# fft4_frame_sequencer

`src/rtl/fft4_frame_sequencer.sv`:
```
// Frame sequencer that runs an external combinational 4-point butterfly stage
// twice per frame to form a 4-point DFT, then streams the bins out in order.
module fft4_frame_sequencer #(
  parameter int W = 32
) (
  input  logic         clk,
  input  logic         rst,
  input  logic         in_valid,
  output logic         in_ready,
  input  logic [W-1:0] in_re,
  input  logic [W-1:0] in_im,
  output logic         out_valid,
  input  logic         out_ready,
  output logic [W-1:0] out_re,
  output logic [W-1:0] out_im,
  output logic [1:0]   out_idx,
  output logic         out_last,
  output logic [W-1:0] st_ar,
  output logic [W-1:0] st_ai,
  output logic [W-1:0] st_br,
  output logic [W-1:0] st_bi,
  output logic [W-1:0] st_cr,
  output logic [W-1:0] st_ci,
  output logic [W-1:0] st_dr,
  output logic [W-1:0] st_di,
  input  logic [W-1:0] st_xr0,
  input  logic [W-1:0] st_xi0,
  input  logic [W-1:0] st_xr1,
  input  logic [W-1:0] st_xi1,
  input  logic [W-1:0] st_xr2,
  input  logic [W-1:0] st_xi2,
  input  logic [W-1:0] st_xr3,
  input  logic [W-1:0] st_xi3
);

  typedef enum logic [1:0] {LOAD, PASS1, PASS2, OUT} state_t;

  state_t       state_reg, state_next;
  logic [1:0]   load_cnt_reg;
  logic [1:0]   out_idx_reg;
  logic [W-1:0] smp_re_reg [4];
  logic [W-1:0] smp_im_reg [4];
  // Holds the pass-1 intermediates, then is overwritten with the final bins.
  logic [W-1:0] mid_re_reg [4];
  logic [W-1:0] mid_im_reg [4];
  logic [W-1:0] x_re [4];
  logic [W-1:0] x_im [4];

  assign x_re[0] = st_xr0;
  assign x_im[0] = st_xi0;
  assign x_re[1] = st_xr1;
  assign x_im[1] = st_xi1;
  assign x_re[2] = st_xr2;
  assign x_im[2] = st_xi2;
  assign x_re[3] = st_xr3;
  assign x_im[3] = st_xi3;

  always_ff @(posedge clk or posedge rst) begin
    if (rst) begin
      state_reg    <= LOAD;
      load_cnt_reg <= 2'd0;
      out_idx_reg  <= 2'd0;
      for (int i = 0; i < 4; i++) begin
        smp_re_reg[i] <= '0;
        smp_im_reg[i] <= '0;
        mid_re_reg[i] <= '0;
        mid_im_reg[i] <= '0;
      end
    end else begin
      state_reg <= state_next;
      case (state_reg)
        LOAD: begin
          if (in_valid) begin
            smp_re_reg[load_cnt_reg] <= in_re;
            smp_im_reg[load_cnt_reg] <= in_im;
            load_cnt_reg             <= load_cnt_reg + 2'd1;
          end
        end
        PASS1, PASS2: begin
          for (int i = 0; i < 4; i++) begin
            mid_re_reg[i] <= x_re[i];
            mid_im_reg[i] <= x_im[i];
          end
        end
        OUT: begin
          if (out_ready) out_idx_reg <= out_idx_reg + 2'd1;
        end
        default: ;
      endcase
    end
  end

  always_comb begin
    state_next = state_reg;
    in_ready   = 1'b0;
    out_valid  = 1'b0;
    out_re     = '0;
    out_im     = '0;
    out_idx    = out_idx_reg;
    out_last   = 1'b0;
    st_ar      = '0;
    st_ai      = '0;
    st_br      = '0;
    st_bi      = '0;
    st_cr      = '0;
    st_ci      = '0;
    st_dr      = '0;
    st_di      = '0;
    case (state_reg)
      LOAD: begin
        in_ready = 1'b1;
        if (in_valid && load_cnt_reg == 2'd3) state_next = PASS1;
      end
      PASS1: begin
        st_ar      = smp_re_reg[0];
        st_ai      = smp_im_reg[0];
        st_br      = smp_re_reg[1];
        st_bi      = smp_im_reg[1];
        st_cr      = smp_re_reg[2];
        st_ci      = smp_im_reg[2];
        st_dr      = smp_re_reg[3];
        st_di      = smp_im_reg[3];
        state_next = PASS2;
      end
      PASS2: begin
        // Operands B and C swap; D is rotated by -j: (r, i) -> (i, -r).
        st_ar      = mid_re_reg[0];
        st_ai      = mid_im_reg[0];
        st_br      = mid_re_reg[2];
        st_bi      = mid_im_reg[2];
        st_cr      = mid_re_reg[1];
        st_ci      = mid_im_reg[1];
        st_dr      = mid_im_reg[3];
        st_di      = '0 - mid_re_reg[3];
        state_next = OUT;
      end
      OUT: begin
        out_valid = 1'b1;
        out_re    = mid_re_reg[out_idx_reg];
        out_im    = mid_im_reg[out_idx_reg];
        out_last  = (out_idx_reg == 2'd3);
        if (out_ready && out_idx_reg == 2'd3) state_next = LOAD;
      end
      default: state_next = LOAD;
    endcase
  end

endmodule

```
`config.mk`:
```
export PLATFORM = sky130hd
export DESIGN_NAME = fft4_frame_sequencer
export DESIGN_NICKNAME = d
export VERILOG_FILES = /design/src/rtl/fft4_frame_sequencer.sv
export SDC_FILE = /design/constraint.sdc
export NUM_CORES = 1
export LEC_CHECK = 0
export CAP_MARGIN = 20
export CORE_MARGIN = 8
export CORE_UTILIZATION = 25
export CTS_BUF_LIST = sky130_fd_sc_hd__clkbuf_8 sky130_fd_sc_hd__clkbuf_16
export CTS_CLUSTER_SIZE = 30
export DETAILED_ROUTE_END_ITERATION = 8
export SLEW_MARGIN = 10
export SYNTH_ARGS = -nofsm -noshare
export SYNTH_HDL_FRONTEND = slang
export SYNTH_SLANG_ARGS = --single-unit
```
`constraint.sdc`:
```
create_clock -name clk -period 21.2 [get_ports clk]
set_input_delay 4.24 -clock clk [delete_from_list [all_inputs] [get_ports clk]]
set_output_delay 4.24 -clock clk [all_outputs]
set_load 0.02 [all_outputs]
```
# seg_scan_display_flat

<file path="config.mk">
export PLATFORM = sky130hd
export DESIGN_NAME = seg_scan_display_flat
export DESIGN_NICKNAME = d
export VERILOG_FILES = /design/src/rtl/seg_disp_pkg.sv /design/src/rtl/seg_scan_display_if.sv /design/src/rtl/seg_scan_display_tick_gen.sv /design/src/rtl/seg_scan_display.sv /design/src/flat_wrapper.sv
export SDC_FILE = /design/constraint.sdc
export NUM_CORES = 1
export LEC_CHECK = 0
export CORE_UTILIZATION = 57
export CTS_BUF_LIST = sky130_fd_sc_hd__clkbuf_16
export CTS_CLUSTER_SIZE = 16
export DETAILED_ROUTE_END_ITERATION = 10
export PLACE_DENSITY = 0.77
export SYNTH_ARGS = -nofsm -noshare
export SYNTH_HDL_FRONTEND = slang
export SYNTH_SLANG_ARGS = --single-unit
</file>
<file path="constraint.sdc">
create_clock -name clk -period 2.8 [get_ports clk]
set_input_delay 0.28 -clock clk [delete_from_list [all_inputs] [get_ports clk]]
set_output_delay 0.28 -clock clk [all_outputs]
set_load 0.02 [all_outputs]
</file>
<file path="src/rtl/seg_disp_pkg.sv">
// Shared constants and helpers for the multiplexed 7-segment display controller.
// Segment patterns are active-low, bit 0 = a ... bit 6 = g.
package seg_disp_pkg;

    localparam logic [7:0] SEG_OFF = 8'hFF;

    // Entry k is the pattern for hex value k (index 15 is written first).
    localparam logic [15:0][6:0] HEX7 = {
        7'h0E, 7'h06, 7'h21, 7'h46, 7'h03, 7'h08, 7'h10, 7'h00,
        7'h78, 7'h02, 7'h12, 7'h19, 7'h30, 7'h24, 7'h79, 7'h40
    };

    // Bits needed to hold 0..n-1, never less than one so ports stay legal.
    function automatic int clog2_min1(input int n);
        int w;
        w = 1;
        while ((1 << w) < n) w++;
        return w;
    endfunction

endpackage

</file>
<file path="src/rtl/seg_scan_display_if.sv">
// Display-side bundle: BCD frame inputs from the datapath, seg/an pins out.
interface seg_scan_display_if #(
    parameter int NUM_DIGITS = 4
);
    logic                    enable;
    logic [4*NUM_DIGITS-1:0] digits_bcd;
    logic [NUM_DIGITS-1:0]   dp_in;
    logic [NUM_DIGITS-1:0]   blink_mask;
    logic                    lz_blank;
    logic [7:0]              seg;
    logic [NUM_DIGITS-1:0]   an;
    logic                    frame_done;

    modport master (
        output enable, digits_bcd, dp_in, blink_mask, lz_blank,
        input  seg, an, frame_done
    );

    modport slave (
        input  enable, digits_bcd, dp_in, blink_mask, lz_blank,
        output seg, an, frame_done
    );
endinterface

</file>
<file path="src/rtl/seg_scan_display_tick_gen.sv">
// Free-running modulo-DIV counter; tick is high during the last count of each period.
module tick_gen
    import seg_disp_pkg::*;
#(
    parameter int DIV = 1
) (
    input  logic clk,
    input  logic rst,
    output logic tick
);
    localparam int W = clog2_min1(DIV);

    logic [W-1:0] r_cnt;
    logic         w_last;

    assign w_last = (r_cnt == W'(DIV - 1));
    assign tick   = w_last;

    always_ff @(posedge clk or posedge rst) begin
        if (rst)         r_cnt <= '0;
        else if (w_last) r_cnt <= '0;
        else             r_cnt <= r_cnt + 1'b1;
    end
endmodule

</file>
<file path="src/rtl/seg_scan_display.sv">
// Self-timed N-digit multiplexed 7-segment driver with frame shadow,
// per-digit blink/dp, leading-zero blanking and global enable.
module seg_scan_display
    import seg_disp_pkg::*;
#(
    parameter int NUM_DIGITS = 4,
    parameter int CLK_HZ     = 100000000,
    parameter int SCAN_HZ    = 500,
    parameter int BLINK_HZ   = 2
) (
    input  logic               clk,
    input  logic               rst,
    seg_scan_display_if.slave  bus
);
    localparam int SCAN_DIV  = CLK_HZ / SCAN_HZ;
    localparam int BLINK_DIV = CLK_HZ / (2 * BLINK_HZ);
    localparam int IW        = clog2_min1(NUM_DIGITS);

    logic                    w_scan_tick;
    logic                    w_blink_tick;
    logic [IW-1:0]           r_idx;
    logic                    r_blink_phase;
    logic                    r_frame_done;
    logic [7:0]              r_seg;
    logic [NUM_DIGITS-1:0]   r_an;
    logic [4*NUM_DIGITS-1:0] r_sh_digits;
    logic [NUM_DIGITS-1:0]   r_sh_dp;
    logic [NUM_DIGITS-1:0]   r_sh_blink;
    logic                    r_sh_lz;

    logic [3:0]              w_digit   [NUM_DIGITS];
    logic [NUM_DIGITS-1:0]   w_lz_hide;
    logic                    w_blank;
    logic                    w_wrap;

    tick_gen #(.DIV(SCAN_DIV))  u_scan  (.clk(clk), .rst(rst), .tick(w_scan_tick));
    tick_gen #(.DIV(BLINK_DIV)) u_blink (.clk(clk), .rst(rst), .tick(w_blink_tick));

    // A digit is a leading zero when it and every more significant digit are 0.
    for (genvar gi = 0; gi < NUM_DIGITS; gi++) begin : g_digit
        assign w_digit[gi] = r_sh_digits[4*gi +: 4];
        if (gi == 0) begin : g_lsd
            assign w_lz_hide[gi] = 1'b0;
        end else begin : g_upper
            assign w_lz_hide[gi] = r_sh_lz && (r_sh_digits[4*NUM_DIGITS-1:4*gi] == '0);
        end
    end

    assign w_wrap  = w_scan_tick && (r_idx == IW'(NUM_DIGITS - 1));
    assign w_blank = !bus.enable
                   || (r_sh_blink[r_idx] && r_blink_phase)
                   || w_lz_hide[r_idx];

    always_ff @(posedge clk or posedge rst) begin
        if (rst) begin
            r_idx         <= '0;
            r_blink_phase <= 1'b0;
            r_frame_done  <= 1'b0;
            r_sh_digits   <= '0;
            r_sh_dp       <= '0;
            r_sh_blink    <= '0;
            r_sh_lz       <= 1'b0;
        end else begin
            r_frame_done <= w_wrap;
            if (w_blink_tick) r_blink_phase <= !r_blink_phase;
            if (w_wrap) begin
                r_idx       <= '0;
                r_sh_digits <= bus.digits_bcd;
                r_sh_dp     <= bus.dp_in;
                r_sh_blink  <= bus.blink_mask;
                r_sh_lz     <= bus.lz_blank;
            end else if (w_scan_tick) begin
                r_idx <= r_idx + 1'b1;
            end
        end
    end

    // Pin register: drives the digit selected by the current idx, one cycle behind it.
    always_ff @(posedge clk or posedge rst) begin
        if (rst) begin
            r_seg <= SEG_OFF;
            r_an  <= '1;
        end else if (w_blank) begin
            r_seg <= SEG_OFF;
            r_an  <= '1;
        end else begin
            r_seg <= {~r_sh_dp[r_idx], HEX7[w_digit[r_idx]]};
            r_an  <= ~(NUM_DIGITS'(1) << r_idx);
        end
    end

    assign bus.seg        = r_seg;
    assign bus.an         = r_an;
    assign bus.frame_done = r_frame_done;
endmodule
</file>
<file path="src/flat_wrapper.sv">
// flat-port wrapper written by rule: the top's interface ports become plain ports
module seg_scan_display_flat import seg_disp_pkg::*;
#(
    parameter int NUM_DIGITS = 4,
    parameter int CLK_HZ     = 100000000,
    parameter int SCAN_HZ    = 500,
    parameter int BLINK_HZ   = 2
)
  (clk, rst, bus_enable, bus_digits_bcd, bus_dp_in, bus_blink_mask, bus_lz_blank, bus_seg, bus_an, bus_frame_done);
  seg_scan_display_if #(.NUM_DIGITS(NUM_DIGITS)) bus_i ();
  input  logic clk;
  input  logic rst;
  input wire logic [$bits(bus_i.enable)-1:0] bus_enable;
  input wire logic [$bits(bus_i.digits_bcd)-1:0] bus_digits_bcd;
  input wire logic [$bits(bus_i.dp_in)-1:0] bus_dp_in;
  input wire logic [$bits(bus_i.blink_mask)-1:0] bus_blink_mask;
  input wire logic [$bits(bus_i.lz_blank)-1:0] bus_lz_blank;
  output wire logic [$bits(bus_i.seg)-1:0] bus_seg;
  output wire logic [$bits(bus_i.an)-1:0] bus_an;
  output wire logic [$bits(bus_i.frame_done)-1:0] bus_frame_done;
  assign bus_i.enable = bus_enable;
  assign bus_i.digits_bcd = bus_digits_bcd;
  assign bus_i.dp_in = bus_dp_in;
  assign bus_i.blink_mask = bus_blink_mask;
  assign bus_i.lz_blank = bus_lz_blank;
  assign bus_seg = bus_i.seg;
  assign bus_an = bus_i.an;
  assign bus_frame_done = bus_i.frame_done;
  seg_scan_display #(.NUM_DIGITS(NUM_DIGITS), .CLK_HZ(CLK_HZ), .SCAN_HZ(SCAN_HZ), .BLINK_HZ(BLINK_HZ)) u_core (.clk(clk), .rst(rst), .bus(bus_i));
endmodule
</file>
# cache_line_mover_flat

<file path="config.mk">
export PLATFORM = sky130hd
export DESIGN_NAME = cache_line_mover_flat
export DESIGN_NICKNAME = d
export VERILOG_FILES = /design/src/rtl/cache_line_mover_pkg.sv /design/src/rtl/cache_line_mover_if.sv /design/src/rtl/cache_line_mover_line_buffer.sv /design/src/rtl/cache_line_mover.sv /design/src/flat_wrapper.sv
export SDC_FILE = /design/constraint.sdc
export NUM_CORES = 1
export LEC_CHECK = 0
export ABC_AREA = 1
export CAP_MARGIN = 30
export CORE_MARGIN = 8
export CORE_UTILIZATION = 44
export DETAILED_ROUTE_END_ITERATION = 12
export PLACE_DENSITY = 0.81
export SLEW_MARGIN = 20
export SYNTH_ARGS = -nofsm -noshare
export SYNTH_HDL_FRONTEND = slang
export SYNTH_SLANG_ARGS = --single-unit
</file>
<file path="constraint.sdc">
create_clock -name main_clk -period 2.8 [get_ports main_clk]
set_clock_uncertainty 0.1 [all_clocks]
set_input_delay 0.42 -clock main_clk [delete_from_list [all_inputs] [get_ports main_clk]]
set_output_delay 0.42 -clock main_clk [all_outputs]
set_load 0.01 [all_outputs]
</file>
<file path="src/rtl/cache_line_mover_pkg.sv">
// Shared definitions for the cache line mover slice.
// Contents: line/word geometry constants, the mover FSM state type and a
// helper that maps a word index within a line to its bit offset.
package cache_pkg;

  localparam int LINE_W         = 128;
  localparam int WORDS_PER_LINE = 8;
  localparam int WORD_W         = 16;
  localparam int WORD_IDX_W     = 3;

  typedef enum logic [3:0] {
    IDLE,
    RD,
    CHK,
    WB_CMD,
    WB_DATA,
    FILL_CMD,
    FILL_DATA,
    COMMIT,
    DONE
  } mover_state_t;

  // Bit offset of word idx inside a line (word k = bits 16k+15:16k).
  function automatic int unsigned word_lsb(input int unsigned idx);
    return idx * WORD_W;
  endfunction

endpackage

</file>
<file path="src/rtl/cache_line_mover_if.sv">
// Burst interface between the line mover and the 16-bit memory controller.
// Signals: command (valid/ready/write/addr), writeback word stream
// (wdata/valid/ready) and fill word stream (rdata/valid, no backpressure).
// Modports: master = line mover side, slave = memory controller side.
interface cache_line_mover_if #(
  parameter int LINE_ADDR_W = 22
);

  logic                        mem_cmd_valid;
  logic                        mem_cmd_ready;
  logic                        mem_cmd_write;
  logic [LINE_ADDR_W-1:0]      mem_cmd_addr;
  logic [cache_pkg::WORD_W-1:0] mem_wdata;
  logic                        mem_wdata_valid;
  logic                        mem_wdata_ready;
  logic [cache_pkg::WORD_W-1:0] mem_rdata;
  logic                        mem_rdata_valid;

  modport master (
    output mem_cmd_valid, mem_cmd_write, mem_cmd_addr,
    output mem_wdata, mem_wdata_valid,
    input  mem_cmd_ready, mem_wdata_ready,
    input  mem_rdata, mem_rdata_valid
  );

  modport slave (
    input  mem_cmd_valid, mem_cmd_write, mem_cmd_addr,
    input  mem_wdata, mem_wdata_valid,
    output mem_cmd_ready, mem_wdata_ready,
    output mem_rdata, mem_rdata_valid
  );

endinterface

</file>
<file path="src/rtl/cache_line_mover_line_buffer.sv">
// cache_line_buffer: one 128-bit line held as eight 16-bit word registers.
// Ports: clk, rst_n (synchronous, active-low), load_en/load_line (full-line
// load, wins over a word write), wr_en/wr_idx/wr_data (single word write),
// rd_idx/rd_data (indexed word read mux), line (whole buffer contents).
module cache_line_buffer
  import cache_pkg::*;
(
  input  logic                  clk,
  input  logic                  rst_n,
  input  logic                  load_en,
  input  logic [LINE_W-1:0]     load_line,
  input  logic                  wr_en,
  input  logic [WORD_IDX_W-1:0] wr_idx,
  input  logic [WORD_W-1:0]     wr_data,
  input  logic [WORD_IDX_W-1:0] rd_idx,
  output logic [WORD_W-1:0]     rd_data,
  output logic [LINE_W-1:0]     line
);

  for (genvar gi = 0; gi < WORDS_PER_LINE; gi++) begin : g_word
    logic [WORD_W-1:0] word_reg;

    always_ff @(posedge clk) begin
      if (!rst_n) begin
        word_reg <= '0;
      end else if (load_en) begin
        word_reg <= load_line[word_lsb(gi) +: WORD_W];
      end else if (wr_en && (wr_idx == WORD_IDX_W'(gi))) begin
        word_reg <= wr_data;
      end
    end

    assign line[word_lsb(gi) +: WORD_W] = word_reg;
  end

  assign rd_data = line[word_lsb(32'(rd_idx)) +: WORD_W];

endmodule

</file>
<file path="src/rtl/cache_line_mover.sv">
// cache_line_mover: miss-service engine between the cache control FSM, the
// cache data array and the 16-bit memory controller. Reads the victim line,
// writes it back as an 8-word burst when dirty, fetches the replacement line
// as an 8-word burst and commits it with a single full-line array write.
// Ports: main_clk, main_rst_n (synchronous, active-low); req_* request
// handshake; done pulse; target_segment/target_way, do_full_write,
// raw_in_full_data, raw_out_full_data, out_dirty to/from the data array;
// mem (cache_line_mover_if.master) to the memory controller.
// Optional: define CACHE_LINE_MOVER_FILL_FORWARD_EN to add fwd_valid,
// fwd_index and fwd_word, which echo each fill word one cycle after it lands.
module cache_line_mover
  import cache_pkg::*;
#(
  parameter int LINE_ADDR_W = 22,
  parameter int SEG_W       = 9,
  parameter int WAY_W       = 2
) (
  input  logic                   main_clk,
  input  logic                   main_rst_n,
  input  logic                   req_valid,
  output logic                   req_ready,
  input  logic [SEG_W-1:0]       req_segment,
  input  logic [WAY_W-1:0]       req_way,
  input  logic [LINE_ADDR_W-1:0] req_evict_addr,
  input  logic [LINE_ADDR_W-1:0] req_fill_addr,
  output logic                   done,
  output logic [SEG_W-1:0]       target_segment,
  output logic [WAY_W-1:0]       target_way,
  output logic                   do_full_write,
  output logic [LINE_W-1:0]      raw_in_full_data,
  input  logic [LINE_W-1:0]      raw_out_full_data,
  input  logic                   out_dirty,
  cache_line_mover_if.master     mem
`ifdef CACHE_LINE_MOVER_FILL_FORWARD_EN
  ,
  output logic                   fwd_valid,
  output logic [WORD_IDX_W-1:0]  fwd_index,
  output logic [WORD_W-1:0]      fwd_word
`endif
);

  mover_state_t           state_reg, state_next;
  logic [WORD_IDX_W-1:0]  cnt_reg, cnt_next;
  logic [SEG_W-1:0]       seg_reg;
  logic [WAY_W-1:0]       way_reg;
  logic [LINE_ADDR_W-1:0] evict_reg, fill_reg;
  logic                   buf_load, buf_wr;
  logic [WORD_W-1:0]      buf_rd_data;

  always_ff @(posedge main_clk) begin
    if (!main_rst_n) begin
      state_reg <= IDLE;
      cnt_reg   <= '0;
      seg_reg   <= '0;
      way_reg   <= '0;
      evict_reg <= '0;
      fill_reg  <= '0;
    end else begin
      state_reg <= state_next;
      cnt_reg   <= cnt_next;
      if (state_reg == IDLE && req_valid) begin
        seg_reg   <= req_segment;
        way_reg   <= req_way;
        evict_reg <= req_evict_addr;
        fill_reg  <= req_fill_addr;
      end
    end
  end

  // The dirty flag is consumed by the CHK transition itself, so it never
  // needs to outlive that cycle.
  always_comb begin
    state_next = state_reg;
    cnt_next   = cnt_reg;
    buf_load   = 1'b0;
    buf_wr     = 1'b0;
    case (state_reg)
      IDLE:     if (req_valid) state_next = RD;
      RD:       state_next = CHK;
      CHK: begin
        buf_load   = 1'b1;
        state_next = out_dirty ? WB_CMD : FILL_CMD;
      end
      WB_CMD: if (mem.mem_cmd_ready) begin
        state_next = WB_DATA;
        cnt_next   = '0;
      end
      WB_DATA: if (mem.mem_wdata_ready) begin
        cnt_next = cnt_reg + 1'b1;   // wraps 7->0 as the burst ends
        if (cnt_reg == WORD_IDX_W'(WORDS_PER_LINE - 1)) state_next = FILL_CMD;
      end
      FILL_CMD: if (mem.mem_cmd_ready) begin
        state_next = FILL_DATA;
        cnt_next   = '0;
      end
      FILL_DATA: if (mem.mem_rdata_valid) begin
        buf_wr   = 1'b1;
        cnt_next = cnt_reg + 1'b1;
        if (cnt_reg == WORD_IDX_W'(WORDS_PER_LINE - 1)) state_next = COMMIT;
      end
      COMMIT:   state_next = DONE;
      DONE:     state_next = IDLE;
      default:  state_next = IDLE;
    endcase
  end

  cache_line_buffer u_line_buffer (
    .clk       (main_clk),
    .rst_n     (main_rst_n),
    .load_en   (buf_load),
    .load_line (raw_out_full_data),
    .wr_en     (buf_wr),
    .wr_idx    (cnt_reg),
    .wr_data   (mem.mem_rdata),
    .rd_idx    (cnt_reg),
    .rd_data   (buf_rd_data),
    .line      (raw_in_full_data)
  );

  assign req_ready           = (state_reg == IDLE);
  assign done                = (state_reg == DONE);
  assign do_full_write       = (state_reg == COMMIT);
  assign target_segment      = seg_reg;
  assign target_way          = way_reg;
  assign mem.mem_cmd_valid   = (state_reg == WB_CMD) || (state_reg == FILL_CMD);
  assign mem.mem_cmd_write   = (state_reg == WB_CMD);
  assign mem.mem_cmd_addr    = (state_reg == WB_CMD) ? evict_reg : fill_reg;
  assign mem.mem_wdata       = buf_rd_data;
  assign mem.mem_wdata_valid = (state_reg == WB_DATA);

`ifdef CACHE_LINE_MOVER_FILL_FORWARD_EN
  logic                  fwd_valid_reg;
  logic [WORD_IDX_W-1:0] fwd_index_reg;
  logic [WORD_W-1:0]     fwd_word_reg;

  always_ff @(posedge main_clk) begin
    if (!main_rst_n) begin
      fwd_valid_reg <= 1'b0;
      fwd_index_reg <= '0;
      fwd_word_reg  <= '0;
    end else begin
      fwd_valid_reg <= buf_wr;
      if (buf_wr) begin
        fwd_index_reg <= cnt_reg;
        fwd_word_reg  <= mem.mem_rdata;
      end
    end
  end

  assign fwd_valid = fwd_valid_reg;
  assign fwd_index = fwd_index_reg;
  assign fwd_word  = fwd_word_reg;
`endif

endmodule

</file>
<file path="src/flat_wrapper.sv">
// flat-port wrapper written by rule: the top's interface ports become plain ports
module cache_line_mover_flat import cache_pkg::*;
#(
  parameter int LINE_ADDR_W = 22,
  parameter int SEG_W       = 9,
  parameter int WAY_W       = 2
)
  (main_clk, main_rst_n, req_valid, req_ready, req_segment, req_way, req_evict_addr, req_fill_addr, done, target_segment, target_way, do_full_write, raw_in_full_data, raw_out_full_data, out_dirty, mem_mem_cmd_valid, mem_mem_cmd_write, mem_mem_cmd_addr, mem_mem_wdata, mem_mem_wdata_valid, mem_mem_cmd_ready, mem_mem_wdata_ready, mem_mem_rdata, mem_mem_rdata_valid);
  cache_line_mover_if #(.LINE_ADDR_W(LINE_ADDR_W)) mem_i ();
  input  logic main_clk;
  input  logic main_rst_n;
  input  logic req_valid;
  output logic req_ready;
  input  logic [SEG_W-1:0] req_segment;
  input  logic [WAY_W-1:0] req_way;
  input  logic [LINE_ADDR_W-1:0] req_evict_addr;
  input  logic [LINE_ADDR_W-1:0] req_fill_addr;
  output logic done;
  output logic [SEG_W-1:0] target_segment;
  output logic [WAY_W-1:0] target_way;
  output logic do_full_write;
  output logic [LINE_W-1:0] raw_in_full_data;
  input  logic [LINE_W-1:0] raw_out_full_data;
  input  logic out_dirty;
  output wire logic [$bits(mem_i.mem_cmd_valid)-1:0] mem_mem_cmd_valid;
  output wire logic [$bits(mem_i.mem_cmd_write)-1:0] mem_mem_cmd_write;
  output wire logic [$bits(mem_i.mem_cmd_addr)-1:0] mem_mem_cmd_addr;
  output wire logic [$bits(mem_i.mem_wdata)-1:0] mem_mem_wdata;
  output wire logic [$bits(mem_i.mem_wdata_valid)-1:0] mem_mem_wdata_valid;
  input wire logic [$bits(mem_i.mem_cmd_ready)-1:0] mem_mem_cmd_ready;
  input wire logic [$bits(mem_i.mem_wdata_ready)-1:0] mem_mem_wdata_ready;
  input wire logic [$bits(mem_i.mem_rdata)-1:0] mem_mem_rdata;
  input wire logic [$bits(mem_i.mem_rdata_valid)-1:0] mem_mem_rdata_valid;
  assign mem_mem_cmd_valid = mem_i.mem_cmd_valid;
  assign mem_mem_cmd_write = mem_i.mem_cmd_write;
  assign mem_mem_cmd_addr = mem_i.mem_cmd_addr;
  assign mem_mem_wdata = mem_i.mem_wdata;
  assign mem_mem_wdata_valid = mem_i.mem_wdata_valid;
  assign mem_i.mem_cmd_ready = mem_mem_cmd_ready;
  assign mem_i.mem_wdata_ready = mem_mem_wdata_ready;
  assign mem_i.mem_rdata = mem_mem_rdata;
  assign mem_i.mem_rdata_valid = mem_mem_rdata_valid;
  cache_line_mover #(.LINE_ADDR_W(LINE_ADDR_W), .SEG_W(SEG_W), .WAY_W(WAY_W)) u_core (.main_clk(main_clk), .main_rst_n(main_rst_n), .req_valid(req_valid), .req_ready(req_ready), .req_segment(req_segment), .req_way(req_way), .req_evict_addr(req_evict_addr), .req_fill_addr(req_fill_addr), .done(done), .target_segment(target_segment), .target_way(target_way), .do_full_write(do_full_write), .raw_in_full_data(raw_in_full_data), .raw_out_full_data(raw_out_full_data), .out_dirty(out_dirty), .mem(mem_i));
endmodule
</file>
# pc_sequencer

[src/rtl/pc_sequencer.sv]
// pc_sequencer: multi-cycle program-counter sequencer.
// Steps FETCH -> DECODE -> EXEC -> UPDATE for each instruction, with a HALT
// state that is left on a resume pulse. All outputs come from registers.
module pc_sequencer #(
    parameter logic [7:0]  RESET_PC = 8'h00,
    parameter int unsigned CNT_W    = 16
) (
    input  logic             clk,
    input  logic             reset,
    output logic             imem_req,
    output logic [7:0]       imem_addr,
    input  logic             imem_ack,
    input  logic [7:0]       imem_data,
    output logic [7:0]       ir,
    input  logic [2:0]       pcsrc,
    input  logic             is_halt,
    input  logic             zero,
    input  logic [7:0]       brzr_pc,
    input  logic [7:0]       brzi_pc,
    input  logic [7:0]       ji_pc,
    input  logic             resume,
    output logic             reg_we,
    output logic [7:0]       pc,
    output logic             halted,
    output logic [CNT_W-1:0] retired
);

    typedef enum logic [2:0] {
        S_FETCH  = 3'd0,
        S_DECODE = 3'd1,
        S_EXEC   = 3'd2,
        S_UPDATE = 3'd3,
        S_HALT   = 3'd4
    } state_t;

    localparam logic [2:0]       SRC_BRZR = 3'b000;
    localparam logic [2:0]       SRC_BRZI = 3'b100;
    localparam logic [2:0]       SRC_JI   = 3'b101;
    localparam logic [CNT_W-1:0] RET_ONE  = CNT_W'(1);
    localparam logic [CNT_W-1:0] RET_MAX  = {CNT_W{1'b1}};

    state_t           state_q, state_d;
    logic [7:0]       pc_q, pc_d;
    logic [7:0]       ir_q, ir_d;
    logic [7:0]       npc_q, npc_d;
    logic [CNT_W-1:0] ret_q, ret_d;
    logic             req_q, req_d;
    logic             we_q, we_d;
    logic             halted_q, halted_d;

    // Next-state and datapath selection; registered outputs follow the next state.
    always_comb begin
        state_d = state_q;
        pc_d    = pc_q;
        ir_d    = ir_q;
        npc_d   = npc_q;
        ret_d   = ret_q;
        unique case (state_q)
            S_FETCH: begin
                // req_q is low only in the first cycle after reset; an ack
                // there does not belong to a request and is dropped.
                if (req_q && imem_ack) begin
                    ir_d    = imem_data;
                    state_d = S_DECODE;
                end
            end
            S_DECODE: begin
                state_d = is_halt ? S_HALT : S_EXEC;
            end
            S_EXEC: begin
                if (pcsrc == SRC_BRZR && zero) begin
                    npc_d = brzr_pc;
                end else if (pcsrc == SRC_BRZI && zero) begin
                    npc_d = brzi_pc;
                end else if (pcsrc == SRC_JI) begin
                    npc_d = ji_pc;
                end else begin
                    npc_d = pc_q + 8'd1;
                end
                state_d = S_UPDATE;
            end
            S_UPDATE: begin
                pc_d    = npc_q;
                ret_d   = (ret_q == RET_MAX) ? ret_q : ret_q + RET_ONE;
                state_d = S_FETCH;
            end
            S_HALT: begin
                if (resume) begin
                    pc_d    = pc_q + 8'd1;
                    state_d = S_FETCH;
                end
            end
            default: begin
                state_d = S_FETCH;
            end
        endcase
        req_d    = (state_d == S_FETCH);
        we_d     = (state_d == S_UPDATE);
        halted_d = (state_d == S_HALT);
    end

    // State, datapath and output registers with asynchronous reset.
    always_ff @(posedge clk or posedge reset) begin
        if (reset) begin
            state_q  <= S_FETCH;
            pc_q     <= RESET_PC;
            ir_q     <= 8'h00;
            npc_q    <= 8'h00;
            ret_q    <= '0;
            req_q    <= 1'b0;
            we_q     <= 1'b0;
            halted_q <= 1'b0;
        end else begin
            state_q  <= state_d;
            pc_q     <= pc_d;
            ir_q     <= ir_d;
            npc_q    <= npc_d;
            ret_q    <= ret_d;
            req_q    <= req_d;
            we_q     <= we_d;
            halted_q <= halted_d;
        end
    end

    assign imem_req  = req_q;
    assign imem_addr = pc_q;
    assign pc        = pc_q;
    assign ir        = ir_q;
    assign reg_we    = we_q;
    assign halted    = halted_q;
    assign retired   = ret_q;

endmodule
[config.mk]
export PLATFORM = sky130hd
export DESIGN_NAME = pc_sequencer
export DESIGN_NICKNAME = d
export VERILOG_FILES = /design/src/rtl/pc_sequencer.sv
export SDC_FILE = /design/constraint.sdc
export NUM_CORES = 1
export LEC_CHECK = 0
export ABC_CLOCK_PERIOD_IN_PS = 2320
export CAP_MARGIN = 20
export CORE_AREA = 8 8 91 93
export CTS_CLUSTER_DIAMETER = 200
export DETAILED_ROUTE_END_ITERATION = 8
export DIE_AREA = 0 0 99 101
export PLACE_DENSITY = 0.69
export SLEW_MARGIN = 10
export SYNTH_ARGS = -nofsm -noshare
export SYNTH_HDL_FRONTEND = slang
export SYNTH_SLANG_ARGS = --single-unit
[constraint.sdc]
create_clock -name clk -period 2.32 [get_ports clk]
set_input_delay 0.232 -clock clk [delete_from_list [all_inputs] [get_ports clk]]
set_output_delay 0.232 -clock clk [all_outputs]
set_load 0.005 [all_outputs]

==> gallery <==
The clock network.
picture 1
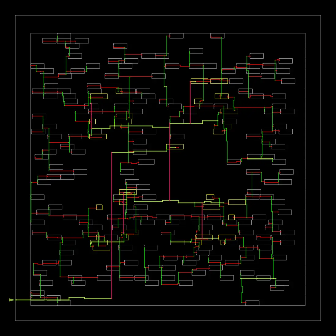
picture 2
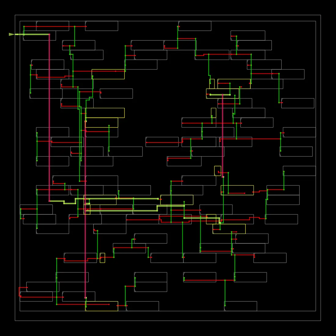
picture 3
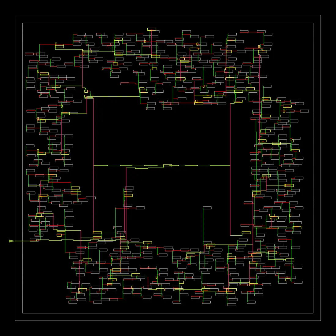
picture 4
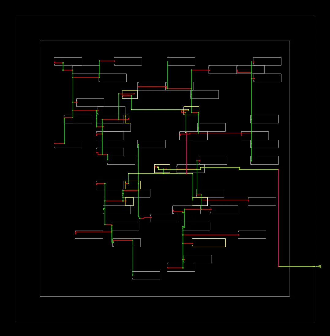
picture 4: pc_sequencer
picture 2: seg_scan_display_flat
picture 3: fft4_frame_sequencer
picture 1: cache_line_mover_flat

**seg_scan_display_flat: metal 3**

Bar = 20 um. Cells faint in the background.
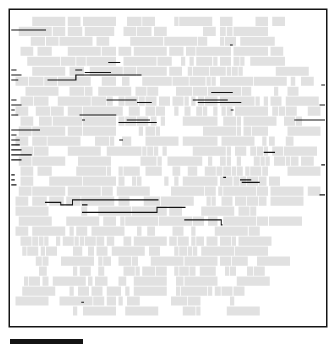
The longest straight run is 23.2 um. 38 nets have wire on it. The wires run mostly horizontal.
DR vias: 2766
met3 usage in global routing: 4.139%
total wirelength of the detailed-routed design: 7.611 mm

==> run_results.csv, seg_scan_display_flat <==
group,metric,value,unit
final_layout,final-comb-area,1814,sq um
final_layout,layout.area.seq,2117,sq um
die,chip_area,7402,sq um
die,core.rowCount,30,
final_layout,layout.area.top_class,"sequential cells",
run_status,outcome,"complete, no violations",
power_and_ir_drop,leakagePower,0.002024,uW
sta,tightest_slew,0.7643,ns
drt,met3_wirelength,246,um
worst_setup_path,rrSetupSlack,0.57,ns
drt,detailedRoute.firstIterationViolations,170,
worst_setup_path,cp.buffers_inverters,1,
power_and_ir_drop,irDropWorstVdd,0.3503,mV
sta,finalHoldWorstSlack,0.3864,ns
worst_setup_path,worstSetupPathType,"flop to flop",
place,place_inst,481,
die,starting_density_of_the_core,59.24,%
worst_setup_path,cp_slowest_cell,"dfrtp_1",
worst_setup_path,cp_cell_sequence,"mux4_2 -> inv_1 -> ha_1 -> nor4b_1 -> nor3_1 -> a22oi_1 -> o21ai_0",
worst_setup_path,critPathMaxFanout,14,
sta,fin_skew,0.008676,ns
final_layout,num-nets-final,436,
final_layout,bufAreaShareNonClock,9.180,%
yosys,fp_nets,392,
die,floorplan.die.width,86.04,um
grt,grt_use_met1,32.97,%
clocking,clk_transition_reported_paths,0.06,ns
clocking,cts-root-to-sink-buffers,2,
final_layout,top_regs,"u_core.u_blink.r_cnt (25), u_core.u_scan.r_cnt (18), u_core.r_sh_digits (16)",
final_layout,fin_cells,497,
drt,wire_per_inst,15.31,um
grt,wire_length_of_the_first_global_routing_pass,13.12,mm
final_layout,layout.clock_buffers,9,
yosys,avgSynthCellArea,11.43,sq um
worst_setup_path,timing.critical_path.slowest_cell_delay,0.67,ns
sta,final.setup.worst_slack,0.5728,ns
final_layout,diodes,0,
## seg_scan_display_flat: path summary, 6_finish.rpt
check / start / cells past startpoint / end
worst max register to register: u_core.r_idx[1] / 7 / u_core.bus.seg[0]
min in group clk: u_core.r_blink_phase / 1 / u_core.r_blink_phase
worst min-delay path: rst / 3 / u_core.u_blink.r_cnt[7]
worst max-delay path: u_core.r_idx[1] / 7 / u_core.bus.seg[0]
max in group asynchronous: rst / 3 / u_core.bus.seg[7]
worst min register to register: u_core.r_blink_phase / 1 / u_core.r_blink_phase
## seg_scan_display_flat: cells by family (layout without fill, tap and decap cells)
logic type | Yosys count | after routing | share of synthesized area (%)
AOI/OAI and AO/OA | 24 | 24 | 3.730
xor gates and xnor gates | 40 | 40 | 8.704
adders and majority gates | 12 | 12 | 3.730
buffers and inverters | 23 | 72 | 2.331
DFF | 84 | 84 | 52.60
muxes | 35 | 35 | 11.41
and+or+nand+nor | 134 | 134 | 17.50
## seg_scan_display_flat: where the power goes
part | internal, uW | switching [uW] | leakage, uW
logic | 91.0 | 78.7 | 0.000837
clock network | 678 | 456 | 0.000141
registers | 1250 | 19.9 | 0.00105
total | 2020 | 554 | 0.00202
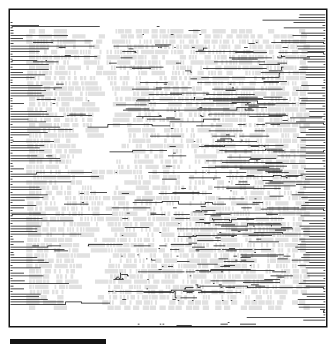
**Above:** cache_line_mover_flat (metal 3).
Bar = 50 um. Cells faint in the background.
The layer holds 13% of the routed length. The layer carries 6180 um of wire. 401 nets have wire on it. The wires run mostly horizontal. The longest straight run is 60.3 um.
met3 usage in global routing: 10.87%
DR vias: 12157

==> run_results.csv, cache_line_mover_flat <==
group,metric,value,unit
die,io_pins,389,
yosys,yosys_warnings,0,
clocking,postCtsResizedCells,22,
clocking,htree_num_levels,4,
clocking,clk_transition_reported_paths,0.08,ns
power_and_ir_drop,cell_int_power,7759,uW
run_status,outcome,"complete, no violations",
worst_setup_path,cpLargestDelayFamily,"buffers and inverters",
place,dp_hpwl,34.70,mm
yosys,ys.flop_type,"dfxtp_1",
worst_setup_path,critPathMaxFanout,9,
yosys,yosysUniqueCellTypes,22,
yosys,synthesized_area,9732,sq um
grt,groute.usage.overall,32.71,%
clocking,cts_hold_buffers,0,
grt,grt_overflow_total,0,
worst_setup_path,rr_startpoint,"u_core.state_reg[3]",
drt,drt-pass1-iter-count,7,
place,place.gp.congestion,0.9640,
worst_setup_path,cp.buffers_inverters,2,
yosys,muxShareOfSynthArea,0,%
power_and_ir_drop,power.density,942.9,nW/um^2
sta,timing_max_transition_violations_final,0,
drt,finalWirelength,46.44,mm
worst_setup_path,worst_setup_path_start_kind,"flop",
power_and_ir_drop,p_sw_share,43.72,%
clocking,cts_setup_buffers,0,
clocking,clock-root-buffer,"clkbuf_16",
sta,setup_viol_count_final,0,
die,die_height,164.7,um
yosys,fp_nets,1757,
worst_setup_path,worstSetupEndpoint,"mem_mem_cmd_addr[19]",
yosys,netlist_top_cells_area,"dfxtp_1 (39%), nand2_1 (18%), a21oi_1 (9.6%)",
yosys,synth.logic.top_family,"simple AND/OR/NAND/NOR gates",
final_layout,number_of_flip_flops_under_the_largest_register_name,128,
drt,route.detailed.vias_per_inst,5.556,
die,design.core.area,21760,sq um
die,core.rowCount,54,
die,starting_density_of_the_core,44.73,%
==> cache_line_mover_flat: through the flow <==
stage	instances	worst slack [ns]	setup TNS (ns)	utilization (%)	hold slack, ns
floorplan	1545	0.8204	0	-	0.3245
global placement	2150	0.3312	0	64.04	0.3376
detailed placement	2150	0.3054	0	64.04	0.3465
CTS	2183	-0.02181	-0.02181	66.87	0.3591
global route	2188	0.03531	0	67.20	0.3798
finish	2188	0.1290	0	67.20	0.3547
==> cache_line_mover_flat: per-layer routing <==
| metal | track usage [%] | share of wire [%] | routed length (um) | up-vias |
|---|---|---|---|---|
| li1 | - | - | - | 5704 |
| met1 | 38.02 | 36 | 16810 | 5539 |
| met2 | 52.20 | 45 | 20750 | 772 |
| met3 | 10.87 | 13 | 6183 | 140 |
| met4 | 18.47 | 5.8 | 2691 | 2 |
| met5 | 0 | 0.022 | 10 | - |
==> cache_line_mover_flat: cell type report <==
type	count	area (sq um)
fillers	1970	7136
multi-input cells	1165	5174
repair buffers	445	4420
flip-flops and latches	190	3810
clock buffers	17	425.4
well taps	280	350.3
inverters	76	294.0
clock inverters	15	146.4
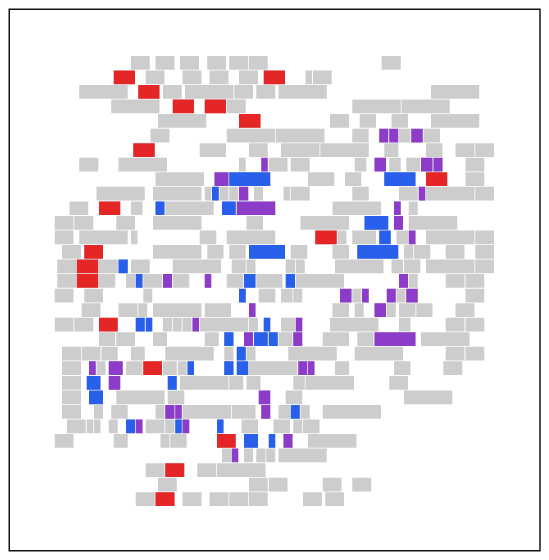
**Above:** pc_sequencer (logic cells by family).
Key: blue = NOR gates [cells 33, most used nor3_1]; red = multiplexers [cells 18, most used mux2_2]; purple = NAND gates [cells 41, most used nand2_1]
share of the final layout cell area in multi-input gates: 36.93%
top logic cell by instance count in the layout: clkdlybuf4s50_1
post-layout instance count excluding filler cells: 414

==> run_results.csv, pc_sequencer <==
group,metric,value,unit
clocking,cts_tree,"yes",
die,floorplan.die.width,99,um
die,design.core.area,6943,sq um
worst_setup_path,regToRegEndpoint,"imem_req",
sta,final-hold-violation-count,0,
run_status,outcome,"complete, no violations",
drt,post_route_antenna_net_violation_count,0,
final_layout,final_core_util,51.43,%
sta,timing_max_transition_violations_final,0,
clocking,htree_num_levels,2,
yosys,netlist_top_cells_area,"dfrtp_1 (44%), mux2_2 (5.1%), a21oi_1 (4.4%)",
grt,groute.usage.overall,13.11,%
worst_setup_path,arrival,2.08,ns
clocking,postCtsResizedCells,0,
power_and_ir_drop,p_sw_share,33.41,%
clocking,clock-root-buffer,"clkbuf_8",
clocking,clock_insertion_delay_worst_skew,0.30,ns
final_layout,nFillCells,627,
power_and_ir_drop,combinational_share_of_power,39.8,%
sta,tightest_slew,0.6096,ns
sta,rsz0062_at_grt,"false",
worst_setup_path,worst-path-stages,4,
pc_sequencer: area by class of cell:
| class | instances | area (sq um) | area share, % |
|---|---|---|---|
| repair buffers | 86 | 865.8 | 24.25 |
| flip-flops and latches | 46 | 1151 | 32.24 |
| inverters | 6 | 22.52 | 0.6307 |
| well taps | 82 | 102.6 | 2.873 |
| clock buffers | 6 | 72.57 | 2.032 |
| multi-input cells | 186 | 1319 | 36.93 |
| clock inverters | 2 | 37.54 | 1.051 |
pc_sequencer: layer usage:
metal	part of all wire, %	vias to the layer above	track usage [%]
li1	-	1081	-
met1	45	1046	16.31
met2	46	61	20.63
met3	7.8	4	4.420
met4	0.71	0	4.604
met5	0	-	0
pc_sequencer: sequential cells by signal (all words and copies together), names as in the netlist:
signal     flops
imem_req       1
state_q        3
ir             8
halted         1
imem_addr      8
npc_q          8
retired       16
reg_we         1
pc_sequencer: cells in the mapped netlist, types with 6 or more instances:
cell type / number
nand2_1: 15
xor2_1: 11
mux2i_1: 6
buf_4: 10
nand4_1: 7
nor3_1: 11
mux2_2: 12
inv_1: 6
o21ai_0: 14
a21oi_1: 23
dfrtp_1: 46
nand3_1: 14
nor2_1: 9
**fft4_frame_sequencer: metal 3**

Bar = 100 um. Cells faint in the background.
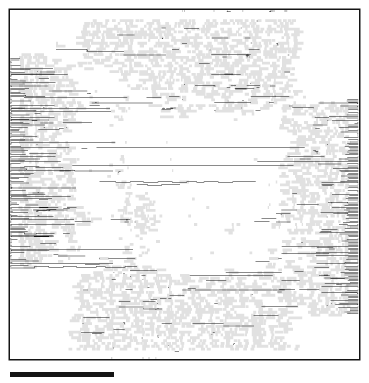
The wires run mostly horizontal. The layer holds 7.4% of the routed length. The longest straight run is 212 um. The layer carries 7670 um of wire. 396 nets have wire on it.
total wirelength of the detailed-routed design: 104.3 mm
met3 usage in global routing: 4.896%

**fft4_frame_sequencer: met2 routing**

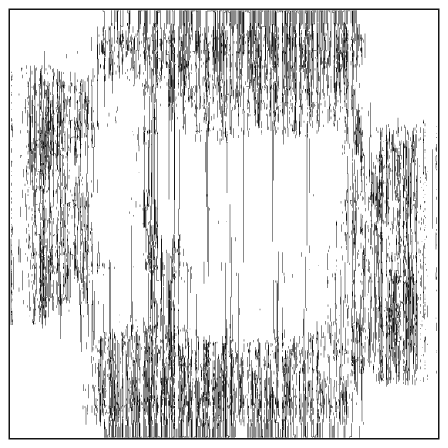
2604 nets have wire on it. The wires run mostly vertical. The layer holds 46% of the routed length. The layer carries 48.3 mm of wire. The longest straight run is 111 um.
GR Util met2: 28.21%
DR vias: 19016

==> run_results.csv, fft4_frame_sequencer <==
group,metric,value,unit
job,stage_log_warnings,38,
clocking,cts_tree,"yes",
place,dp_hpwl,76.42,mm
worst_setup_path,cp.buffers_inverters,6,
worst_hold_path,hp-class,"flop to flop",
job,maxCapViolCount,0,
grt,wire_length_of_the_first_global_routing_pass,148.4,mm
die,io_pins,649,
die,starting_density_of_the_core,25.11,%
worst_setup_path,cp_slowest_cell,"buf_4",
drt,met2WireLength,48.29,mm
die,floorplan.tapcells,1368,
sta,fmax,0.09624,GHz
sta,final.period_utilization,49.01,%
die,chip_area,112400,sq um
die,floorplan.die.width,335.2,um
power_and_ir_drop,combinational_share_of_power,52.2,%
run_status,outcome,"complete, no violations",
final_layout,bufAreaShareNonClock,18.84,%
yosys,enable_flop_cells,0,
sta,finalWorstPathRequiredPeriod,10.39,ns
drt,wire_per_inst,26.24,um
sta,final-hold-violation-count,0,
final_layout,signal_buffers,674,
sta,max_slew_margin,26.43,%
die,die_height,335.2,um
final_layout,layout.area.seq,12970,sq um
drt,route.detailed.vias_per_inst,4.785,
power_and_ir_drop,p_seq_share,30.8,%
clocking,htree_num_levels,2,
yosys,post-synth-top-area-cell,"dfrtp_1",
worst_setup_path,worst_setup_path_start_kind,"flop",
clocking,clock-root-buffer,"clkbuf_16",
place,detailedPlace.worstSlack,11.37,ns
die,core.rowCount,117,
clocking,clock_insertion_delay_worst_skew,0.64,ns
yosys,top_cells_by_count,"dfrtp_1 (518), mux2_2 (512), nor2b_1 (232), a22oi_1 (229), clkbuf_1 (159)",
yosys,yosys_warnings,0,
[fft4_frame_sequencer: worst paths after layout]
kind,slack [ns],startpoint,cells past startpoint,to
worst min-delay path,0.50,smp_re_reg[13],1,smp_re_reg[13]
worst min register to register,0.50,smp_re_reg[13],1,smp_re_reg[13]
worst max register to register,16.00,state_reg[0],7,mid_im_reg[87]
max in group asynchronous,13.13,rst,6,mid_re_reg[118]
min in group asynchronous,4.12,rst,2,smp_re_reg[29]
worst max-delay path,10.81,state_reg[0],8,st_bi[1]
[fft4_frame_sequencer: kinds of logic (layout without fill, tap and decap cells)]
family / Yosys count / in the layout / synth area share, %
multiplexers: 576 / 576 / 28.29
flip-flops: 518 / 518 / 50.89
AND/OR/NAND/NOR: 390 / 390 / 9.195
AND-OR/OR-AND: 265 / 265 / 7.549
buffers and inverters: 173 / 795 / 2.623
XOR/XNOR: 28 / 28 / 0.9627
adder cells (fa/ha/maj): 10 / 10 / 0.4912
other: 0 / 24 / 0

# tpu_instr_sequencer

**tpu_instr_sequencer: signal wires on met4**

Supply wires on this layer in grey. Cells faint in the background.
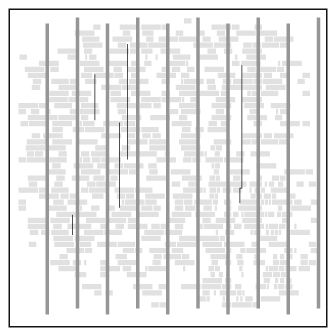

**src/rtl/tpu_seq_pkg.sv**
```systemverilog
// Shared types and fixed instruction words for the Mini-TPU instruction sequencer.
package tpu_seq_pkg;

  typedef enum logic [1:0] {
    OPC_START = 2'b00,
    OPC_STOP  = 2'b01,
    OPC_LOAD  = 2'b10,
    OPC_STORE = 2'b11
  } opcode_e;

  typedef enum logic {
    RUN     = 1'b0,
    COMPUTE = 1'b1
  } seq_state_e;

  localparam logic [15:0] IDLE_WORD = 16'hC000;
  localparam logic [15:0] STOP_WORD = 16'h4000;

  function automatic opcode_e get_opcode(input logic [15:0] word);
    return opcode_e'(word[15:14]);
  endfunction

endpackage

```
**src/rtl/tpu_instr_sequencer_fifo.sv**
```systemverilog
// Synchronous instruction FIFO with flush; push while full and pop while empty are ignored.
module seq_fifo
  import tpu_seq_pkg::*;
#(
  parameter int DEPTH = 8,
  parameter int WIDTH = 16
) (
  input  logic                     clk,
  input  logic                     rst,
  input  logic                     push,
  input  logic                     pop,
  input  logic                     flush,
  input  logic [WIDTH-1:0]         wdata,
  output logic [WIDTH-1:0]         rdata,
  output logic                     full,
  output logic                     empty,
  output logic [$clog2(DEPTH):0]   count
);

  localparam int PW = $clog2(DEPTH);
  localparam int CW = PW + 1;
  localparam logic [CW-1:0] FULL_CNT = CW'(DEPTH);

  logic [WIDTH-1:0] mem_q [DEPTH];
  logic [WIDTH-1:0] mem_d [DEPTH];
  logic [PW-1:0]    wr_ptr_q, wr_ptr_d;
  logic [PW-1:0]    rd_ptr_q, rd_ptr_d;
  logic [CW-1:0]    count_q, count_d;
  logic             do_push;
  logic             do_pop;

  assign full  = (count_q == FULL_CNT);
  assign empty = (count_q == '0);
  assign count = count_q;
  assign rdata = mem_q[rd_ptr_q];

  always_comb begin
    do_push  = push && !full;
    do_pop   = pop && !empty;
    mem_d    = mem_q;
    wr_ptr_d = wr_ptr_q;
    rd_ptr_d = rd_ptr_q;
    count_d  = count_q;
    if (flush) begin
      wr_ptr_d = '0;
      rd_ptr_d = '0;
      count_d  = '0;
    end else begin
      if (do_push) begin
        mem_d[wr_ptr_q] = wdata;
        wr_ptr_d        = wr_ptr_q + 1'b1;
      end
      if (do_pop) begin
        rd_ptr_d = rd_ptr_q + 1'b1;
      end
      // Simultaneous push and pop leaves occupancy unchanged.
      case ({do_push, do_pop})
        2'b10:   count_d = count_q + 1'b1;
        2'b01:   count_d = count_q - 1'b1;
        default: count_d = count_q;
      endcase
    end
  end

  always_ff @(posedge clk or posedge rst) begin
    if (rst) begin
      for (int i = 0; i < DEPTH; i++) begin
        mem_q[i] <= '0;
      end
      wr_ptr_q <= '0;
      rd_ptr_q <= '0;
      count_q  <= '0;
    end else begin
      mem_q    <= mem_d;
      wr_ptr_q <= wr_ptr_d;
      rd_ptr_q <= rd_ptr_d;
      count_q  <= count_d;
    end
  end

endmodule

```
**src/rtl/tpu_instr_sequencer.sv**
```systemverilog
// Buffers host instructions and issues one per cycle to the control unit, holding off during START.
// Optional perf counters are built when SEQ_PERF_EN is defined.
//
// state   | meaning
// RUN     | pop and issue one queued word per cycle, idle word when empty
// COMPUTE | array busy; down-counter runs, issue resumes on its terminal cycle
module tpu_instr_sequencer
  import tpu_seq_pkg::*;
#(
  parameter int          DEPTH          = 8,
  parameter int          COMPUTE_CYCLES = 10,
  parameter logic [15:0] IDLE_WORD      = tpu_seq_pkg::IDLE_WORD,
  parameter logic [15:0] STOP_WORD      = tpu_seq_pkg::STOP_WORD
) (
  input  logic                   clk,
  input  logic                   rst,
  input  logic [15:0]            host_instr,
  input  logic                   host_valid,
  output logic                   host_ready,
  input  logic                   abort,
  output logic [15:0]            instruction,
  output logic                   issue_valid,
  output logic                   busy,
  output logic                   done,
  output logic [$clog2(DEPTH):0] fifo_count
`ifdef SEQ_PERF_EN
  ,
  output logic [31:0]            perf_busy_cycles,
  output logic [31:0]            perf_stall_cycles
`endif
);

  localparam int CNT_W = (COMPUTE_CYCLES < 2) ? 1 : $clog2(COMPUTE_CYCLES + 1);
  localparam logic [CNT_W-1:0] CNT_LOAD = CNT_W'(COMPUTE_CYCLES);

  seq_state_e       state_q, state_d;
  logic [CNT_W-1:0] cnt_q, cnt_d;
  logic [15:0]      instr_q, instr_d;
  logic             issue_valid_q, issue_valid_d;
  logic             rdy_en_q;

  logic             fifo_push;
  logic             fifo_pop;
  logic             fifo_flush;
  logic             fifo_full;
  logic             fifo_empty;
  logic [15:0]      fifo_rdata;
  logic             can_issue;

  // rdy_en_q keeps host_ready low during reset and for the first cycle after it.
  assign host_ready  = rdy_en_q && !fifo_full && !abort;
  assign fifo_push   = host_valid && host_ready;
  assign instruction = instr_q;
  assign issue_valid = issue_valid_q;
  assign busy        = (state_q == COMPUTE) && (cnt_q != CNT_LOAD);
  assign done        = (state_q == COMPUTE) && (cnt_q == '0);

  seq_fifo #(
    .DEPTH (DEPTH),
    .WIDTH (16)
  ) u_fifo (
    .clk   (clk),
    .rst   (rst),
    .push  (fifo_push),
    .pop   (fifo_pop),
    .flush (fifo_flush),
    .wdata (host_instr),
    .rdata (fifo_rdata),
    .full  (fifo_full),
    .empty (fifo_empty),
    .count (fifo_count)
  );

  always_comb begin
    state_d       = state_q;
    cnt_d         = cnt_q;
    instr_d       = IDLE_WORD;
    issue_valid_d = 1'b0;
    fifo_pop      = 1'b0;
    fifo_flush    = 1'b0;
    can_issue     = (state_q == RUN) || done;
    if (abort) begin
      instr_d       = STOP_WORD;
      issue_valid_d = 1'b1;
      fifo_flush    = 1'b1;
      cnt_d         = '0;
      state_d       = RUN;
    end else begin
      if ((state_q == COMPUTE) && !done) begin
        cnt_d = cnt_q - 1'b1;
      end
      if (can_issue) begin
        state_d = RUN;
        cnt_d   = '0;
        if (!fifo_empty) begin
          fifo_pop      = 1'b1;
          instr_d       = fifo_rdata;
          issue_valid_d = 1'b1;
          if (get_opcode(fifo_rdata) == OPC_START) begin
            state_d = COMPUTE;
            cnt_d   = CNT_LOAD;
          end
        end
      end
    end
  end

  always_ff @(posedge clk or posedge rst) begin
    if (rst) begin
      state_q       <= RUN;
      cnt_q         <= '0;
      instr_q       <= IDLE_WORD;
      issue_valid_q <= 1'b0;
      rdy_en_q      <= 1'b0;
    end else begin
      state_q       <= state_d;
      cnt_q         <= cnt_d;
      instr_q       <= instr_d;
      issue_valid_q <= issue_valid_d;
      rdy_en_q      <= 1'b1;
    end
  end

`ifdef SEQ_PERF_EN
  logic [31:0] perf_busy_q, perf_busy_d;
  logic [31:0] perf_stall_q, perf_stall_d;

  assign perf_busy_cycles  = perf_busy_q;
  assign perf_stall_cycles = perf_stall_q;

  always_comb begin
    perf_busy_d  = perf_busy_q;
    perf_stall_d = perf_stall_q;
    if (busy && (perf_busy_q != 32'hFFFF_FFFF)) begin
      perf_busy_d = perf_busy_q + 32'd1;
    end
    if (host_valid && !host_ready && (perf_stall_q != 32'hFFFF_FFFF)) begin
      perf_stall_d = perf_stall_q + 32'd1;
    end
  end

  always_ff @(posedge clk or posedge rst) begin
    if (rst) begin
      perf_busy_q  <= '0;
      perf_stall_q <= '0;
    end else begin
      perf_busy_q  <= perf_busy_d;
      perf_stall_q <= perf_stall_d;
    end
  end
`endif

endmodule

```
**config.mk**
```make
export PLATFORM = sky130hd
export DESIGN_NAME = tpu_instr_sequencer
export DESIGN_NICKNAME = d
export VERILOG_FILES = /design/src/rtl/tpu_seq_pkg.sv /design/src/rtl/tpu_instr_sequencer_fifo.sv /design/src/rtl/tpu_instr_sequencer.sv
export SDC_FILE = /design/constraint.sdc
export NUM_CORES = 1
export LEC_CHECK = 0
export CAP_MARGIN = 20
export CORE_MARGIN = 3
export CORE_UTILIZATION = 40
export DETAILED_ROUTE_END_ITERATION = 8
export GPL_ROUTABILITY_DRIVEN = 0
export HOLD_SLACK_MARGIN = 0.12
export PLACE_DENSITY_LB_ADDON = 0.15
export RECOVER_POWER = 50
export SLEW_MARGIN = 20
export SYNTH_ARGS = -nofsm -noshare
export SYNTH_HDL_FRONTEND = slang
export SYNTH_SLANG_ARGS = --single-unit
export TNS_END_PERCENT = 5
```
**constraint.sdc**
```tcl
create_clock -name clk -period 10.01 [get_ports clk]
set_clock_uncertainty 0.2 [all_clocks]
set_input_delay 2.002 -clock clk [delete_from_list [all_inputs] [get_ports clk]]
set_output_delay 2.002 -clock clk [all_outputs]
set_load 0.01 [all_outputs]
```
# cfg_serial_loader

==> config.mk <==
export PLATFORM = sky130hd
export DESIGN_NAME = cfg_serial_loader
export DESIGN_NICKNAME = d
export VERILOG_FILES = /design/src/rtl/cfg_serial_loader.sv
export SDC_FILE = /design/constraint.sdc
export NUM_CORES = 1
export LEC_CHECK = 0
export CAP_MARGIN = 0
export CORE_AREA = 10 10 158 160
export DETAILED_ROUTE_END_ITERATION = 16
export DIE_AREA = 0 0 168 170
export PLACE_DENSITY = 0.77
export SLEW_MARGIN = 20
export SYNTH_ARGS = -nofsm -noshare
export SYNTH_HDL_FRONTEND = slang
export SYNTH_SLANG_ARGS = --single-unit
==> constraint.sdc <==
create_clock -name clk -period 1.9 [get_ports clk]
set_input_delay 0.38 -clock clk [delete_from_list [all_inputs] [get_ports clk]]
set_output_delay 0.38 -clock clk [all_outputs]
set_load 0.02 [all_outputs]
==> src/rtl/cfg_serial_loader.sv <==
// Preset-table serial loader: on a start edge, shifts one CFG_WIDTH-bit word out over enable/sclk/sdata.
// Frame = 2 + SCLK_DIV + 2*SCLK_DIV*CFG_WIDTH cycles from accept to done; start edges while busy are dropped.
module cfg_serial_loader #(
   parameter int CFG_WIDTH   = 52,
   parameter int NUM_PRESETS = 8,
   parameter int SCLK_DIV    = 1,
   parameter bit MSB_FIRST   = 1'b0,
   localparam int IDX_W      = (NUM_PRESETS > 1) ? $clog2(NUM_PRESETS) : 1
) (
   input  logic                             clk,
   input  logic                             reset,
   input  logic                             start,
   input  logic                             auto_inc,
   input  logic [IDX_W-1:0]                 preset_sel,
   input  logic [NUM_PRESETS*CFG_WIDTH-1:0] presets,
   output logic                             enable,
   output logic                             sclk,
   output logic                             sdata,
   output logic                             busy,
   output logic                             done,
   output logic [IDX_W-1:0]                 cur_index
);

   localparam int CNT_W = $clog2(CFG_WIDTH);
   localparam int DIV_W = (SCLK_DIV > 1) ? $clog2(SCLK_DIV) : 1;
   localparam logic [CNT_W-1:0] LAST_BIT = CNT_W'(CFG_WIDTH - 1);
   localparam logic [DIV_W-1:0] LAST_DIV = DIV_W'(SCLK_DIV - 1);
   localparam logic [IDX_W-1:0] LAST_IDX = IDX_W'(NUM_PRESETS - 1);

   typedef enum logic [2:0] {
      S_IDLE,
      S_LOAD,
      S_SETUP,
      S_HIGH,
      S_LOW,
      S_END
   } state_t;

   state_t               state;
   state_t               next_state;
   logic                 start_q;
   logic [CFG_WIDTH-1:0] shreg;
   logic [CNT_W-1:0]     bit_cnt;
   logic [DIV_W-1:0]     div_cnt;
   logic                 auto_q;
   logic                 accept;
   logic                 div_last;
   logic                 bit_last;
   logic [IDX_W-1:0]     sel_raw;
   logic [IDX_W-1:0]     sel_idx;
   logic [CFG_WIDTH-1:0] sel_word;

   assign accept   = start & ~start_q & (state == S_IDLE);
   assign div_last = (div_cnt == LAST_DIV);
   assign bit_last = (bit_cnt == LAST_BIT);

   // Out-of-range explicit selections fall back to entry 0.
   always_comb begin
      sel_raw  = auto_inc ? cur_index : preset_sel;
      sel_idx  = (32'(sel_raw) < NUM_PRESETS) ? sel_raw : '0;
      sel_word = presets[sel_idx*CFG_WIDTH +: CFG_WIDTH];
   end

   always_ff @(posedge clk) begin
      if (reset) begin
         state <= S_IDLE;
      end else begin
         state <= next_state;
      end
   end

   always_comb begin
      next_state = state;
      enable     = 1'b0;
      sclk       = 1'b0;
      busy       = 1'b1;
      done       = 1'b0;
      sdata      = MSB_FIRST ? shreg[CFG_WIDTH-1] : shreg[0];
      case (state)
         S_IDLE: begin
            busy = 1'b0;
            if (accept) next_state = S_LOAD;
         end
         S_LOAD: begin
            next_state = S_SETUP;
         end
         S_SETUP: begin
            enable = 1'b1;
            if (div_last) next_state = S_HIGH;
         end
         S_HIGH: begin
            enable = 1'b1;
            sclk   = 1'b1;
            if (div_last) next_state = S_LOW;
         end
         S_LOW: begin
            enable = 1'b1;
            if (div_last) next_state = bit_last ? S_END : S_HIGH;
         end
         S_END: begin
            done       = 1'b1;
            next_state = S_IDLE;
         end
         default: begin
            next_state = S_IDLE;
         end
      endcase
   end

   always_ff @(posedge clk) begin
      if (reset) begin
         start_q   <= 1'b0;
         shreg     <= '0;
         bit_cnt   <= '0;
         div_cnt   <= '0;
         auto_q    <= 1'b0;
         cur_index <= '0;
      end else begin
         start_q <= start;
         case (state)
            S_LOAD: begin
               shreg   <= sel_word;
               bit_cnt <= '0;
               div_cnt <= '0;
               auto_q  <= auto_inc;
            end
            S_SETUP, S_HIGH: begin
               div_cnt <= div_last ? '0 : div_cnt + 1'b1;
            end
            S_LOW: begin
               div_cnt <= div_last ? '0 : div_cnt + 1'b1;
               // Zero-fill leaves shreg clear after the last bit, so sdata idles low.
               if (div_last) begin
                  shreg <= MSB_FIRST ? (shreg << 1) : (shreg >> 1);
                  if (!bit_last) bit_cnt <= bit_cnt + 1'b1;
               end
            end
            S_END: begin
               if (auto_q) cur_index <= (cur_index == LAST_IDX) ? '0 : cur_index + 1'b1;
            end
            default: begin
            end
         endcase
      end
   end

endmodule

# ex_muldiv

$ cat config.mk
export PLATFORM = sky130hd
export DESIGN_NAME = ex_muldiv
export DESIGN_NICKNAME = d
export VERILOG_FILES = /design/src/rtl/ex_muldiv.sv
export SDC_FILE = /design/constraint.sdc
export NUM_CORES = 1
export LEC_CHECK = 0
export ABC_CLOCK_PERIOD_IN_PS = 7550
export CORE_ASPECT_RATIO = 1.25
export CORE_MARGIN = 2
export CORE_UTILIZATION = 45
export DETAILED_ROUTE_END_ITERATION = 10
export PLACE_DENSITY_LB_ADDON = 0.12
export SLEW_MARGIN = 20
export SYNTH_ARGS = -nofsm -noshare
export SYNTH_HDL_FRONTEND = slang
export SYNTH_SLANG_ARGS = --single-unit
export TNS_END_PERCENT = 50
$ cat constraint.sdc
create_clock -name clk -period 7.55 [get_ports clk]
set_input_delay 0.755 -clock clk [delete_from_list [all_inputs] [get_ports clk]]
set_output_delay 0.755 -clock clk [all_outputs]
set_load 0.01 [all_outputs]
$ cat src/rtl/ex_muldiv.sv
// ex_muldiv: iterative RV32M multiply/divide unit for the EX stage.
// Shift-add multiply and restoring divide on operand magnitudes, one
// iteration per cycle for 32 cycles; divide-by-zero and signed overflow
// finish in a single cycle. Stalls the front of the pipeline while working.
module ex_muldiv (
    input  logic        clk,
    input  logic        rst,
    input  logic        md_start,
    input  logic [2:0]  md_op,
    input  logic [31:0] md_op_a,
    input  logic [31:0] md_op_b,
    input  logic        flush,
    output logic        md_stall,
    output logic        md_busy,
    output logic        md_done,
    output logic [31:0] md_result
);

    localparam logic [2:0] OP_MUL    = 3'b000;
    localparam logic [2:0] OP_MULH   = 3'b001;
    localparam logic [2:0] OP_MULHSU = 3'b010;
    localparam logic [2:0] OP_DIV    = 3'b100;
    localparam logic [2:0] OP_REM    = 3'b110;

    typedef enum logic [1:0] {IDLE, CALC, DONE} state_t;

    state_t      state, state_nxt;
    logic [2:0]  op_q;
    logic [31:0] a_q, b_q;
    logic [4:0]  cnt;
    logic [63:0] acc;

    logic        accept, special;
    logic [31:0] special_res;
    logic        in_neg_a, in_neg_b;
    logic [31:0] in_mag_a, in_mag_b;
    logic        neg_a, neg_b;
    logic [31:0] mag_a, mag_b;
    logic [32:0] mul_sum, div_trial, div_diff;
    logic [63:0] acc_nxt, prod_s;
    logic [31:0] quot_s, rem_s, final_res;

    function automatic logic a_is_signed(input logic [2:0] op);
        return (op == OP_MULH) || (op == OP_MULHSU) || (op == OP_DIV) || (op == OP_REM);
    endfunction

    function automatic logic b_is_signed(input logic [2:0] op);
        return (op == OP_MULH) || (op == OP_DIV) || (op == OP_REM);
    endfunction

    // Incoming operand magnitudes and single-cycle special-case detection
    always_comb begin
        accept   = (state == IDLE) && md_start && !flush && !rst;
        in_neg_a = a_is_signed(md_op) & md_op_a[31];
        in_neg_b = b_is_signed(md_op) & md_op_b[31];
        in_mag_a = in_neg_a ? 32'd0 - md_op_a : md_op_a;
        in_mag_b = in_neg_b ? 32'd0 - md_op_b : md_op_b;
        special  = md_op[2] && ((md_op_b == '0) ||
                   (!md_op[0] && (md_op_a == 32'h8000_0000) && (md_op_b == '1)));
        if (md_op_b == '0)
            special_res = md_op[1] ? md_op_a : '1;
        else
            special_res = md_op[1] ? '0 : 32'h8000_0000;
    end

    // One multiply or divide iteration plus sign fix-up of the finished value.
    // acc holds {partial product, multiplier} for MUL* and {remainder, quotient} for DIV*.
    always_comb begin
        neg_a     = a_is_signed(op_q) & a_q[31];
        neg_b     = b_is_signed(op_q) & b_q[31];
        mag_a     = neg_a ? 32'd0 - a_q : a_q;
        mag_b     = neg_b ? 32'd0 - b_q : b_q;
        mul_sum   = {1'b0, acc[63:32]} + (acc[0] ? {1'b0, mag_a} : 33'd0);
        div_trial = {acc[63:32], acc[31]};
        div_diff  = div_trial - {1'b0, mag_b};
        if (!op_q[2])
            acc_nxt = {mul_sum, acc[31:1]};
        else if (!div_diff[32])
            acc_nxt = {div_diff[31:0], acc[30:0], 1'b1};
        else
            acc_nxt = {div_trial[31:0], acc[30:0], 1'b0};
        prod_s = (neg_a ^ neg_b) ? 64'd0 - acc_nxt : acc_nxt;
        quot_s = (neg_a ^ neg_b) ? 32'd0 - acc_nxt[31:0] : acc_nxt[31:0];
        rem_s  = neg_a ? 32'd0 - acc_nxt[63:32] : acc_nxt[63:32];
        if (!op_q[2])
            final_res = (op_q == OP_MUL) ? prod_s[31:0] : prod_s[63:32];
        else
            final_res = op_q[1] ? rem_s : quot_s;
    end

    // State register
    always_ff @(posedge clk) begin
        if (rst)
            state <= IDLE;
        else
            state <= state_nxt;
    end

    // Next-state logic
    always_comb begin
        state_nxt = state;
        case (state)
            IDLE:    if (accept) state_nxt = special ? DONE : CALC;
            CALC: begin
                if (flush)
                    state_nxt = IDLE;
                else if (cnt == 5'd31)
                    state_nxt = DONE;
            end
            DONE:    state_nxt = IDLE;
            default: state_nxt = IDLE;
        endcase
    end

    // Handshake outputs; a flush in DONE suppresses the completion pulse
    always_comb begin
        md_busy  = (state != IDLE);
        md_stall = accept || (state == CALC);
        md_done  = (state == DONE) && !flush;
    end

    // Operand latch, iteration datapath and result register
    always_ff @(posedge clk) begin
        if (rst) begin
            op_q      <= '0;
            a_q       <= '0;
            b_q       <= '0;
            cnt       <= '0;
            acc       <= '0;
            md_result <= '0;
        end else if (accept) begin
            op_q <= md_op;
            a_q  <= md_op_a;
            b_q  <= md_op_b;
            cnt  <= '0;
            acc  <= {32'd0, md_op[2] ? in_mag_a : in_mag_b};
            if (special)
                md_result <= special_res;
        end else if ((state == CALC) && !flush) begin
            acc <= acc_nxt;
            cnt <= cnt + 5'd1;
            if (cnt == 5'd31)
                md_result <= final_res;
        end
    end

endmodule

**tpu_instr_sequencer: metal 3**

Bar = 50 um. Cells faint in the background.
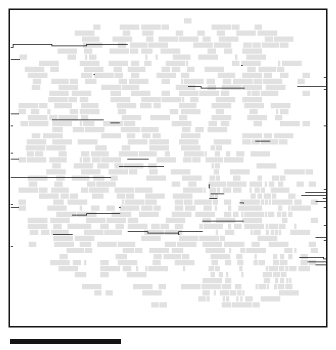
The longest straight run is 44.9 um. 31 nets have wire on it. The wires run mostly horizontal.
total wirelength of the detailed-routed design: 15.55 mm
met3 usage in global routing: 3.696%
DR vias: 4255

## Picture notes: 'signal wires on met4' of tpu_instr_sequencer
The longest straight run is 55.2 um. 2 nets have wire on it. The layer holds 1.2% of the routed length. The wires run mostly vertical.

==> run_results.csv, tpu_instr_sequencer <==
group,metric,value,unit
run_status,outcome,"finished, violations left",
run_status,violated_checks,"max-capacitance violations, max-slew violations",
sta,total_negative_setup_slacks,0,ns
sta,rsz0062_at_grt,"false",
grt,globalRoute.busiestLayer,"met2",
worst_setup_path,timing.critical_path.slowest_cell_delay,0.77,ns
drt,wire_per_inst,20.06,um
clocking,clk_transition_reported_paths,0.05,ns
sta,timing_max_transition_violations_final,81,
grt,grt_use_met1,21.14,%
grt,groute.usage.overall,16.47,%
sta,fmax,0.1698,GHz
final_layout,layout-drive-gt1-share,37.55,%
grt,wire_length_of_the_first_global_routing_pass,25.34,mm
job,maxCapViolCount,1,
place,placement.io_buffers,43,
final_layout,final_design_area_no_fill,8643,sq um
clocking,clock_insertion_delay_worst_skew,0.43,ns
yosys,aoi_share,2.273,%
place,place_inst,744,
place,dp_hpwl,9.009,mm
drt,drcViolationCount,0,
yosys,ys_async_sr_fraction,100.0,%
final_layout,n_all_inverters,7,
worst_setup_path,worstSetupPathType,"input pin to output pin",
sta,final.period_utilization,58.82,%
die,starting_density_of_the_core,41.09,%
sta,max_slew_margin,-135.3,%
yosys,synth.logic.top_family,"multiplexers",
worst_hold_path,hold_path.startpoint,"cnt_q[0]",
final_layout,signal_buffers,52,
place,detailedPlace.worstSlack,4.153,ns
die,chip_area,20250,sq um
==> tpu_instr_sequencer: cells by family (layout without fill, tap and decap cells) <==
kind of cell             after synthesis  after routing
AND-OR/OR-AND                         24             24
flip-flops                           161            161
buffers and inverters                 37             90
other                                  1              1
multiplexers                         183            183
adder cells (fa/ha/maj)                7              7
XOR/XNOR                               7              7
AND/OR/NAND/NOR                       73             73
==> tpu_instr_sequencer: synthesized netlist by cell type (all sizes together), types with 4 or more instances <==
| library cell | number | area (sq um) |
|---|---|---|
| inv | 7 | 26.28 |
| xnor2 | 4 | 35.03 |
| buf | 20 | 130.1 |
| mux2i | 21 | 210.2 |
| nor2 | 29 | 111.4 |
| or3 | 5 | 31.28 |
| nor3 | 6 | 46.30 |
| ha | 7 | 87.58 |
| dfrtp | 159 | 3979 |
| nand3 | 4 | 20.02 |
| mux2 | 130 | 1539 |
| clkbuf | 10 | 37.54 |
| mux4 | 32 | 720.7 |
| nand2 | 8 | 30.03 |
| a21oi | 4 | 20.02 |
==> tpu_instr_sequencer: report_power, final <==
group          switching (uW)  leakage [uW]  internal, uW  total [uW]
Combinational             276       0.00154           317         593
Sequential               64.7       0.00217           763         828
Clock                     246      0.000290           398         644
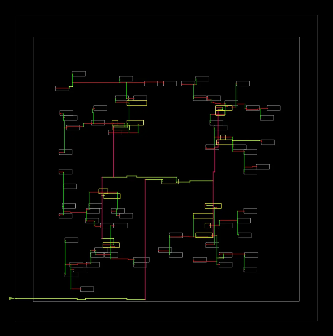
**Above:** cfg_serial_loader (the clock network).
clock insertion delay at the later pin of the skew report: 0.34 ns
TritonCTS buffer count: 9
post-route clock skew: 0.008556 ns
number of clock buffer instances in the layout: 11

==> run_results.csv, cfg_serial_loader <==
group,metric,value,unit
clocking,cts-root-to-sink-buffers,2,
worst_setup_path,worst_setup_path_end_kind,"output pin",
worst_setup_path,critPathRequiredTime,1.52,ns
clocking,cts_hold_buffers,0,
yosys,ys.flop_type,"dfxtp_1",
yosys,post-synth-top-area-cell,"dfxtp_1",
yosys,synthesized_area,7392,sq um
worst_setup_path,critPathMaxFanout,4,
final_layout,nFillCells,1885,
power_and_ir_drop,power.density,449.3,nW/um^2
sta,final.period_utilization,95.52,%
yosys,synth.cellmix.simpleShare,14.62,%
grt,wire_length_of_the_first_global_routing_pass,66.16,mm
yosys,aoi_share,48.29,%
place,placed_area,12760,sq um
worst_setup_path,regToRegEndpoint,"shreg[50]",
run_status,outcome,"complete, no violations",
power_and_ir_drop,irDropWorstVdd,0.3302,mV
worst_setup_path,crit_start,"cur_index[2]",
sta,fmax,0.5510,GHz
drt,finalWirelength,45.57,mm
sta,rsz0062_at_grt,"false",
final_layout,fin_cells,1847,
sta,max_slew_margin,61.96,%
clocking,postCtsResizedCells,15,
yosys,ys_chip_area,7392,sq um
die,floorplan.die.width,168,um
yosys,top_cell_area_share,17.87,%
clocking,clock-root-buffer,"clkbuf_16",
grt,grt_overflow_total,0,
die,design.core.area,21690,sq um
-- cfg_serial_loader: flip-flops by register name, indices dropped and copies added (netlist names) --
| register | flops |
|---|---|
| auto_q | 1 |
| cur_index | 3 |
| shreg | 52 |
| start_q | 1 |
| bit_cnt | 6 |
| state | 3 |
-- cfg_serial_loader: power by group --
part | internal, uW | switching [uW] | total, uW
combinational | 1470 | 1130 | 2600
clock | 1230 | 695 | 1920
sequential | 1490 | 72.7 | 1560
total | 4180 | 1900 | 6080
-- cfg_serial_loader: cell usage in the layout (no fill, tap or decap), types with 8 or more instances in the layout --
master,n
o21ai_0,156
a21oi_1,109
clkdlybuf4s50_1,419
a32oi_1,44
clkbuf_16,10
o311ai_1,50
a22oi_2,8
mux2i_1,51
o22ai_1,40
nand2_1,110
buf_12,34
nor2_1,113
buf_4,92
dfxtp_1,63
o22ai_2,10
a41o_1,51
nand3_1,8
inv_1,54
a22oi_1,43
-- cfg_serial_loader: metal layers --
layer,wire [um],share of wire (%),vias up
li1,-,-,5135
met1,16700,37,5333
met2,22060,48,798
met3,4601,10,141
met4,2190,4.8,4
met5,27,0.059,-
**ex_muldiv: metal 3**

Bar = 50 um. Cells faint in the background.
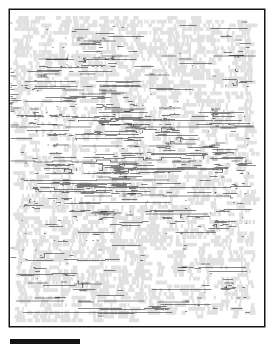
The layer holds 7.1% of the routed length. The longest straight run is 107 um.
total wirelength of the detailed-routed design: 85.16 mm
DR vias: 20620

==> run_results.csv, ex_muldiv <==
group,metric,value,unit
clocking,cts_buffers,17,
worst_setup_path,worst_setup_path_end_kind,"flop",
final_layout,signal_buffers,161,
final_layout,layout.clock.cell_area_share,2.743,%
yosys,fp_nets,2748,
worst_setup_path,rr_startpoint,"b_q[2]",
final_layout,layout.clock_buffers,19,
run_status,outcome,"complete, no violations",
sta,timing_max_transition_violations_final,0,
yosys,ys_sh_adder,5.312,%
drt,drt-pass1-iter-count,8,
place,dp_hpwl,66.36,mm
worst_setup_path,crit_start,"b_q[2]",
yosys,yosysUniqueCellTypes,103,
clocking,clock-root-buffer,"clkbuf_16",
sta,fmax,0.1427,GHz
worst_hold_path,hp-class,"flop to flop",
worst_setup_path,worst_setup_path_start_kind,"flop",
yosys,muxShareOfSynthArea,2.761,%
power_and_ir_drop,p_seq_share,31.5,%
yosys,yosysCellCount,2602,
yosys,ys_chip_area,17950,sq um
yosys,synthesis.instances,2602,
yosys,synth.cellmix.simpleShare,26.30,%
yosys,top_cells_by_count,"nand2_1 (362), a21oi_1 (317), nor2_1 (279), dfxtp_1 (170), o21ai_0 (150)",
## ex_muldiv: layer usage
metal | vias to the layer above | wire (um) | GRT usage (%)
met2 | 1052 | 38630 | 65.73
li1 | 9560 | - | -
met4 | 0 | 8149 | 34.24
met5 | - | 0 | 0
met3 | 298 | 6034 | 6.271
met1 | 9710 | 32350 | 47.19
## ex_muldiv: stage by stage
stage | area [sq um] | util [%] | hold slack, ns | cells | setup WS [ns]
final | 20070 | 51.16 | 0.4600 | 3134 | 0.5406
after floorplan | 17950 | - | 0.4363 | 2602 | 1.097
after CTS | 20010 | 51.03 | 0.4569 | 3132 | 0.2659
after global routing | 20070 | 51.16 | 0.4924 | 3134 | -0.01909
after global placement | 19460 | 49.62 | 0.4478 | 3100 | 0.4461
after detailed placement | 19460 | 49.63 | 0.4465 | 3100 | 0.2957
## ex_muldiv: worst register-to-register path, delay by kind of cell (launching register included)
family	cells	cell delay, ns
buffers and inverters	1	0.35
AOI/OAI and AO/OA	11	3.22
xor gates and xnor gates	2	0.32
DFF	1	0.34
and+or+nand+nor	9	2.30
adders and majority gates	1	0.38

# safety_island_err_subordinate

[config.mk]
export PLATFORM = sky130hd
export DESIGN_NAME = safety_island_err_subordinate
export DESIGN_NICKNAME = d
export VERILOG_FILES = /design/src/rtl/safety_island_err_subordinate.sv
export SDC_FILE = /design/constraint.sdc
export NUM_CORES = 1
export LEC_CHECK = 0
export CAP_MARGIN = 10
export CORE_MARGIN = 2
export CORE_UTILIZATION = 38
export DETAILED_ROUTE_END_ITERATION = 6
export PLACE_DENSITY = 0.84
export SYNTH_ARGS = -nofsm -noshare
export SYNTH_HDL_FRONTEND = slang
export SYNTH_SLANG_ARGS = --single-unit
export TNS_END_PERCENT = 100
[constraint.sdc]
create_clock -name clk_i -period 2.4 [get_ports clk_i]
set_clock_uncertainty 0.1 [all_clocks]
set_input_delay 0.48 -clock clk_i [delete_from_list [all_inputs] [get_ports clk_i]]
set_output_delay 0.48 -clock clk_i [all_outputs]
set_load 0.005 [all_outputs]
[src/rtl/safety_island_err_subordinate.sv]
// Purpose: OBI error subordinate. It grants every request aimed at unmapped peripheral space
//          and answers each one in order with err=1 and a fixed rdata pattern. It also logs
//          the first fault (addr/we) and keeps a saturating fault count.
// Latency: 1 cycle minimum from grant to rvalid. Grant is combinational: gnt = req & ~full.
// Backpressure: rready_i low holds the head response. A full ID FIFO drops gnt, including in a popping cycle.
// Ports: OBI request (req/gnt/addr/we/be/wdata/aid), OBI response (rvalid/rready/rdata/err/rid),
//        fault log (clr_i in; err_valid/err_addr/err_we/err_cnt out).
module safety_island_err_subordinate #(
    parameter int unsigned            AddrWidth   = 32,
    parameter int unsigned            DataWidth   = 32,
    parameter int unsigned            IdWidth     = 1,
    parameter int unsigned            NumMaxTrans = 2,
    parameter logic [DataWidth-1:0]   RspData     = 32'hBADC_AB1E,
    parameter int unsigned            CntWidth    = 16
) (
    input  logic                   clk_i,
    input  logic                   rst_ni,
    input  logic                   req_i,
    output logic                   gnt_o,
    input  logic [AddrWidth-1:0]   addr_i,
    input  logic                   we_i,
    input  logic [DataWidth/8-1:0] be_i,
    input  logic [DataWidth-1:0]   wdata_i,
    input  logic [IdWidth-1:0]     aid_i,
    output logic                   rvalid_o,
    input  logic                   rready_i,
    output logic [DataWidth-1:0]   rdata_o,
    output logic                   err_o,
    output logic [IdWidth-1:0]     rid_o,
    input  logic                   clr_i,
    output logic                   err_valid_o,
    output logic [AddrWidth-1:0]   err_addr_o,
    output logic                   err_we_o,
    output logic [CntWidth-1:0]    err_cnt_o
);

    // A depth-1 FIFO still needs a 1-bit pointer.
    localparam int unsigned PtrWidth = (NumMaxTrans > 1) ? $clog2(NumMaxTrans) : 1;
    localparam int unsigned OccWidth = $clog2(NumMaxTrans + 1);

    // Byte enables and write data carry no meaning for an error response.
    logic unused_inputs;
    assign unused_inputs = ^{be_i, wdata_i};

    logic [IdWidth-1:0]  id_mem [NumMaxTrans];
    logic [PtrWidth-1:0] wr_ptr;
    logic [PtrWidth-1:0] rd_ptr;
    logic [OccWidth-1:0] occ;
    logic                full;
    logic                empty;
    logic                push;
    logic                pop;

    assign full  = (occ == OccWidth'(NumMaxTrans));
    assign empty = (occ == '0);

    // No pass-through when full: a pop in the same cycle does not free a slot until the next cycle.
    assign gnt_o = req_i & ~full;
    assign push  = req_i & gnt_o;
    assign pop   = rvalid_o & rready_i;

    // The response comes only from registered FIFO state, so rvalid and rid hold while rready is low.
    assign rvalid_o = ~empty;
    assign err_o    = ~empty;
    assign rdata_o  = empty ? '0 : RspData;
    assign rid_o    = empty ? '0 : id_mem[rd_ptr];

    always_ff @(posedge clk_i) begin
        if (push) begin
            id_mem[wr_ptr] <= aid_i;
        end
    end

    always_ff @(posedge clk_i) begin
        if (!rst_ni) begin
            wr_ptr <= '0;
            rd_ptr <= '0;
            occ    <= '0;
        end else begin
            if (push) begin
                wr_ptr <= (wr_ptr == PtrWidth'(NumMaxTrans - 1)) ? '0 : wr_ptr + 1'b1;
            end
            if (pop) begin
                rd_ptr <= (rd_ptr == PtrWidth'(NumMaxTrans - 1)) ? '0 : rd_ptr + 1'b1;
            end
            case ({push, pop})
                2'b10:   occ <= occ + 1'b1;
                2'b01:   occ <= occ - 1'b1;
                default: occ <= occ;
            endcase
        end
    end

    // Fault log. A handshake takes priority over a coincident clear, so the new fault is
    // the one that gets logged, and the count restarts at 1.
    always_ff @(posedge clk_i) begin
        if (!rst_ni) begin
            err_valid_o <= 1'b0;
            err_addr_o  <= '0;
            err_we_o    <= 1'b0;
            err_cnt_o   <= '0;
        end else if (push) begin
            if (clr_i) begin
                err_cnt_o <= CntWidth'(1);
            end else if (err_cnt_o != '1) begin
                err_cnt_o <= err_cnt_o + 1'b1;
            end
            if (clr_i || !err_valid_o) begin
                err_valid_o <= 1'b1;
                err_addr_o  <= addr_i;
                err_we_o    <= we_i;
            end
        end else if (clr_i) begin
            err_valid_o <= 1'b0;
            err_addr_o  <= '0;
            err_we_o    <= 1'b0;
            err_cnt_o   <= '0;
        end
    end

endmodule
# pill_feeder_flat

**src/rtl/pill_feeder_if.sv**
```systemverilog
`default_nettype none
// ----------------------------------------------------------------------------
// pill_feeder_if : control and status bundle between the pill feeder and the
//                  downstream bottle counter.  Rev 1.0
// ----------------------------------------------------------------------------
interface pill_feeder_if #(
   parameter int HOPPER_CAP = 200,
   parameter int LEVEL_W    = $clog2(HOPPER_CAP + 1)
);
   logic               run_en;
   logic               emergency_stop;
   logic               hopper_stop;
   logic               hopper_add;
   logic               conveyor_stop;
   logic               bottle_done;
   logic               pill_pulse;
   logic [2:0]         feeder_state;
   logic [LEVEL_W-1:0] hopper_level;
   logic               hopper_low;
   logic               hopper_empty;
   logic               alarm;

   modport master (
      output run_en, emergency_stop, hopper_stop, hopper_add, conveyor_stop, bottle_done,
      input  pill_pulse, feeder_state, hopper_level, hopper_low, hopper_empty, alarm
   );

   modport slave (
      input  run_en, emergency_stop, hopper_stop, hopper_add, conveyor_stop, bottle_done,
      output pill_pulse, feeder_state, hopper_level, hopper_low, hopper_empty, alarm
   );
endinterface
`default_nettype wire

```
**src/rtl/pill_feeder.sv**
```systemverilog
`default_nettype none
// ----------------------------------------------------------------------------
// pill_feeder : hopper and vibratory feeder model, one pill pulse every
//               PILL_PERIOD cycles. Optional macro: PILL_FEEDER_HOLD_WDOG_EN.
// Rev 1.0
// ----------------------------------------------------------------------------
module pill_feeder #(
   parameter int PILL_PERIOD  = 250,
   parameter int HOPPER_CAP   = 200,
   parameter int HOPPER_LOW   = 20,
   parameter int REFILL_STEP  = 50,
   parameter int SWAP_CYCLES  = 500,
   parameter int HOLD_TIMEOUT = 5000
) (
   input  logic         clk_1khz,
   input  logic         clr,
   pill_feeder_if.slave bus
);
   localparam int LEVEL_W = $clog2(HOPPER_CAP + 1);
   localparam int PER_W   = $clog2(PILL_PERIOD);
   localparam int SWAP_W  = $clog2(SWAP_CYCLES + 1);
   localparam logic [PER_W-1:0]  PER_LAST  = PER_W'(PILL_PERIOD - 1);
   localparam logic [SWAP_W-1:0] SWAP_LAST = SWAP_W'(SWAP_CYCLES - 1);

   if (PILL_PERIOD < 2 || SWAP_CYCLES < 1 || HOLD_TIMEOUT < 1) begin : g_param_check
      $error("pill_feeder: parameter out of range");
   end

   typedef enum logic [2:0] {
      IDLE  = 3'd0,
      FEED  = 3'd1,
      SWAP  = 3'd2,
      HOLD  = 3'd3,
      ESTOP = 3'd4
`ifdef PILL_FEEDER_HOLD_WDOG_EN
      , FAULT = 3'd5
`endif
   } state_t;

   state_t              state;
   state_t              state_next;
   logic [PER_W-1:0]    period_cnt;
   logic [PER_W-1:0]    period_next;
   logic [SWAP_W-1:0]   swap_cnt;
   logic [LEVEL_W-1:0]  level;
   logic [LEVEL_W-1:0]  level_next;
   logic                add_q;
   logic                pill_q;
   logic                alarm_q;
   logic                pill_tick;
   logic                alarm_next;
   logic                refill;
   logic                stop_any;
   logic                empty;
   int                  level_sum;

   assign refill   = bus.hopper_add & ~add_q;
   assign stop_any = bus.hopper_stop | bus.conveyor_stop;
   assign empty    = (level == '0);

`ifdef PILL_FEEDER_HOLD_WDOG_EN
   localparam int HOLD_W = $clog2(HOLD_TIMEOUT + 1);
   localparam logic [HOLD_W-1:0] HOLD_LAST = HOLD_W'(HOLD_TIMEOUT - 1);
   logic [HOLD_W-1:0] hold_cnt;
   logic              hold_expired;

   always_ff @(posedge clk_1khz) begin
      if (clr) begin
         hold_cnt <= '0;
      end else if (state == HOLD && state_next == HOLD) begin
         hold_cnt <= hold_cnt + HOLD_W'(1);
      end else begin
         hold_cnt <= '0;
      end
   end

   assign hold_expired = (hold_cnt == HOLD_LAST);
`endif

   always_ff @(posedge clk_1khz) begin
      if (clr) begin
         state <= IDLE;
      end else begin
         state <= state_next;
      end
   end

   always_comb begin
      state_next = state;
      pill_tick  = 1'b0;
      if (bus.emergency_stop) begin
         state_next = ESTOP;
      end else if (state == ESTOP) begin
         if (!bus.run_en) state_next = IDLE;
      end
`ifdef PILL_FEEDER_HOLD_WDOG_EN
      else if (state == FAULT) begin
         if (!bus.run_en) state_next = IDLE;
      end
`endif
      else if (!bus.run_en) begin
         state_next = IDLE;
      end else begin
         case (state)
            IDLE: state_next = (stop_any || empty) ? HOLD : FEED;
            FEED: begin
               // bottle change beats a coincident pill tick
               if (bus.bottle_done)           state_next = SWAP;
               else if (stop_any || empty)    state_next = HOLD;
               else if (period_cnt == PER_LAST) pill_tick = 1'b1;
            end
            SWAP: begin
               if (!bus.conveyor_stop && swap_cnt == SWAP_LAST) state_next = FEED;
            end
            HOLD: begin
`ifdef PILL_FEEDER_HOLD_WDOG_EN
               if (hold_expired) state_next = FAULT;
               else
`endif
               if (!stop_any && !empty) state_next = FEED;
            end
            default: state_next = IDLE;
         endcase
      end
   end

   always_comb begin
      // FEED<->HOLD keeps the pill phase; every other path restarts it
      if (pill_tick) begin
         period_next = '0;
      end else if (state == FEED && state_next == FEED) begin
         period_next = period_cnt + PER_W'(1);
      end else if ((state == FEED || state == HOLD) &&
                   (state_next == FEED || state_next == HOLD)) begin
         period_next = period_cnt;
      end else begin
         period_next = '0;
      end

      level_sum  = int'(level) + (refill ? REFILL_STEP : 0) - (pill_tick ? 1 : 0);
      level_next = (level_sum > HOPPER_CAP) ? LEVEL_W'(HOPPER_CAP) : LEVEL_W'(level_sum);

      alarm_next = (state_next == ESTOP) || (state_next == HOLD && level_next == '0);
`ifdef PILL_FEEDER_HOLD_WDOG_EN
      if (state_next == FAULT) alarm_next = 1'b1;
`endif
   end

   always_ff @(posedge clk_1khz) begin
      if (clr) begin
         period_cnt <= '0;
         swap_cnt   <= '0;
         level      <= LEVEL_W'(HOPPER_CAP);
         add_q      <= 1'b0;
         pill_q     <= 1'b0;
         alarm_q    <= 1'b0;
      end else begin
         period_cnt <= period_next;
         level      <= level_next;
         add_q      <= bus.hopper_add;
         pill_q     <= pill_tick;
         alarm_q    <= alarm_next;
         if (state == SWAP && state_next == SWAP) begin
            if (!bus.conveyor_stop) swap_cnt <= swap_cnt + SWAP_W'(1);
         end else begin
            swap_cnt <= '0;
         end
      end
   end

   assign bus.pill_pulse   = pill_q;
   assign bus.feeder_state = state;
   assign bus.hopper_level = level;
   assign bus.hopper_low   = (int'(level) <= HOPPER_LOW);
   assign bus.hopper_empty = empty;
   assign bus.alarm        = alarm_q;

endmodule
`default_nettype wire
```
**src/flat_wrapper.sv**
```systemverilog
// flat-port wrapper written by rule: the top's interface ports become plain ports
module pill_feeder_flat 
#(
   parameter int PILL_PERIOD  = 250,
   parameter int HOPPER_CAP   = 200,
   parameter int HOPPER_LOW   = 20,
   parameter int REFILL_STEP  = 50,
   parameter int SWAP_CYCLES  = 500,
   parameter int HOLD_TIMEOUT = 5000
)
  (clk_1khz, clr, bus_run_en, bus_emergency_stop, bus_hopper_stop, bus_hopper_add, bus_conveyor_stop, bus_bottle_done, bus_pill_pulse, bus_feeder_state, bus_hopper_level, bus_hopper_low, bus_hopper_empty, bus_alarm);
  pill_feeder_if #(.HOPPER_CAP(HOPPER_CAP)) bus_i ();
  input  logic clk_1khz;
  input  logic clr;
  input wire logic [$bits(bus_i.run_en)-1:0] bus_run_en;
  input wire logic [$bits(bus_i.emergency_stop)-1:0] bus_emergency_stop;
  input wire logic [$bits(bus_i.hopper_stop)-1:0] bus_hopper_stop;
  input wire logic [$bits(bus_i.hopper_add)-1:0] bus_hopper_add;
  input wire logic [$bits(bus_i.conveyor_stop)-1:0] bus_conveyor_stop;
  input wire logic [$bits(bus_i.bottle_done)-1:0] bus_bottle_done;
  output wire logic [$bits(bus_i.pill_pulse)-1:0] bus_pill_pulse;
  output wire logic [$bits(bus_i.feeder_state)-1:0] bus_feeder_state;
  output wire logic [$bits(bus_i.hopper_level)-1:0] bus_hopper_level;
  output wire logic [$bits(bus_i.hopper_low)-1:0] bus_hopper_low;
  output wire logic [$bits(bus_i.hopper_empty)-1:0] bus_hopper_empty;
  output wire logic [$bits(bus_i.alarm)-1:0] bus_alarm;
  assign bus_i.run_en = bus_run_en;
  assign bus_i.emergency_stop = bus_emergency_stop;
  assign bus_i.hopper_stop = bus_hopper_stop;
  assign bus_i.hopper_add = bus_hopper_add;
  assign bus_i.conveyor_stop = bus_conveyor_stop;
  assign bus_i.bottle_done = bus_bottle_done;
  assign bus_pill_pulse = bus_i.pill_pulse;
  assign bus_feeder_state = bus_i.feeder_state;
  assign bus_hopper_level = bus_i.hopper_level;
  assign bus_hopper_low = bus_i.hopper_low;
  assign bus_hopper_empty = bus_i.hopper_empty;
  assign bus_alarm = bus_i.alarm;
  pill_feeder #(.PILL_PERIOD(PILL_PERIOD), .HOPPER_CAP(HOPPER_CAP), .HOPPER_LOW(HOPPER_LOW), .REFILL_STEP(REFILL_STEP), .SWAP_CYCLES(SWAP_CYCLES), .HOLD_TIMEOUT(HOLD_TIMEOUT)) u_core (.clk_1khz(clk_1khz), .clr(clr), .bus(bus_i));
endmodule
```
**config.mk**
```make
export PLATFORM = sky130hd
export DESIGN_NAME = pill_feeder_flat
export DESIGN_NICKNAME = d
export VERILOG_FILES = /design/src/rtl/pill_feeder_if.sv /design/src/rtl/pill_feeder.sv /design/src/flat_wrapper.sv
export SDC_FILE = /design/constraint.sdc
export NUM_CORES = 1
export LEC_CHECK = 0
export CAP_MARGIN = 30
export CORE_MARGIN = 2
export CORE_UTILIZATION = 51
export DETAILED_ROUTE_END_ITERATION = 10
export PLACE_DENSITY = 0.78
export REMOVE_ABC_BUFFERS = 1
export SETUP_SLACK_MARGIN = 0.1
export SLEW_MARGIN = 30
export SYNTH_ARGS = -nofsm -noshare
export SYNTH_HDL_FRONTEND = slang
export SYNTH_SLANG_ARGS = --single-unit
export TNS_END_PERCENT = 20
```
**constraint.sdc**
```tcl
create_clock -name clk_1khz -period 4 [get_ports clk_1khz]
set_input_delay 0.6 -clock clk_1khz [delete_from_list [all_inputs] [get_ports clk_1khz]]
set_output_delay 0.6 -clock clk_1khz [all_outputs]
set_load 0.1 [all_outputs]
```
# serial_receiver

--- src/rtl/serial_receiver.sv ---
// serial_receiver: oversampled 8N1 receiver with a one-deep holding register,
// a one-cycle framing-error pulse and a sticky overrun flag.
//
//   state | meaning
//   IDLE  | waiting for a synchronized 1->0 edge on the line
//   START | counting to mid start bit to reject glitches
//   DATA  | sampling 8 data bits, LSB first, one per bit time
//   STOP  | sampling the stop bit one bit time after data bit 7
module serial_receiver #(
  parameter int OVERSAMPLE = 16
) (
  input  logic       clk,
  input  logic       rst,
  input  logic       serialDataIn,
  input  logic       readAck,
  output logic [7:0] parallelDataOut,
  output logic       dataValid,
  output logic       framingError,
  output logic       overrun,
  output logic       busy
);

  localparam int CW = $clog2(OVERSAMPLE);
  localparam logic [CW-1:0] HALF_M1 = CW'(OVERSAMPLE / 2 - 1);
  localparam logic [CW-1:0] FULL_M1 = CW'(OVERSAMPLE - 1);

  typedef enum logic [1:0] {IDLE, START, DATA, STOP} state_t;

  state_t        state_q, state_d;
  logic [CW-1:0] samp_q, samp_d;
  logic [2:0]    bit_q, bit_d;
  logic [7:0]    shift_q, shift_d;

  logic sync1_q, sync2_q, prev_q;
  logic stop_smp, good_d, bad_d;
  logic good_q, bad_q;
  logic [7:0] data_q;
  logic valid_q, ovr_q, ferr_q;

  // Two-flop synchronizer plus one history flop for falling-edge detection;
  // all reset high so a reset never looks like a start bit.
  always_ff @(posedge clk) begin
    if (rst) begin
      sync1_q <= 1'b1;
      sync2_q <= 1'b1;
      prev_q  <= 1'b1;
    end else begin
      sync1_q <= serialDataIn;
      sync2_q <= sync1_q;
      prev_q  <= sync2_q;
    end
  end

  // State, counters and shift register.
  always_ff @(posedge clk) begin
    if (rst) begin
      state_q <= IDLE;
      samp_q  <= '0;
      bit_q   <= '0;
      shift_q <= '0;
    end else begin
      state_q <= state_d;
      samp_q  <= samp_d;
      bit_q   <= bit_d;
      shift_q <= shift_d;
    end
  end

  // Next-state and counter logic.
  always_comb begin
    state_d = state_q;
    samp_d  = samp_q;
    bit_d   = bit_q;
    shift_d = shift_q;
    case (state_q)
      IDLE: begin
        if (prev_q && !sync2_q) begin
          state_d = START;
          samp_d  = '0;
        end
      end
      START: begin
        if (samp_q == HALF_M1) begin
          samp_d = '0;
          bit_d  = '0;
          // A high line at mid start bit was only a glitch.
          state_d = sync2_q ? IDLE : DATA;
        end else begin
          samp_d = samp_q + CW'(1);
        end
      end
      DATA: begin
        if (samp_q == FULL_M1) begin
          samp_d = '0;
          shift_d[bit_q] = sync2_q;
          if (bit_q == 3'd7) state_d = STOP;
          else               bit_d   = bit_q + 3'd1;
        end else begin
          samp_d = samp_q + CW'(1);
        end
      end
      STOP: begin
        if (samp_q == FULL_M1) begin
          samp_d  = '0;
          state_d = IDLE;
        end else begin
          samp_d = samp_q + CW'(1);
        end
      end
      default: state_d = IDLE;
    endcase
  end

  // FSM outputs: busy and the stop-bit verdict.
  always_comb begin
    busy     = (state_q != IDLE);
    stop_smp = (state_q == STOP) && (samp_q == FULL_M1);
    good_d   = stop_smp && sync2_q;
    bad_d    = stop_smp && !sync2_q;
  end

  // Holding register; the stop verdict is registered once so the character
  // lands one edge after the stop sample.
  always_ff @(posedge clk) begin
    if (rst) begin
      good_q  <= 1'b0;
      bad_q   <= 1'b0;
      ferr_q  <= 1'b0;
      data_q  <= 8'h00;
      valid_q <= 1'b0;
      ovr_q   <= 1'b0;
    end else begin
      good_q <= good_d;
      bad_q  <= bad_d;
      ferr_q <= bad_q;
      if (good_q) begin
        data_q  <= shift_q;
        valid_q <= 1'b1;
        if (valid_q) ovr_q <= !readAck;
      end else if (readAck && valid_q) begin
        valid_q <= 1'b0;
        ovr_q   <= 1'b0;
      end
    end
  end

  assign parallelDataOut = data_q;
  assign dataValid       = valid_q;
  assign framingError    = ferr_q;
  assign overrun         = ovr_q;

endmodule

--- config.mk ---
export PLATFORM = sky130hd
export DESIGN_NAME = serial_receiver
export DESIGN_NICKNAME = d
export VERILOG_FILES = /design/src/rtl/serial_receiver.sv
export SDC_FILE = /design/constraint.sdc
export NUM_CORES = 1
export LEC_CHECK = 0
export CORE_MARGIN = 1.5
export CORE_UTILIZATION = 45
export DETAILED_ROUTE_END_ITERATION = 10
export HOLD_SLACK_MARGIN = 0.03
export PLACE_DENSITY = 0.78
export SYNTH_ARGS = -nofsm -noshare
export SYNTH_HDL_FRONTEND = slang
export SYNTH_SLANG_ARGS = --single-unit
--- constraint.sdc ---
create_clock -name clk -period 3.75 [get_ports clk]
set_input_delay 0.75 -clock clk [delete_from_list [all_inputs] [get_ports clk]]
set_output_delay 0.75 -clock clk [all_outputs]
set_load 0.05 [all_outputs]

==> layout pictures side by side <==
Signal wires on met1.
Supply wires on this layer in grey.
(a)
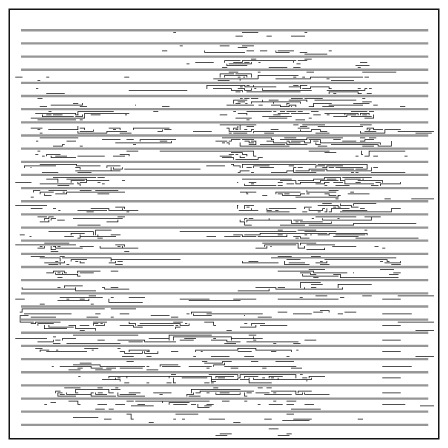
(b)
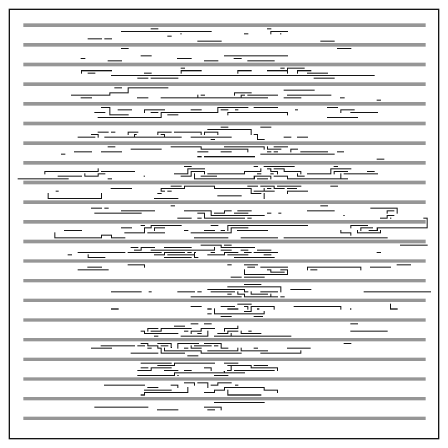
(c)
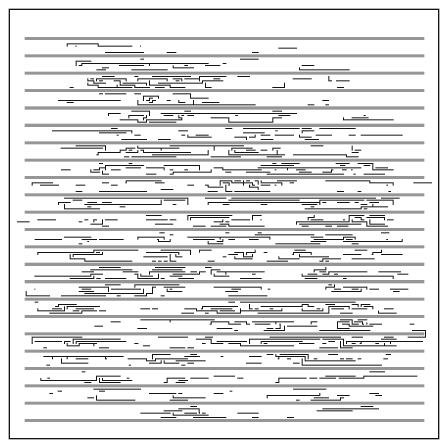
(b) is serial_receiver.
(a) is safety_island_err_subordinate.
(c) is pill_feeder_flat.

Key to (c):
The longest straight run is 22.5 um. The layer holds 45% of the routed length. The wires run mostly horizontal. The layer carries 1920 um of wire.

**pill_feeder_flat: logic cells by family**

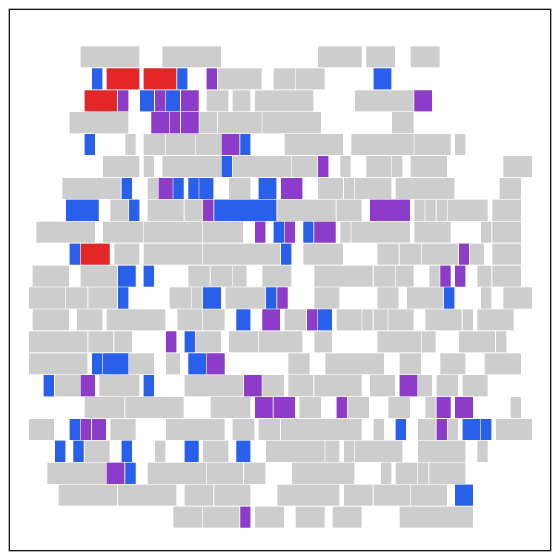
Key: blue = NOR gates [cells 45, most used nor2_1]; purple = NAND gates [cells 38, most used nand2_1]; red = multiplexers [cells 4, most used mux2_2, where north-west]
share of the final layout cell area in multi-input gates: 52.81%
post-layout instance count excluding filler cells: 321

==> run_results.csv, pill_feeder_flat <==
group,metric,value,unit
run_status,outcome,"complete, no violations",
worst_setup_path,regToRegEndpoint,"u_core.bus.hopper_level[4]",
grt,grt_use_met1,25.36,%
final_layout,top_register,"u_core.swap_cnt",
yosys,yosysCellCount,234,
drt,drcViolationCount,0,
sta,tightest_slew,0.9681,ns
yosys,top_cell_area_share,30.64,%
power_and_ir_drop,combinational_share_of_power,58.5,%
yosys,post-synth-top-area-cell,"dfxtp_1",
worst_hold_path,min_delay_worst_endpoint,"u_core.swap_cnt[7]",
clocking,clock-root-buffer,"clkbuf_8",
die,design.core.area,3744,sq um
worst_setup_path,cpLargestDelayFamily,"simple AND/OR/NAND/NOR gates",
grt,groute.usage.overall,20.60,%
yosys,avgSynthCellArea,8.657,sq um
final_layout,syn2layout_area_growth,26.31,%
yosys,seq_area_frac_synth,30.64,%
power_and_ir_drop,power.density,582.4,nW/um^2
final_layout,layout.clock.cell_area_share,3.912,%
worst_setup_path,arrival,3.90,ns
die,chip_area,4492,sq um
grt,grt_overflow_total,0,
final_layout,n_multi_input_combinational_cell,173,
yosys,synthesized_area,2026,sq um
power_and_ir_drop,irDropWorstVdd,0.3673,mV
die,floorplan.tapcells,48,
drt,vias,1773,
yosys,ys_sh_adder,12.72,%
clocking,cts-root-to-sink-buffers,2,
job,stage_log_warnings,30,
final_layout,flop-count,31,
final_layout,layout.area.top_class,"logic gates",
die,floorplan.die.width,67.03,um
final_layout,layout-drive-gt1-share,18.32,%
==> pill_feeder_flat: metrics by stage <==
stage | cell area [sq um] | worst slack [ns] | total power (uW) | setup TNS, ns | utilization, %
floorplan | 2002 | -0.6663 | 952.6 | -4.307 | -
global placement | 2367 | -0.1346 | 1158 | -0.6057 | 63.24
detailed placement | 2367 | -0.2868 | 1176 | -1.999 | 63.24
CTS | 2476 | 0.1905 | 1445 | 0 | 66.14
global route | 2559 | 0.02209 | 1597 | 0 | 68.35
finish | 2559 | 0.2926 | 1490 | 0 | 68.35
==> pill_feeder_flat: cells in the mapped netlist (all sizes together) (3+ instances only) <==
library cell,n
a311oi,3
nor2,30
dfxtp,31
o21ai,4
xnor2,5
nand2b,8
nand3b,3
xor2,7
nand4,4
o21bai,3
mux2,3
ha,19
nand3,4
or2,3
nor3,7
a21o,4
o32ai,5
inv,26
nor2b,5
a221oi,3
a21oi,5
nand2,19
==> pill_feeder_flat: tightest hold or removal path, cell delays in order, from the launching register on <==
cell and delay (ns):
dfxtp_1 0.34, xor2_1 0.07, nor2_1 0.07
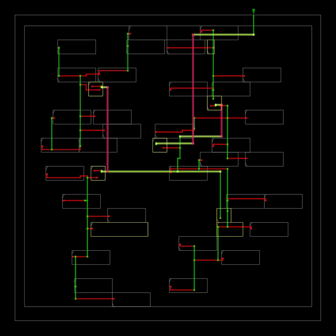
**Above:** serial_receiver (the clock network).
number of clock buffer instances in the layout: 7
total clock network power: 275 uW

==> run_results.csv, serial_receiver <==
group,metric,value,unit
power_and_ir_drop,power.group.top,"registers",
drt,wl_met1,1.100,mm
worst_setup_path,worst_setup_path_end_kind,"output pin",
sta,timing_max_transition_violations_final,0,
worst_setup_path,worst_setup_path_start_kind,"flop",
yosys,seq_area_frac_synth,46.44,%
worst_setup_path,regToRegEndpoint,"bit_q[2]",
place,dp_hpwl,1.644,mm
clocking,cts_hold_buffers,0,
grt,grt_max_degree,23,
sta,max_slew_margin,66.45,%
yosys,avgSynthCellArea,9.744,sq um
final_layout,num-nets-final,166,
worst_hold_path,min_path_cells,1,
worst_setup_path,worstSetupPathType,"flop to output pin",
grt,wire_length_of_the_first_global_routing_pass,4.360,mm
worst_hold_path,min_delay_worst_endpoint,"sync2_q",
clocking,clock-root-buffer,"clkbuf_4",
yosys,synthesis.instances,146,
yosys,ys_async_sr_fraction,0,%
sta,final.period_utilization,77.88,%
clocking,postCtsResizedCells,0,
drt,drcViolationCount,0,
grt,grt_use_met1,20.63,%
power_and_ir_drop,p_seq_share,54.6,%
power_and_ir_drop,combinationalPower,21.9,uW
worst_setup_path,critPathRequiredTime,3.00,ns
yosys,yosysUniqueCellTypes,34,
clocking,htree_num_levels,2,
yosys,yosys_register_bits,33,
die,io_pins,16,
grt,groute.usage.overall,16.52,%
clocking,cts_setup_buffers,0,
run_status,outcome,"complete, no violations",
[serial_receiver: how the worst max path moves through the flow]
stage                     start   end  slack, ns
after floorplan            flop  busy       2.28
after global placement     flop  busy       1.27
after detailed placement   flop  busy       1.22
after CTS                  flop  busy       0.84
after global routing       flop  busy       0.73
final                      flop  busy       0.83
[serial_receiver: metrics by stage]
step                      instances  setup WS, ns  power, uW  hold WS, ns
final                           204        0.8293      653.8       0.4218
after detailed placement        196         1.217      387.1       0.3983
after floorplan                 146         2.281      381.1       0.3895
after global routing            204        0.7296      680.3       0.4405
after CTS                       204        0.8441      660.3       0.4252
after global placement          196         1.268      386.1       0.3964
[serial_receiver: synthesized netlist by cell type, types with 4 or more instances]
cell type  count  area [sq um]
a21oi_1        7         35.03
dfxtp_1       33         660.6
mux2i_1       17         170.2
nand2_1       10         37.54
nor2_1        20         75.07
nor2b_1        4         25.02
[serial_receiver: area by class of cell]
cell class | count | area, sq um | area share (%)
timing repair buffer | 16 | 157.7 | 9.495
clock buffer | 7 | 55.05 | 3.316
clock inverter | 1 | 30.03 | 1.809
multi-input combinational | 101 | 694.4 | 41.82
inverter | 2 | 7.507 | 0.4521
sequential | 33 | 660.6 | 39.79
tap | 44 | 55.05 | 3.316
**safety_island_err_subordinate: the clock network**

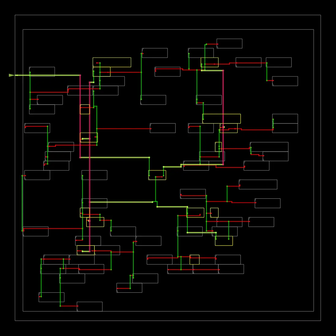
total clock network power: 997 uW
flip-flops: 57
TritonCTS buffer count: 9

==> run_results.csv, safety_island_err_subordinate <==
group,metric,value,unit
run_status,outcome,"complete, no violations",
worst_hold_path,min_delay_worst_endpoint,"err_addr_o[12]",
sta,rsz0062_at_grt,"false",
place,detailedPlace.worstSlack,0.02134,ns
worst_setup_path,critPathMaxFanout,5,
yosys,xor_xnor_area_share,1.291,%
clocking,cts-root-to-sink-buffers,2,
power_and_ir_drop,p_total,3396,uW
worst_setup_path,cp.buffers_inverters,2,
yosys,yosysCellCount,319,
worst_hold_path,hold_path.startpoint,"err_addr_o[12]",
die,die_height,88.51,um
clocking,cts_setup_buffers,0,
place,place_inst,500,
sta,finalWorstPathRequiredPeriod,2.341,ns
worst_setup_path,worst-path-stages,3,
worst_setup_path,cp_cell_sequence,"clkdlybuf4s50_1 -> and2_1 -> clkdlybuf4s50_1",
final_layout,syn2layout_area_growth,47.12,%
final_layout,final_core_util,58.12,%
drt,finalWirelength,6.912,mm
sta,max_slew_margin,58.54,%
clocking,htree_num_levels,3,
## safety_island_err_subordinate: layout make-up
| type | instances | share of cell area, % |
|---|---|---|
| multi-input cells | 220 | 31.59 |
| well taps | 96 | 3.008 |
| flip-flops and latches | 57 | 29.08 |
| clock inverters | 7 | 2.350 |
| inverters | 3 | 0.2820 |
| repair buffers | 124 | 30.59 |
| clock buffers | 9 | 3.102 |
## safety_island_err_subordinate: synth_stat cells, types with 4 or more instances
library cell and count:
a31oi_1 4, buf_4 34, nand2_1 43, nand3_1 5
or4_1 7, o31ai_1 7, and3_1 5, nor2_1 10
nand4_1 6, dfxtp_1 55, o21ai_0 4, a21oi_1 46
nand3b_1 33, clkbuf_1 15
## safety_island_err_subordinate: layer usage
layer / vias to the layer above / global-route usage [%] / share of wire (%)
met5: - / 0 / 0
li1: 1281 / - / -
met2: 121 / 30.42 / 47
met4: 0 / 9.504 / 2.4
met1: 1220 / 21.37 / 41
met3: 17 / 7.649 / 9.8
## safety_island_err_subordinate: report_power, final
part	leakage (uW)	internal [uW]	total [uW]	switching (uW)
Sequential	0.000468	1060	1130	69.6
Clock	0.000102	582	997	415
Combinational	0.000873	778	1270	495

# systolic_fir_chain

$ cat config.mk
export PLATFORM = sky130hd
export DESIGN_NAME = systolic_fir_chain
export DESIGN_NICKNAME = d
export VERILOG_FILES = /design/src/rtl/systolic_fir_chain.sv
export SDC_FILE = /design/constraint.sdc
export NUM_CORES = 1
export LEC_CHECK = 0
export ABC_AREA = 1
export ABC_CLOCK_PERIOD_IN_PS = 6600
export CORE_ASPECT_RATIO = 0.5
export CORE_UTILIZATION = 51
export CTS_CLUSTER_SIZE = 25
export DETAILED_ROUTE_END_ITERATION = 16
export GPL_ROUTABILITY_DRIVEN = 0
export PLACE_DENSITY = 0.68
export SYNTH_ARGS = -nofsm -noshare
export SYNTH_HDL_FRONTEND = slang
export SYNTH_SLANG_ARGS = --single-unit
$ cat constraint.sdc
create_clock -name clk -period 6.6 [get_ports clk]
set_input_delay 1.32 -clock clk [delete_from_list [all_inputs] [get_ports clk]]
set_output_delay 1.32 -clock clk [all_outputs]
set_load 0.02 [all_outputs]
$ cat src/rtl/systolic_fir_chain.sv
// Transposed-form systolic FIR chain behind a valid/ready command stream.
// Optional output saturation: define SYSTOLIC_FIR_SAT_EN.
module systolic_fir_chain #(
  parameter int NUM_PE = 4,
  parameter int DATA_W = 8,
  parameter int OUT_W  = 16
) (
  input  logic                      clk,
  input  logic                      rst_n,
  input  logic                      ena,
  input  logic                      in_valid,
  output logic                      in_ready,
  input  logic [1:0]                in_cmd,
  input  logic [DATA_W-1:0]         in_data,
  output logic                      out_valid,
  input  logic                      out_ready,
  output logic [OUT_W-1:0]          out_data,
  output logic                      out_sat,
  output logic [$clog2(NUM_PE)-1:0] wptr
);

  localparam int ACC_W = 2 * DATA_W + $clog2(NUM_PE);
  localparam int PTR_W = $clog2(NUM_PE);

  typedef enum logic [1:0] {
    CMD_SAMPLE = 2'b00,
    CMD_WEIGHT = 2'b01,
    CMD_CLEAR  = 2'b10,
    CMD_NOP    = 2'b11
  } cmd_e;

  cmd_e cmd;
  logic accept;

  logic signed [DATA_W-1:0]   w        [NUM_PE];
  logic signed [ACC_W-1:0]    p        [NUM_PE-1];
  logic signed [2*DATA_W-1:0] prod     [NUM_PE];
  logic signed [ACC_W-1:0]    prod_ext [NUM_PE];
  logic        [OUT_W-1:0]    y_next;

  assign cmd      = cmd_e'(in_cmd);
  assign in_ready = ena & ((cmd != CMD_SAMPLE) | ~out_valid | out_ready);
  assign accept   = in_valid & in_ready;

  always_comb begin
    for (int unsigned i = 0; i < NUM_PE; i++) begin
      prod[i]     = w[i] * $signed(in_data);
      prod_ext[i] = ACC_W'(prod[i]);
    end
  end

`ifdef SYSTOLIC_FIR_SAT_EN
  localparam logic signed [ACC_W-1:0] SAT_MAX = {{(ACC_W-OUT_W+1){1'b0}}, {(OUT_W-1){1'b1}}};
  localparam logic signed [ACC_W-1:0] SAT_MIN = {{(ACC_W-OUT_W+1){1'b1}}, {(OUT_W-1){1'b0}}};

  logic signed [ACC_W-1:0] y_acc;
  logic                    sat_next;

  assign y_acc = prod_ext[0] + p[0];

  always_comb begin
    sat_next = 1'b0;
    y_next   = y_acc[OUT_W-1:0];
    if (y_acc > SAT_MAX) begin
      sat_next = 1'b1;
      y_next   = SAT_MAX[OUT_W-1:0];
    end else if (y_acc < SAT_MIN) begin
      sat_next = 1'b1;
      y_next   = SAT_MIN[OUT_W-1:0];
    end
  end
`else
  // Plain two's-complement wrap of the full-width sum.
  assign y_next  = OUT_W'(prod_ext[0] + p[0]);
  assign out_sat = 1'b0;
`endif

  always_ff @(posedge clk or negedge rst_n) begin
    if (!rst_n) begin
      for (int unsigned i = 0; i < NUM_PE; i++) w[i] <= '0;
      for (int unsigned i = 0; i < NUM_PE - 1; i++) p[i] <= '0;
      wptr      <= '0;
      out_valid <= 1'b0;
      out_data  <= '0;
`ifdef SYSTOLIC_FIR_SAT_EN
      out_sat   <= 1'b0;
`endif
    end else if (ena) begin
      // A same-cycle SAMPLE below overrides this clear, giving full throughput.
      if (out_valid && out_ready) out_valid <= 1'b0;
      if (accept) begin
        unique case (cmd)
          CMD_SAMPLE: begin
            for (int unsigned i = 0; i < NUM_PE - 2; i++) p[i] <= p[i+1] + prod_ext[i+1];
            p[NUM_PE-2] <= prod_ext[NUM_PE-1];
            out_data    <= y_next;
            out_valid   <= 1'b1;
`ifdef SYSTOLIC_FIR_SAT_EN
            out_sat     <= sat_next;
`endif
          end
          CMD_WEIGHT: begin
            w[wptr] <= $signed(in_data);
            wptr    <= (wptr == PTR_W'(NUM_PE - 1)) ? '0 : wptr + PTR_W'(1);
          end
          CMD_CLEAR: begin
            for (int unsigned i = 0; i < NUM_PE - 1; i++) p[i] <= '0;
            wptr <= '0;
          end
          default: ;
        endcase
      end
    end
  end

endmodule

**systolic_fir_chain: signal wires on met1**

Supply wires on this layer in grey.
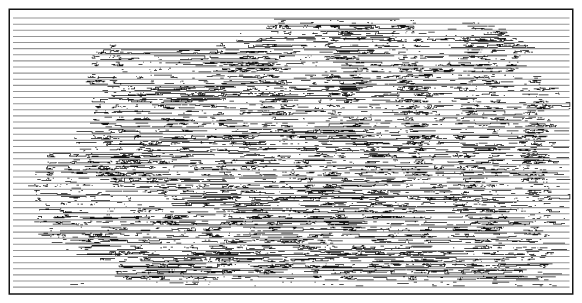
2233 nets have wire on it. The layer carries 14800 um of wire. The longest straight run is 55.7 um.
total wirelength of the detailed-routed design: 32.38 mm
met1 routing resource usage after global routing: 30.32%
DR vias: 11521

==> run_results.csv <==
group,metric,value,unit
run_status,outcome,"complete, no violations",
yosys,muxShareOfSynthArea,0,%
die,floorplan.die.width,250.0,um
yosys,enable_flop_cells,0,
clocking,clock_insertion_delay_worst_skew,0.38,ns
sta,tightest_slew,1.151,ns
worst_setup_path,cp_cell_sequence,"clkdlybuf4s50_1 -> buf_4 -> nand2_1 -> fa_1 -> fa_1 -> inv_1 -> fa_1 -> fa_1 -> fa_1 -> ha_1 -> inv_1 -> nor3_1 -> nand3_1 -> nand3_1 -> nand2_1 -> nand2_1 -> o21ai_1",
grt,groute.usage.overall,22.85,%
final_layout,syn2layout_area_growth,6.264,%
job,maxCapViolCount,0,
sta,total_negative_setup_slacks,0,ns
grt,antenna_found_initial,0,
worst_setup_path,worst-path-stages,17,
yosys,avgSynthCellArea,8.054,sq um
sta,setup_viol_count_final,0,
place,placement.io_buffers,34,
drt,post_route_antenna_net_violation_count,0,
tightest hold or removal path, stage by stage (launching register included):
cell	delay [ns]
dfrtp_1	0.34
nand2_1	0.05
nand2_1	0.05
routing by layer:
layer / share of wire [%] / wire length (um) / vias to the layer above / track usage [%]
li1: - / - / 5664 / -
met1: 46 / 14840 / 5641 / 30.32
met2: 49 / 15950 / 189 / 40.13
met3: 4.0 / 1284 / 27 / 3.473
met4: 0.94 / 305 / 0 / 4.367
met5: 0 / 0 / - / 0
cell type report:
| type | instances | area (sq um) | area share (%) |
|---|---|---|---|
| Clock buffer | 9 | 225.2 | 1.352 |
| Clock inverter | 7 | 82.58 | 0.4956 |
| Inverter | 508 | 1907 | 11.44 |
| Multi-Input combinational cell | 1261 | 10980 | 65.87 |
| Sequential cell | 99 | 2477 | 14.87 |
| Tap cell | 391 | 489.2 | 2.936 |
| Timing Repair Buffer | 48 | 505.5 | 3.033 |
state kept, by name (all words and copies together) (netlist names):
register and cells:
p 48, wptr 2, w 32, out_valid 1, out_data 16


==> screenshots <==
Metal 3.
shot_01.png
Bar = 20 um. Cells faint in the background.
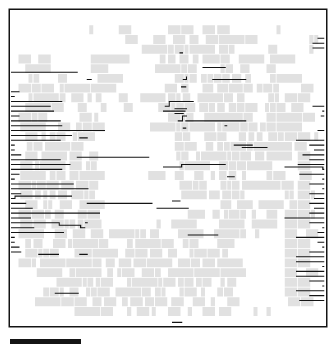
shot_02.png
Bar = 20 um. Cells faint in the background.
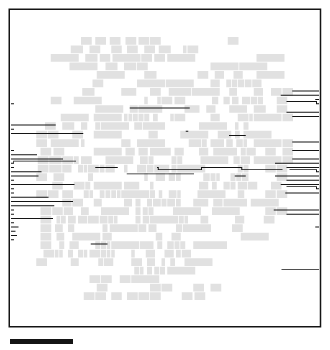
shot_03.png
Bar = 20 um. Cells faint in the background.
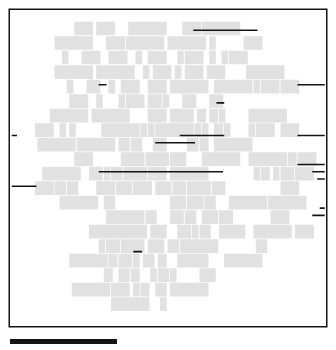
shot_04.png
Bar = 50 um. Cells faint in the background.
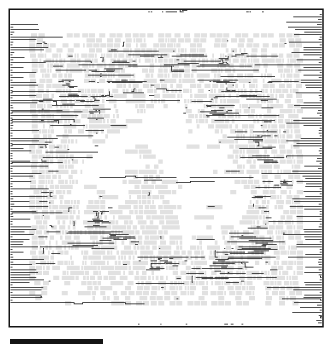
shot_05.png
Bar = 20 um. Cells faint in the background.
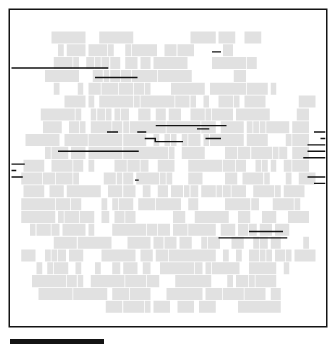
shot_06.png
Bar = 50 um. Cells faint in the background.
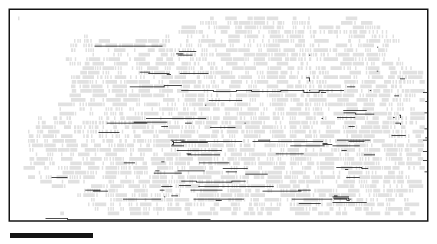
serial_receiver is shot_03.png.
systolic_fir_chain is shot_06.png.
pc_sequencer is shot_02.png.
pill_feeder_flat is shot_05.png.
cfg_serial_loader is shot_04.png.
safety_island_err_subordinate is shot_01.png.

Key to shot_05.png:
18 nets have wire on it. The longest straight run is 20.2 um.


==> layout pictures side by side <==
Signal wires on met1.
Supply wires on this layer in grey.
Plate I
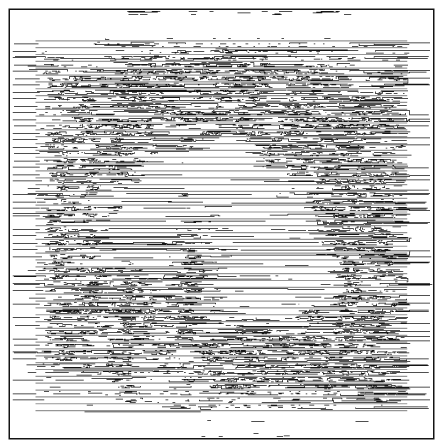
Plate II
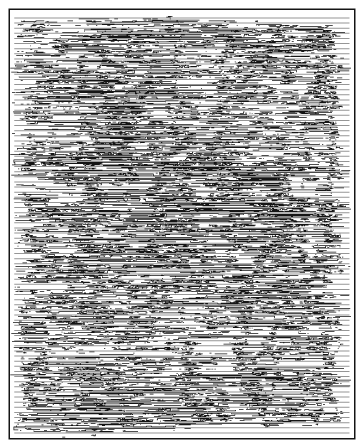
Plate III
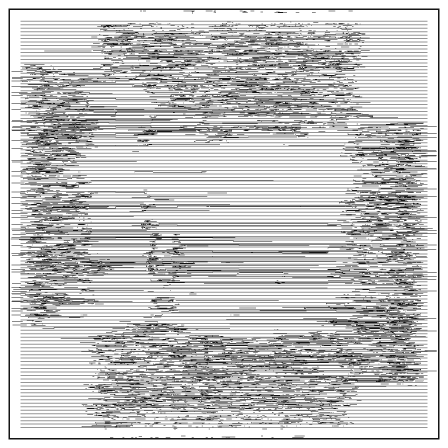
Plate IV
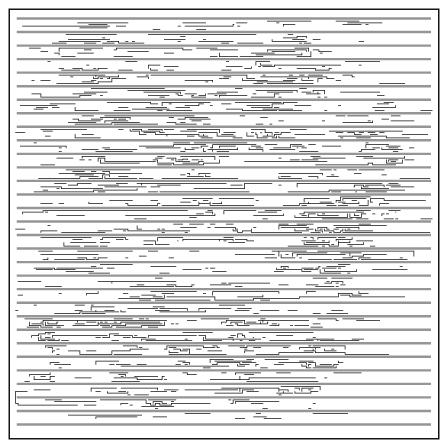
Plate V
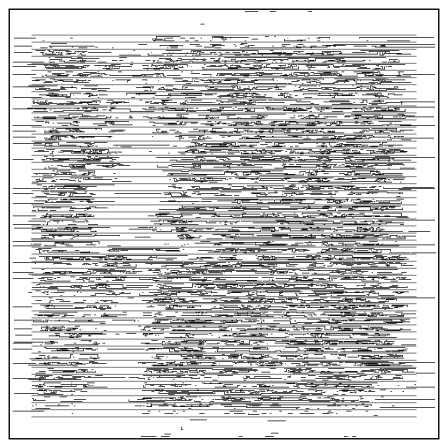
Plate VI
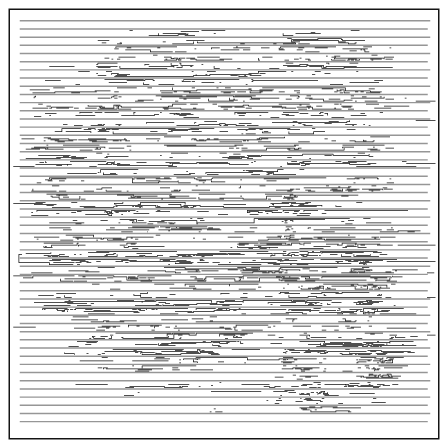
| picture | from |
|---|---|
| Plate IV | seg_scan_display_flat |
| Plate VI | tpu_instr_sequencer |
| Plate I | cfg_serial_loader |
| Plate II | ex_muldiv |
| Plate V | cache_line_mover_flat |
| Plate III | fft4_frame_sequencer |

Key to Plate V:
The layer carries 16800 um of wire. The layer holds 36% of the routed length.

Power figures rest on the tool's default switching activity, not on a simulated workload.
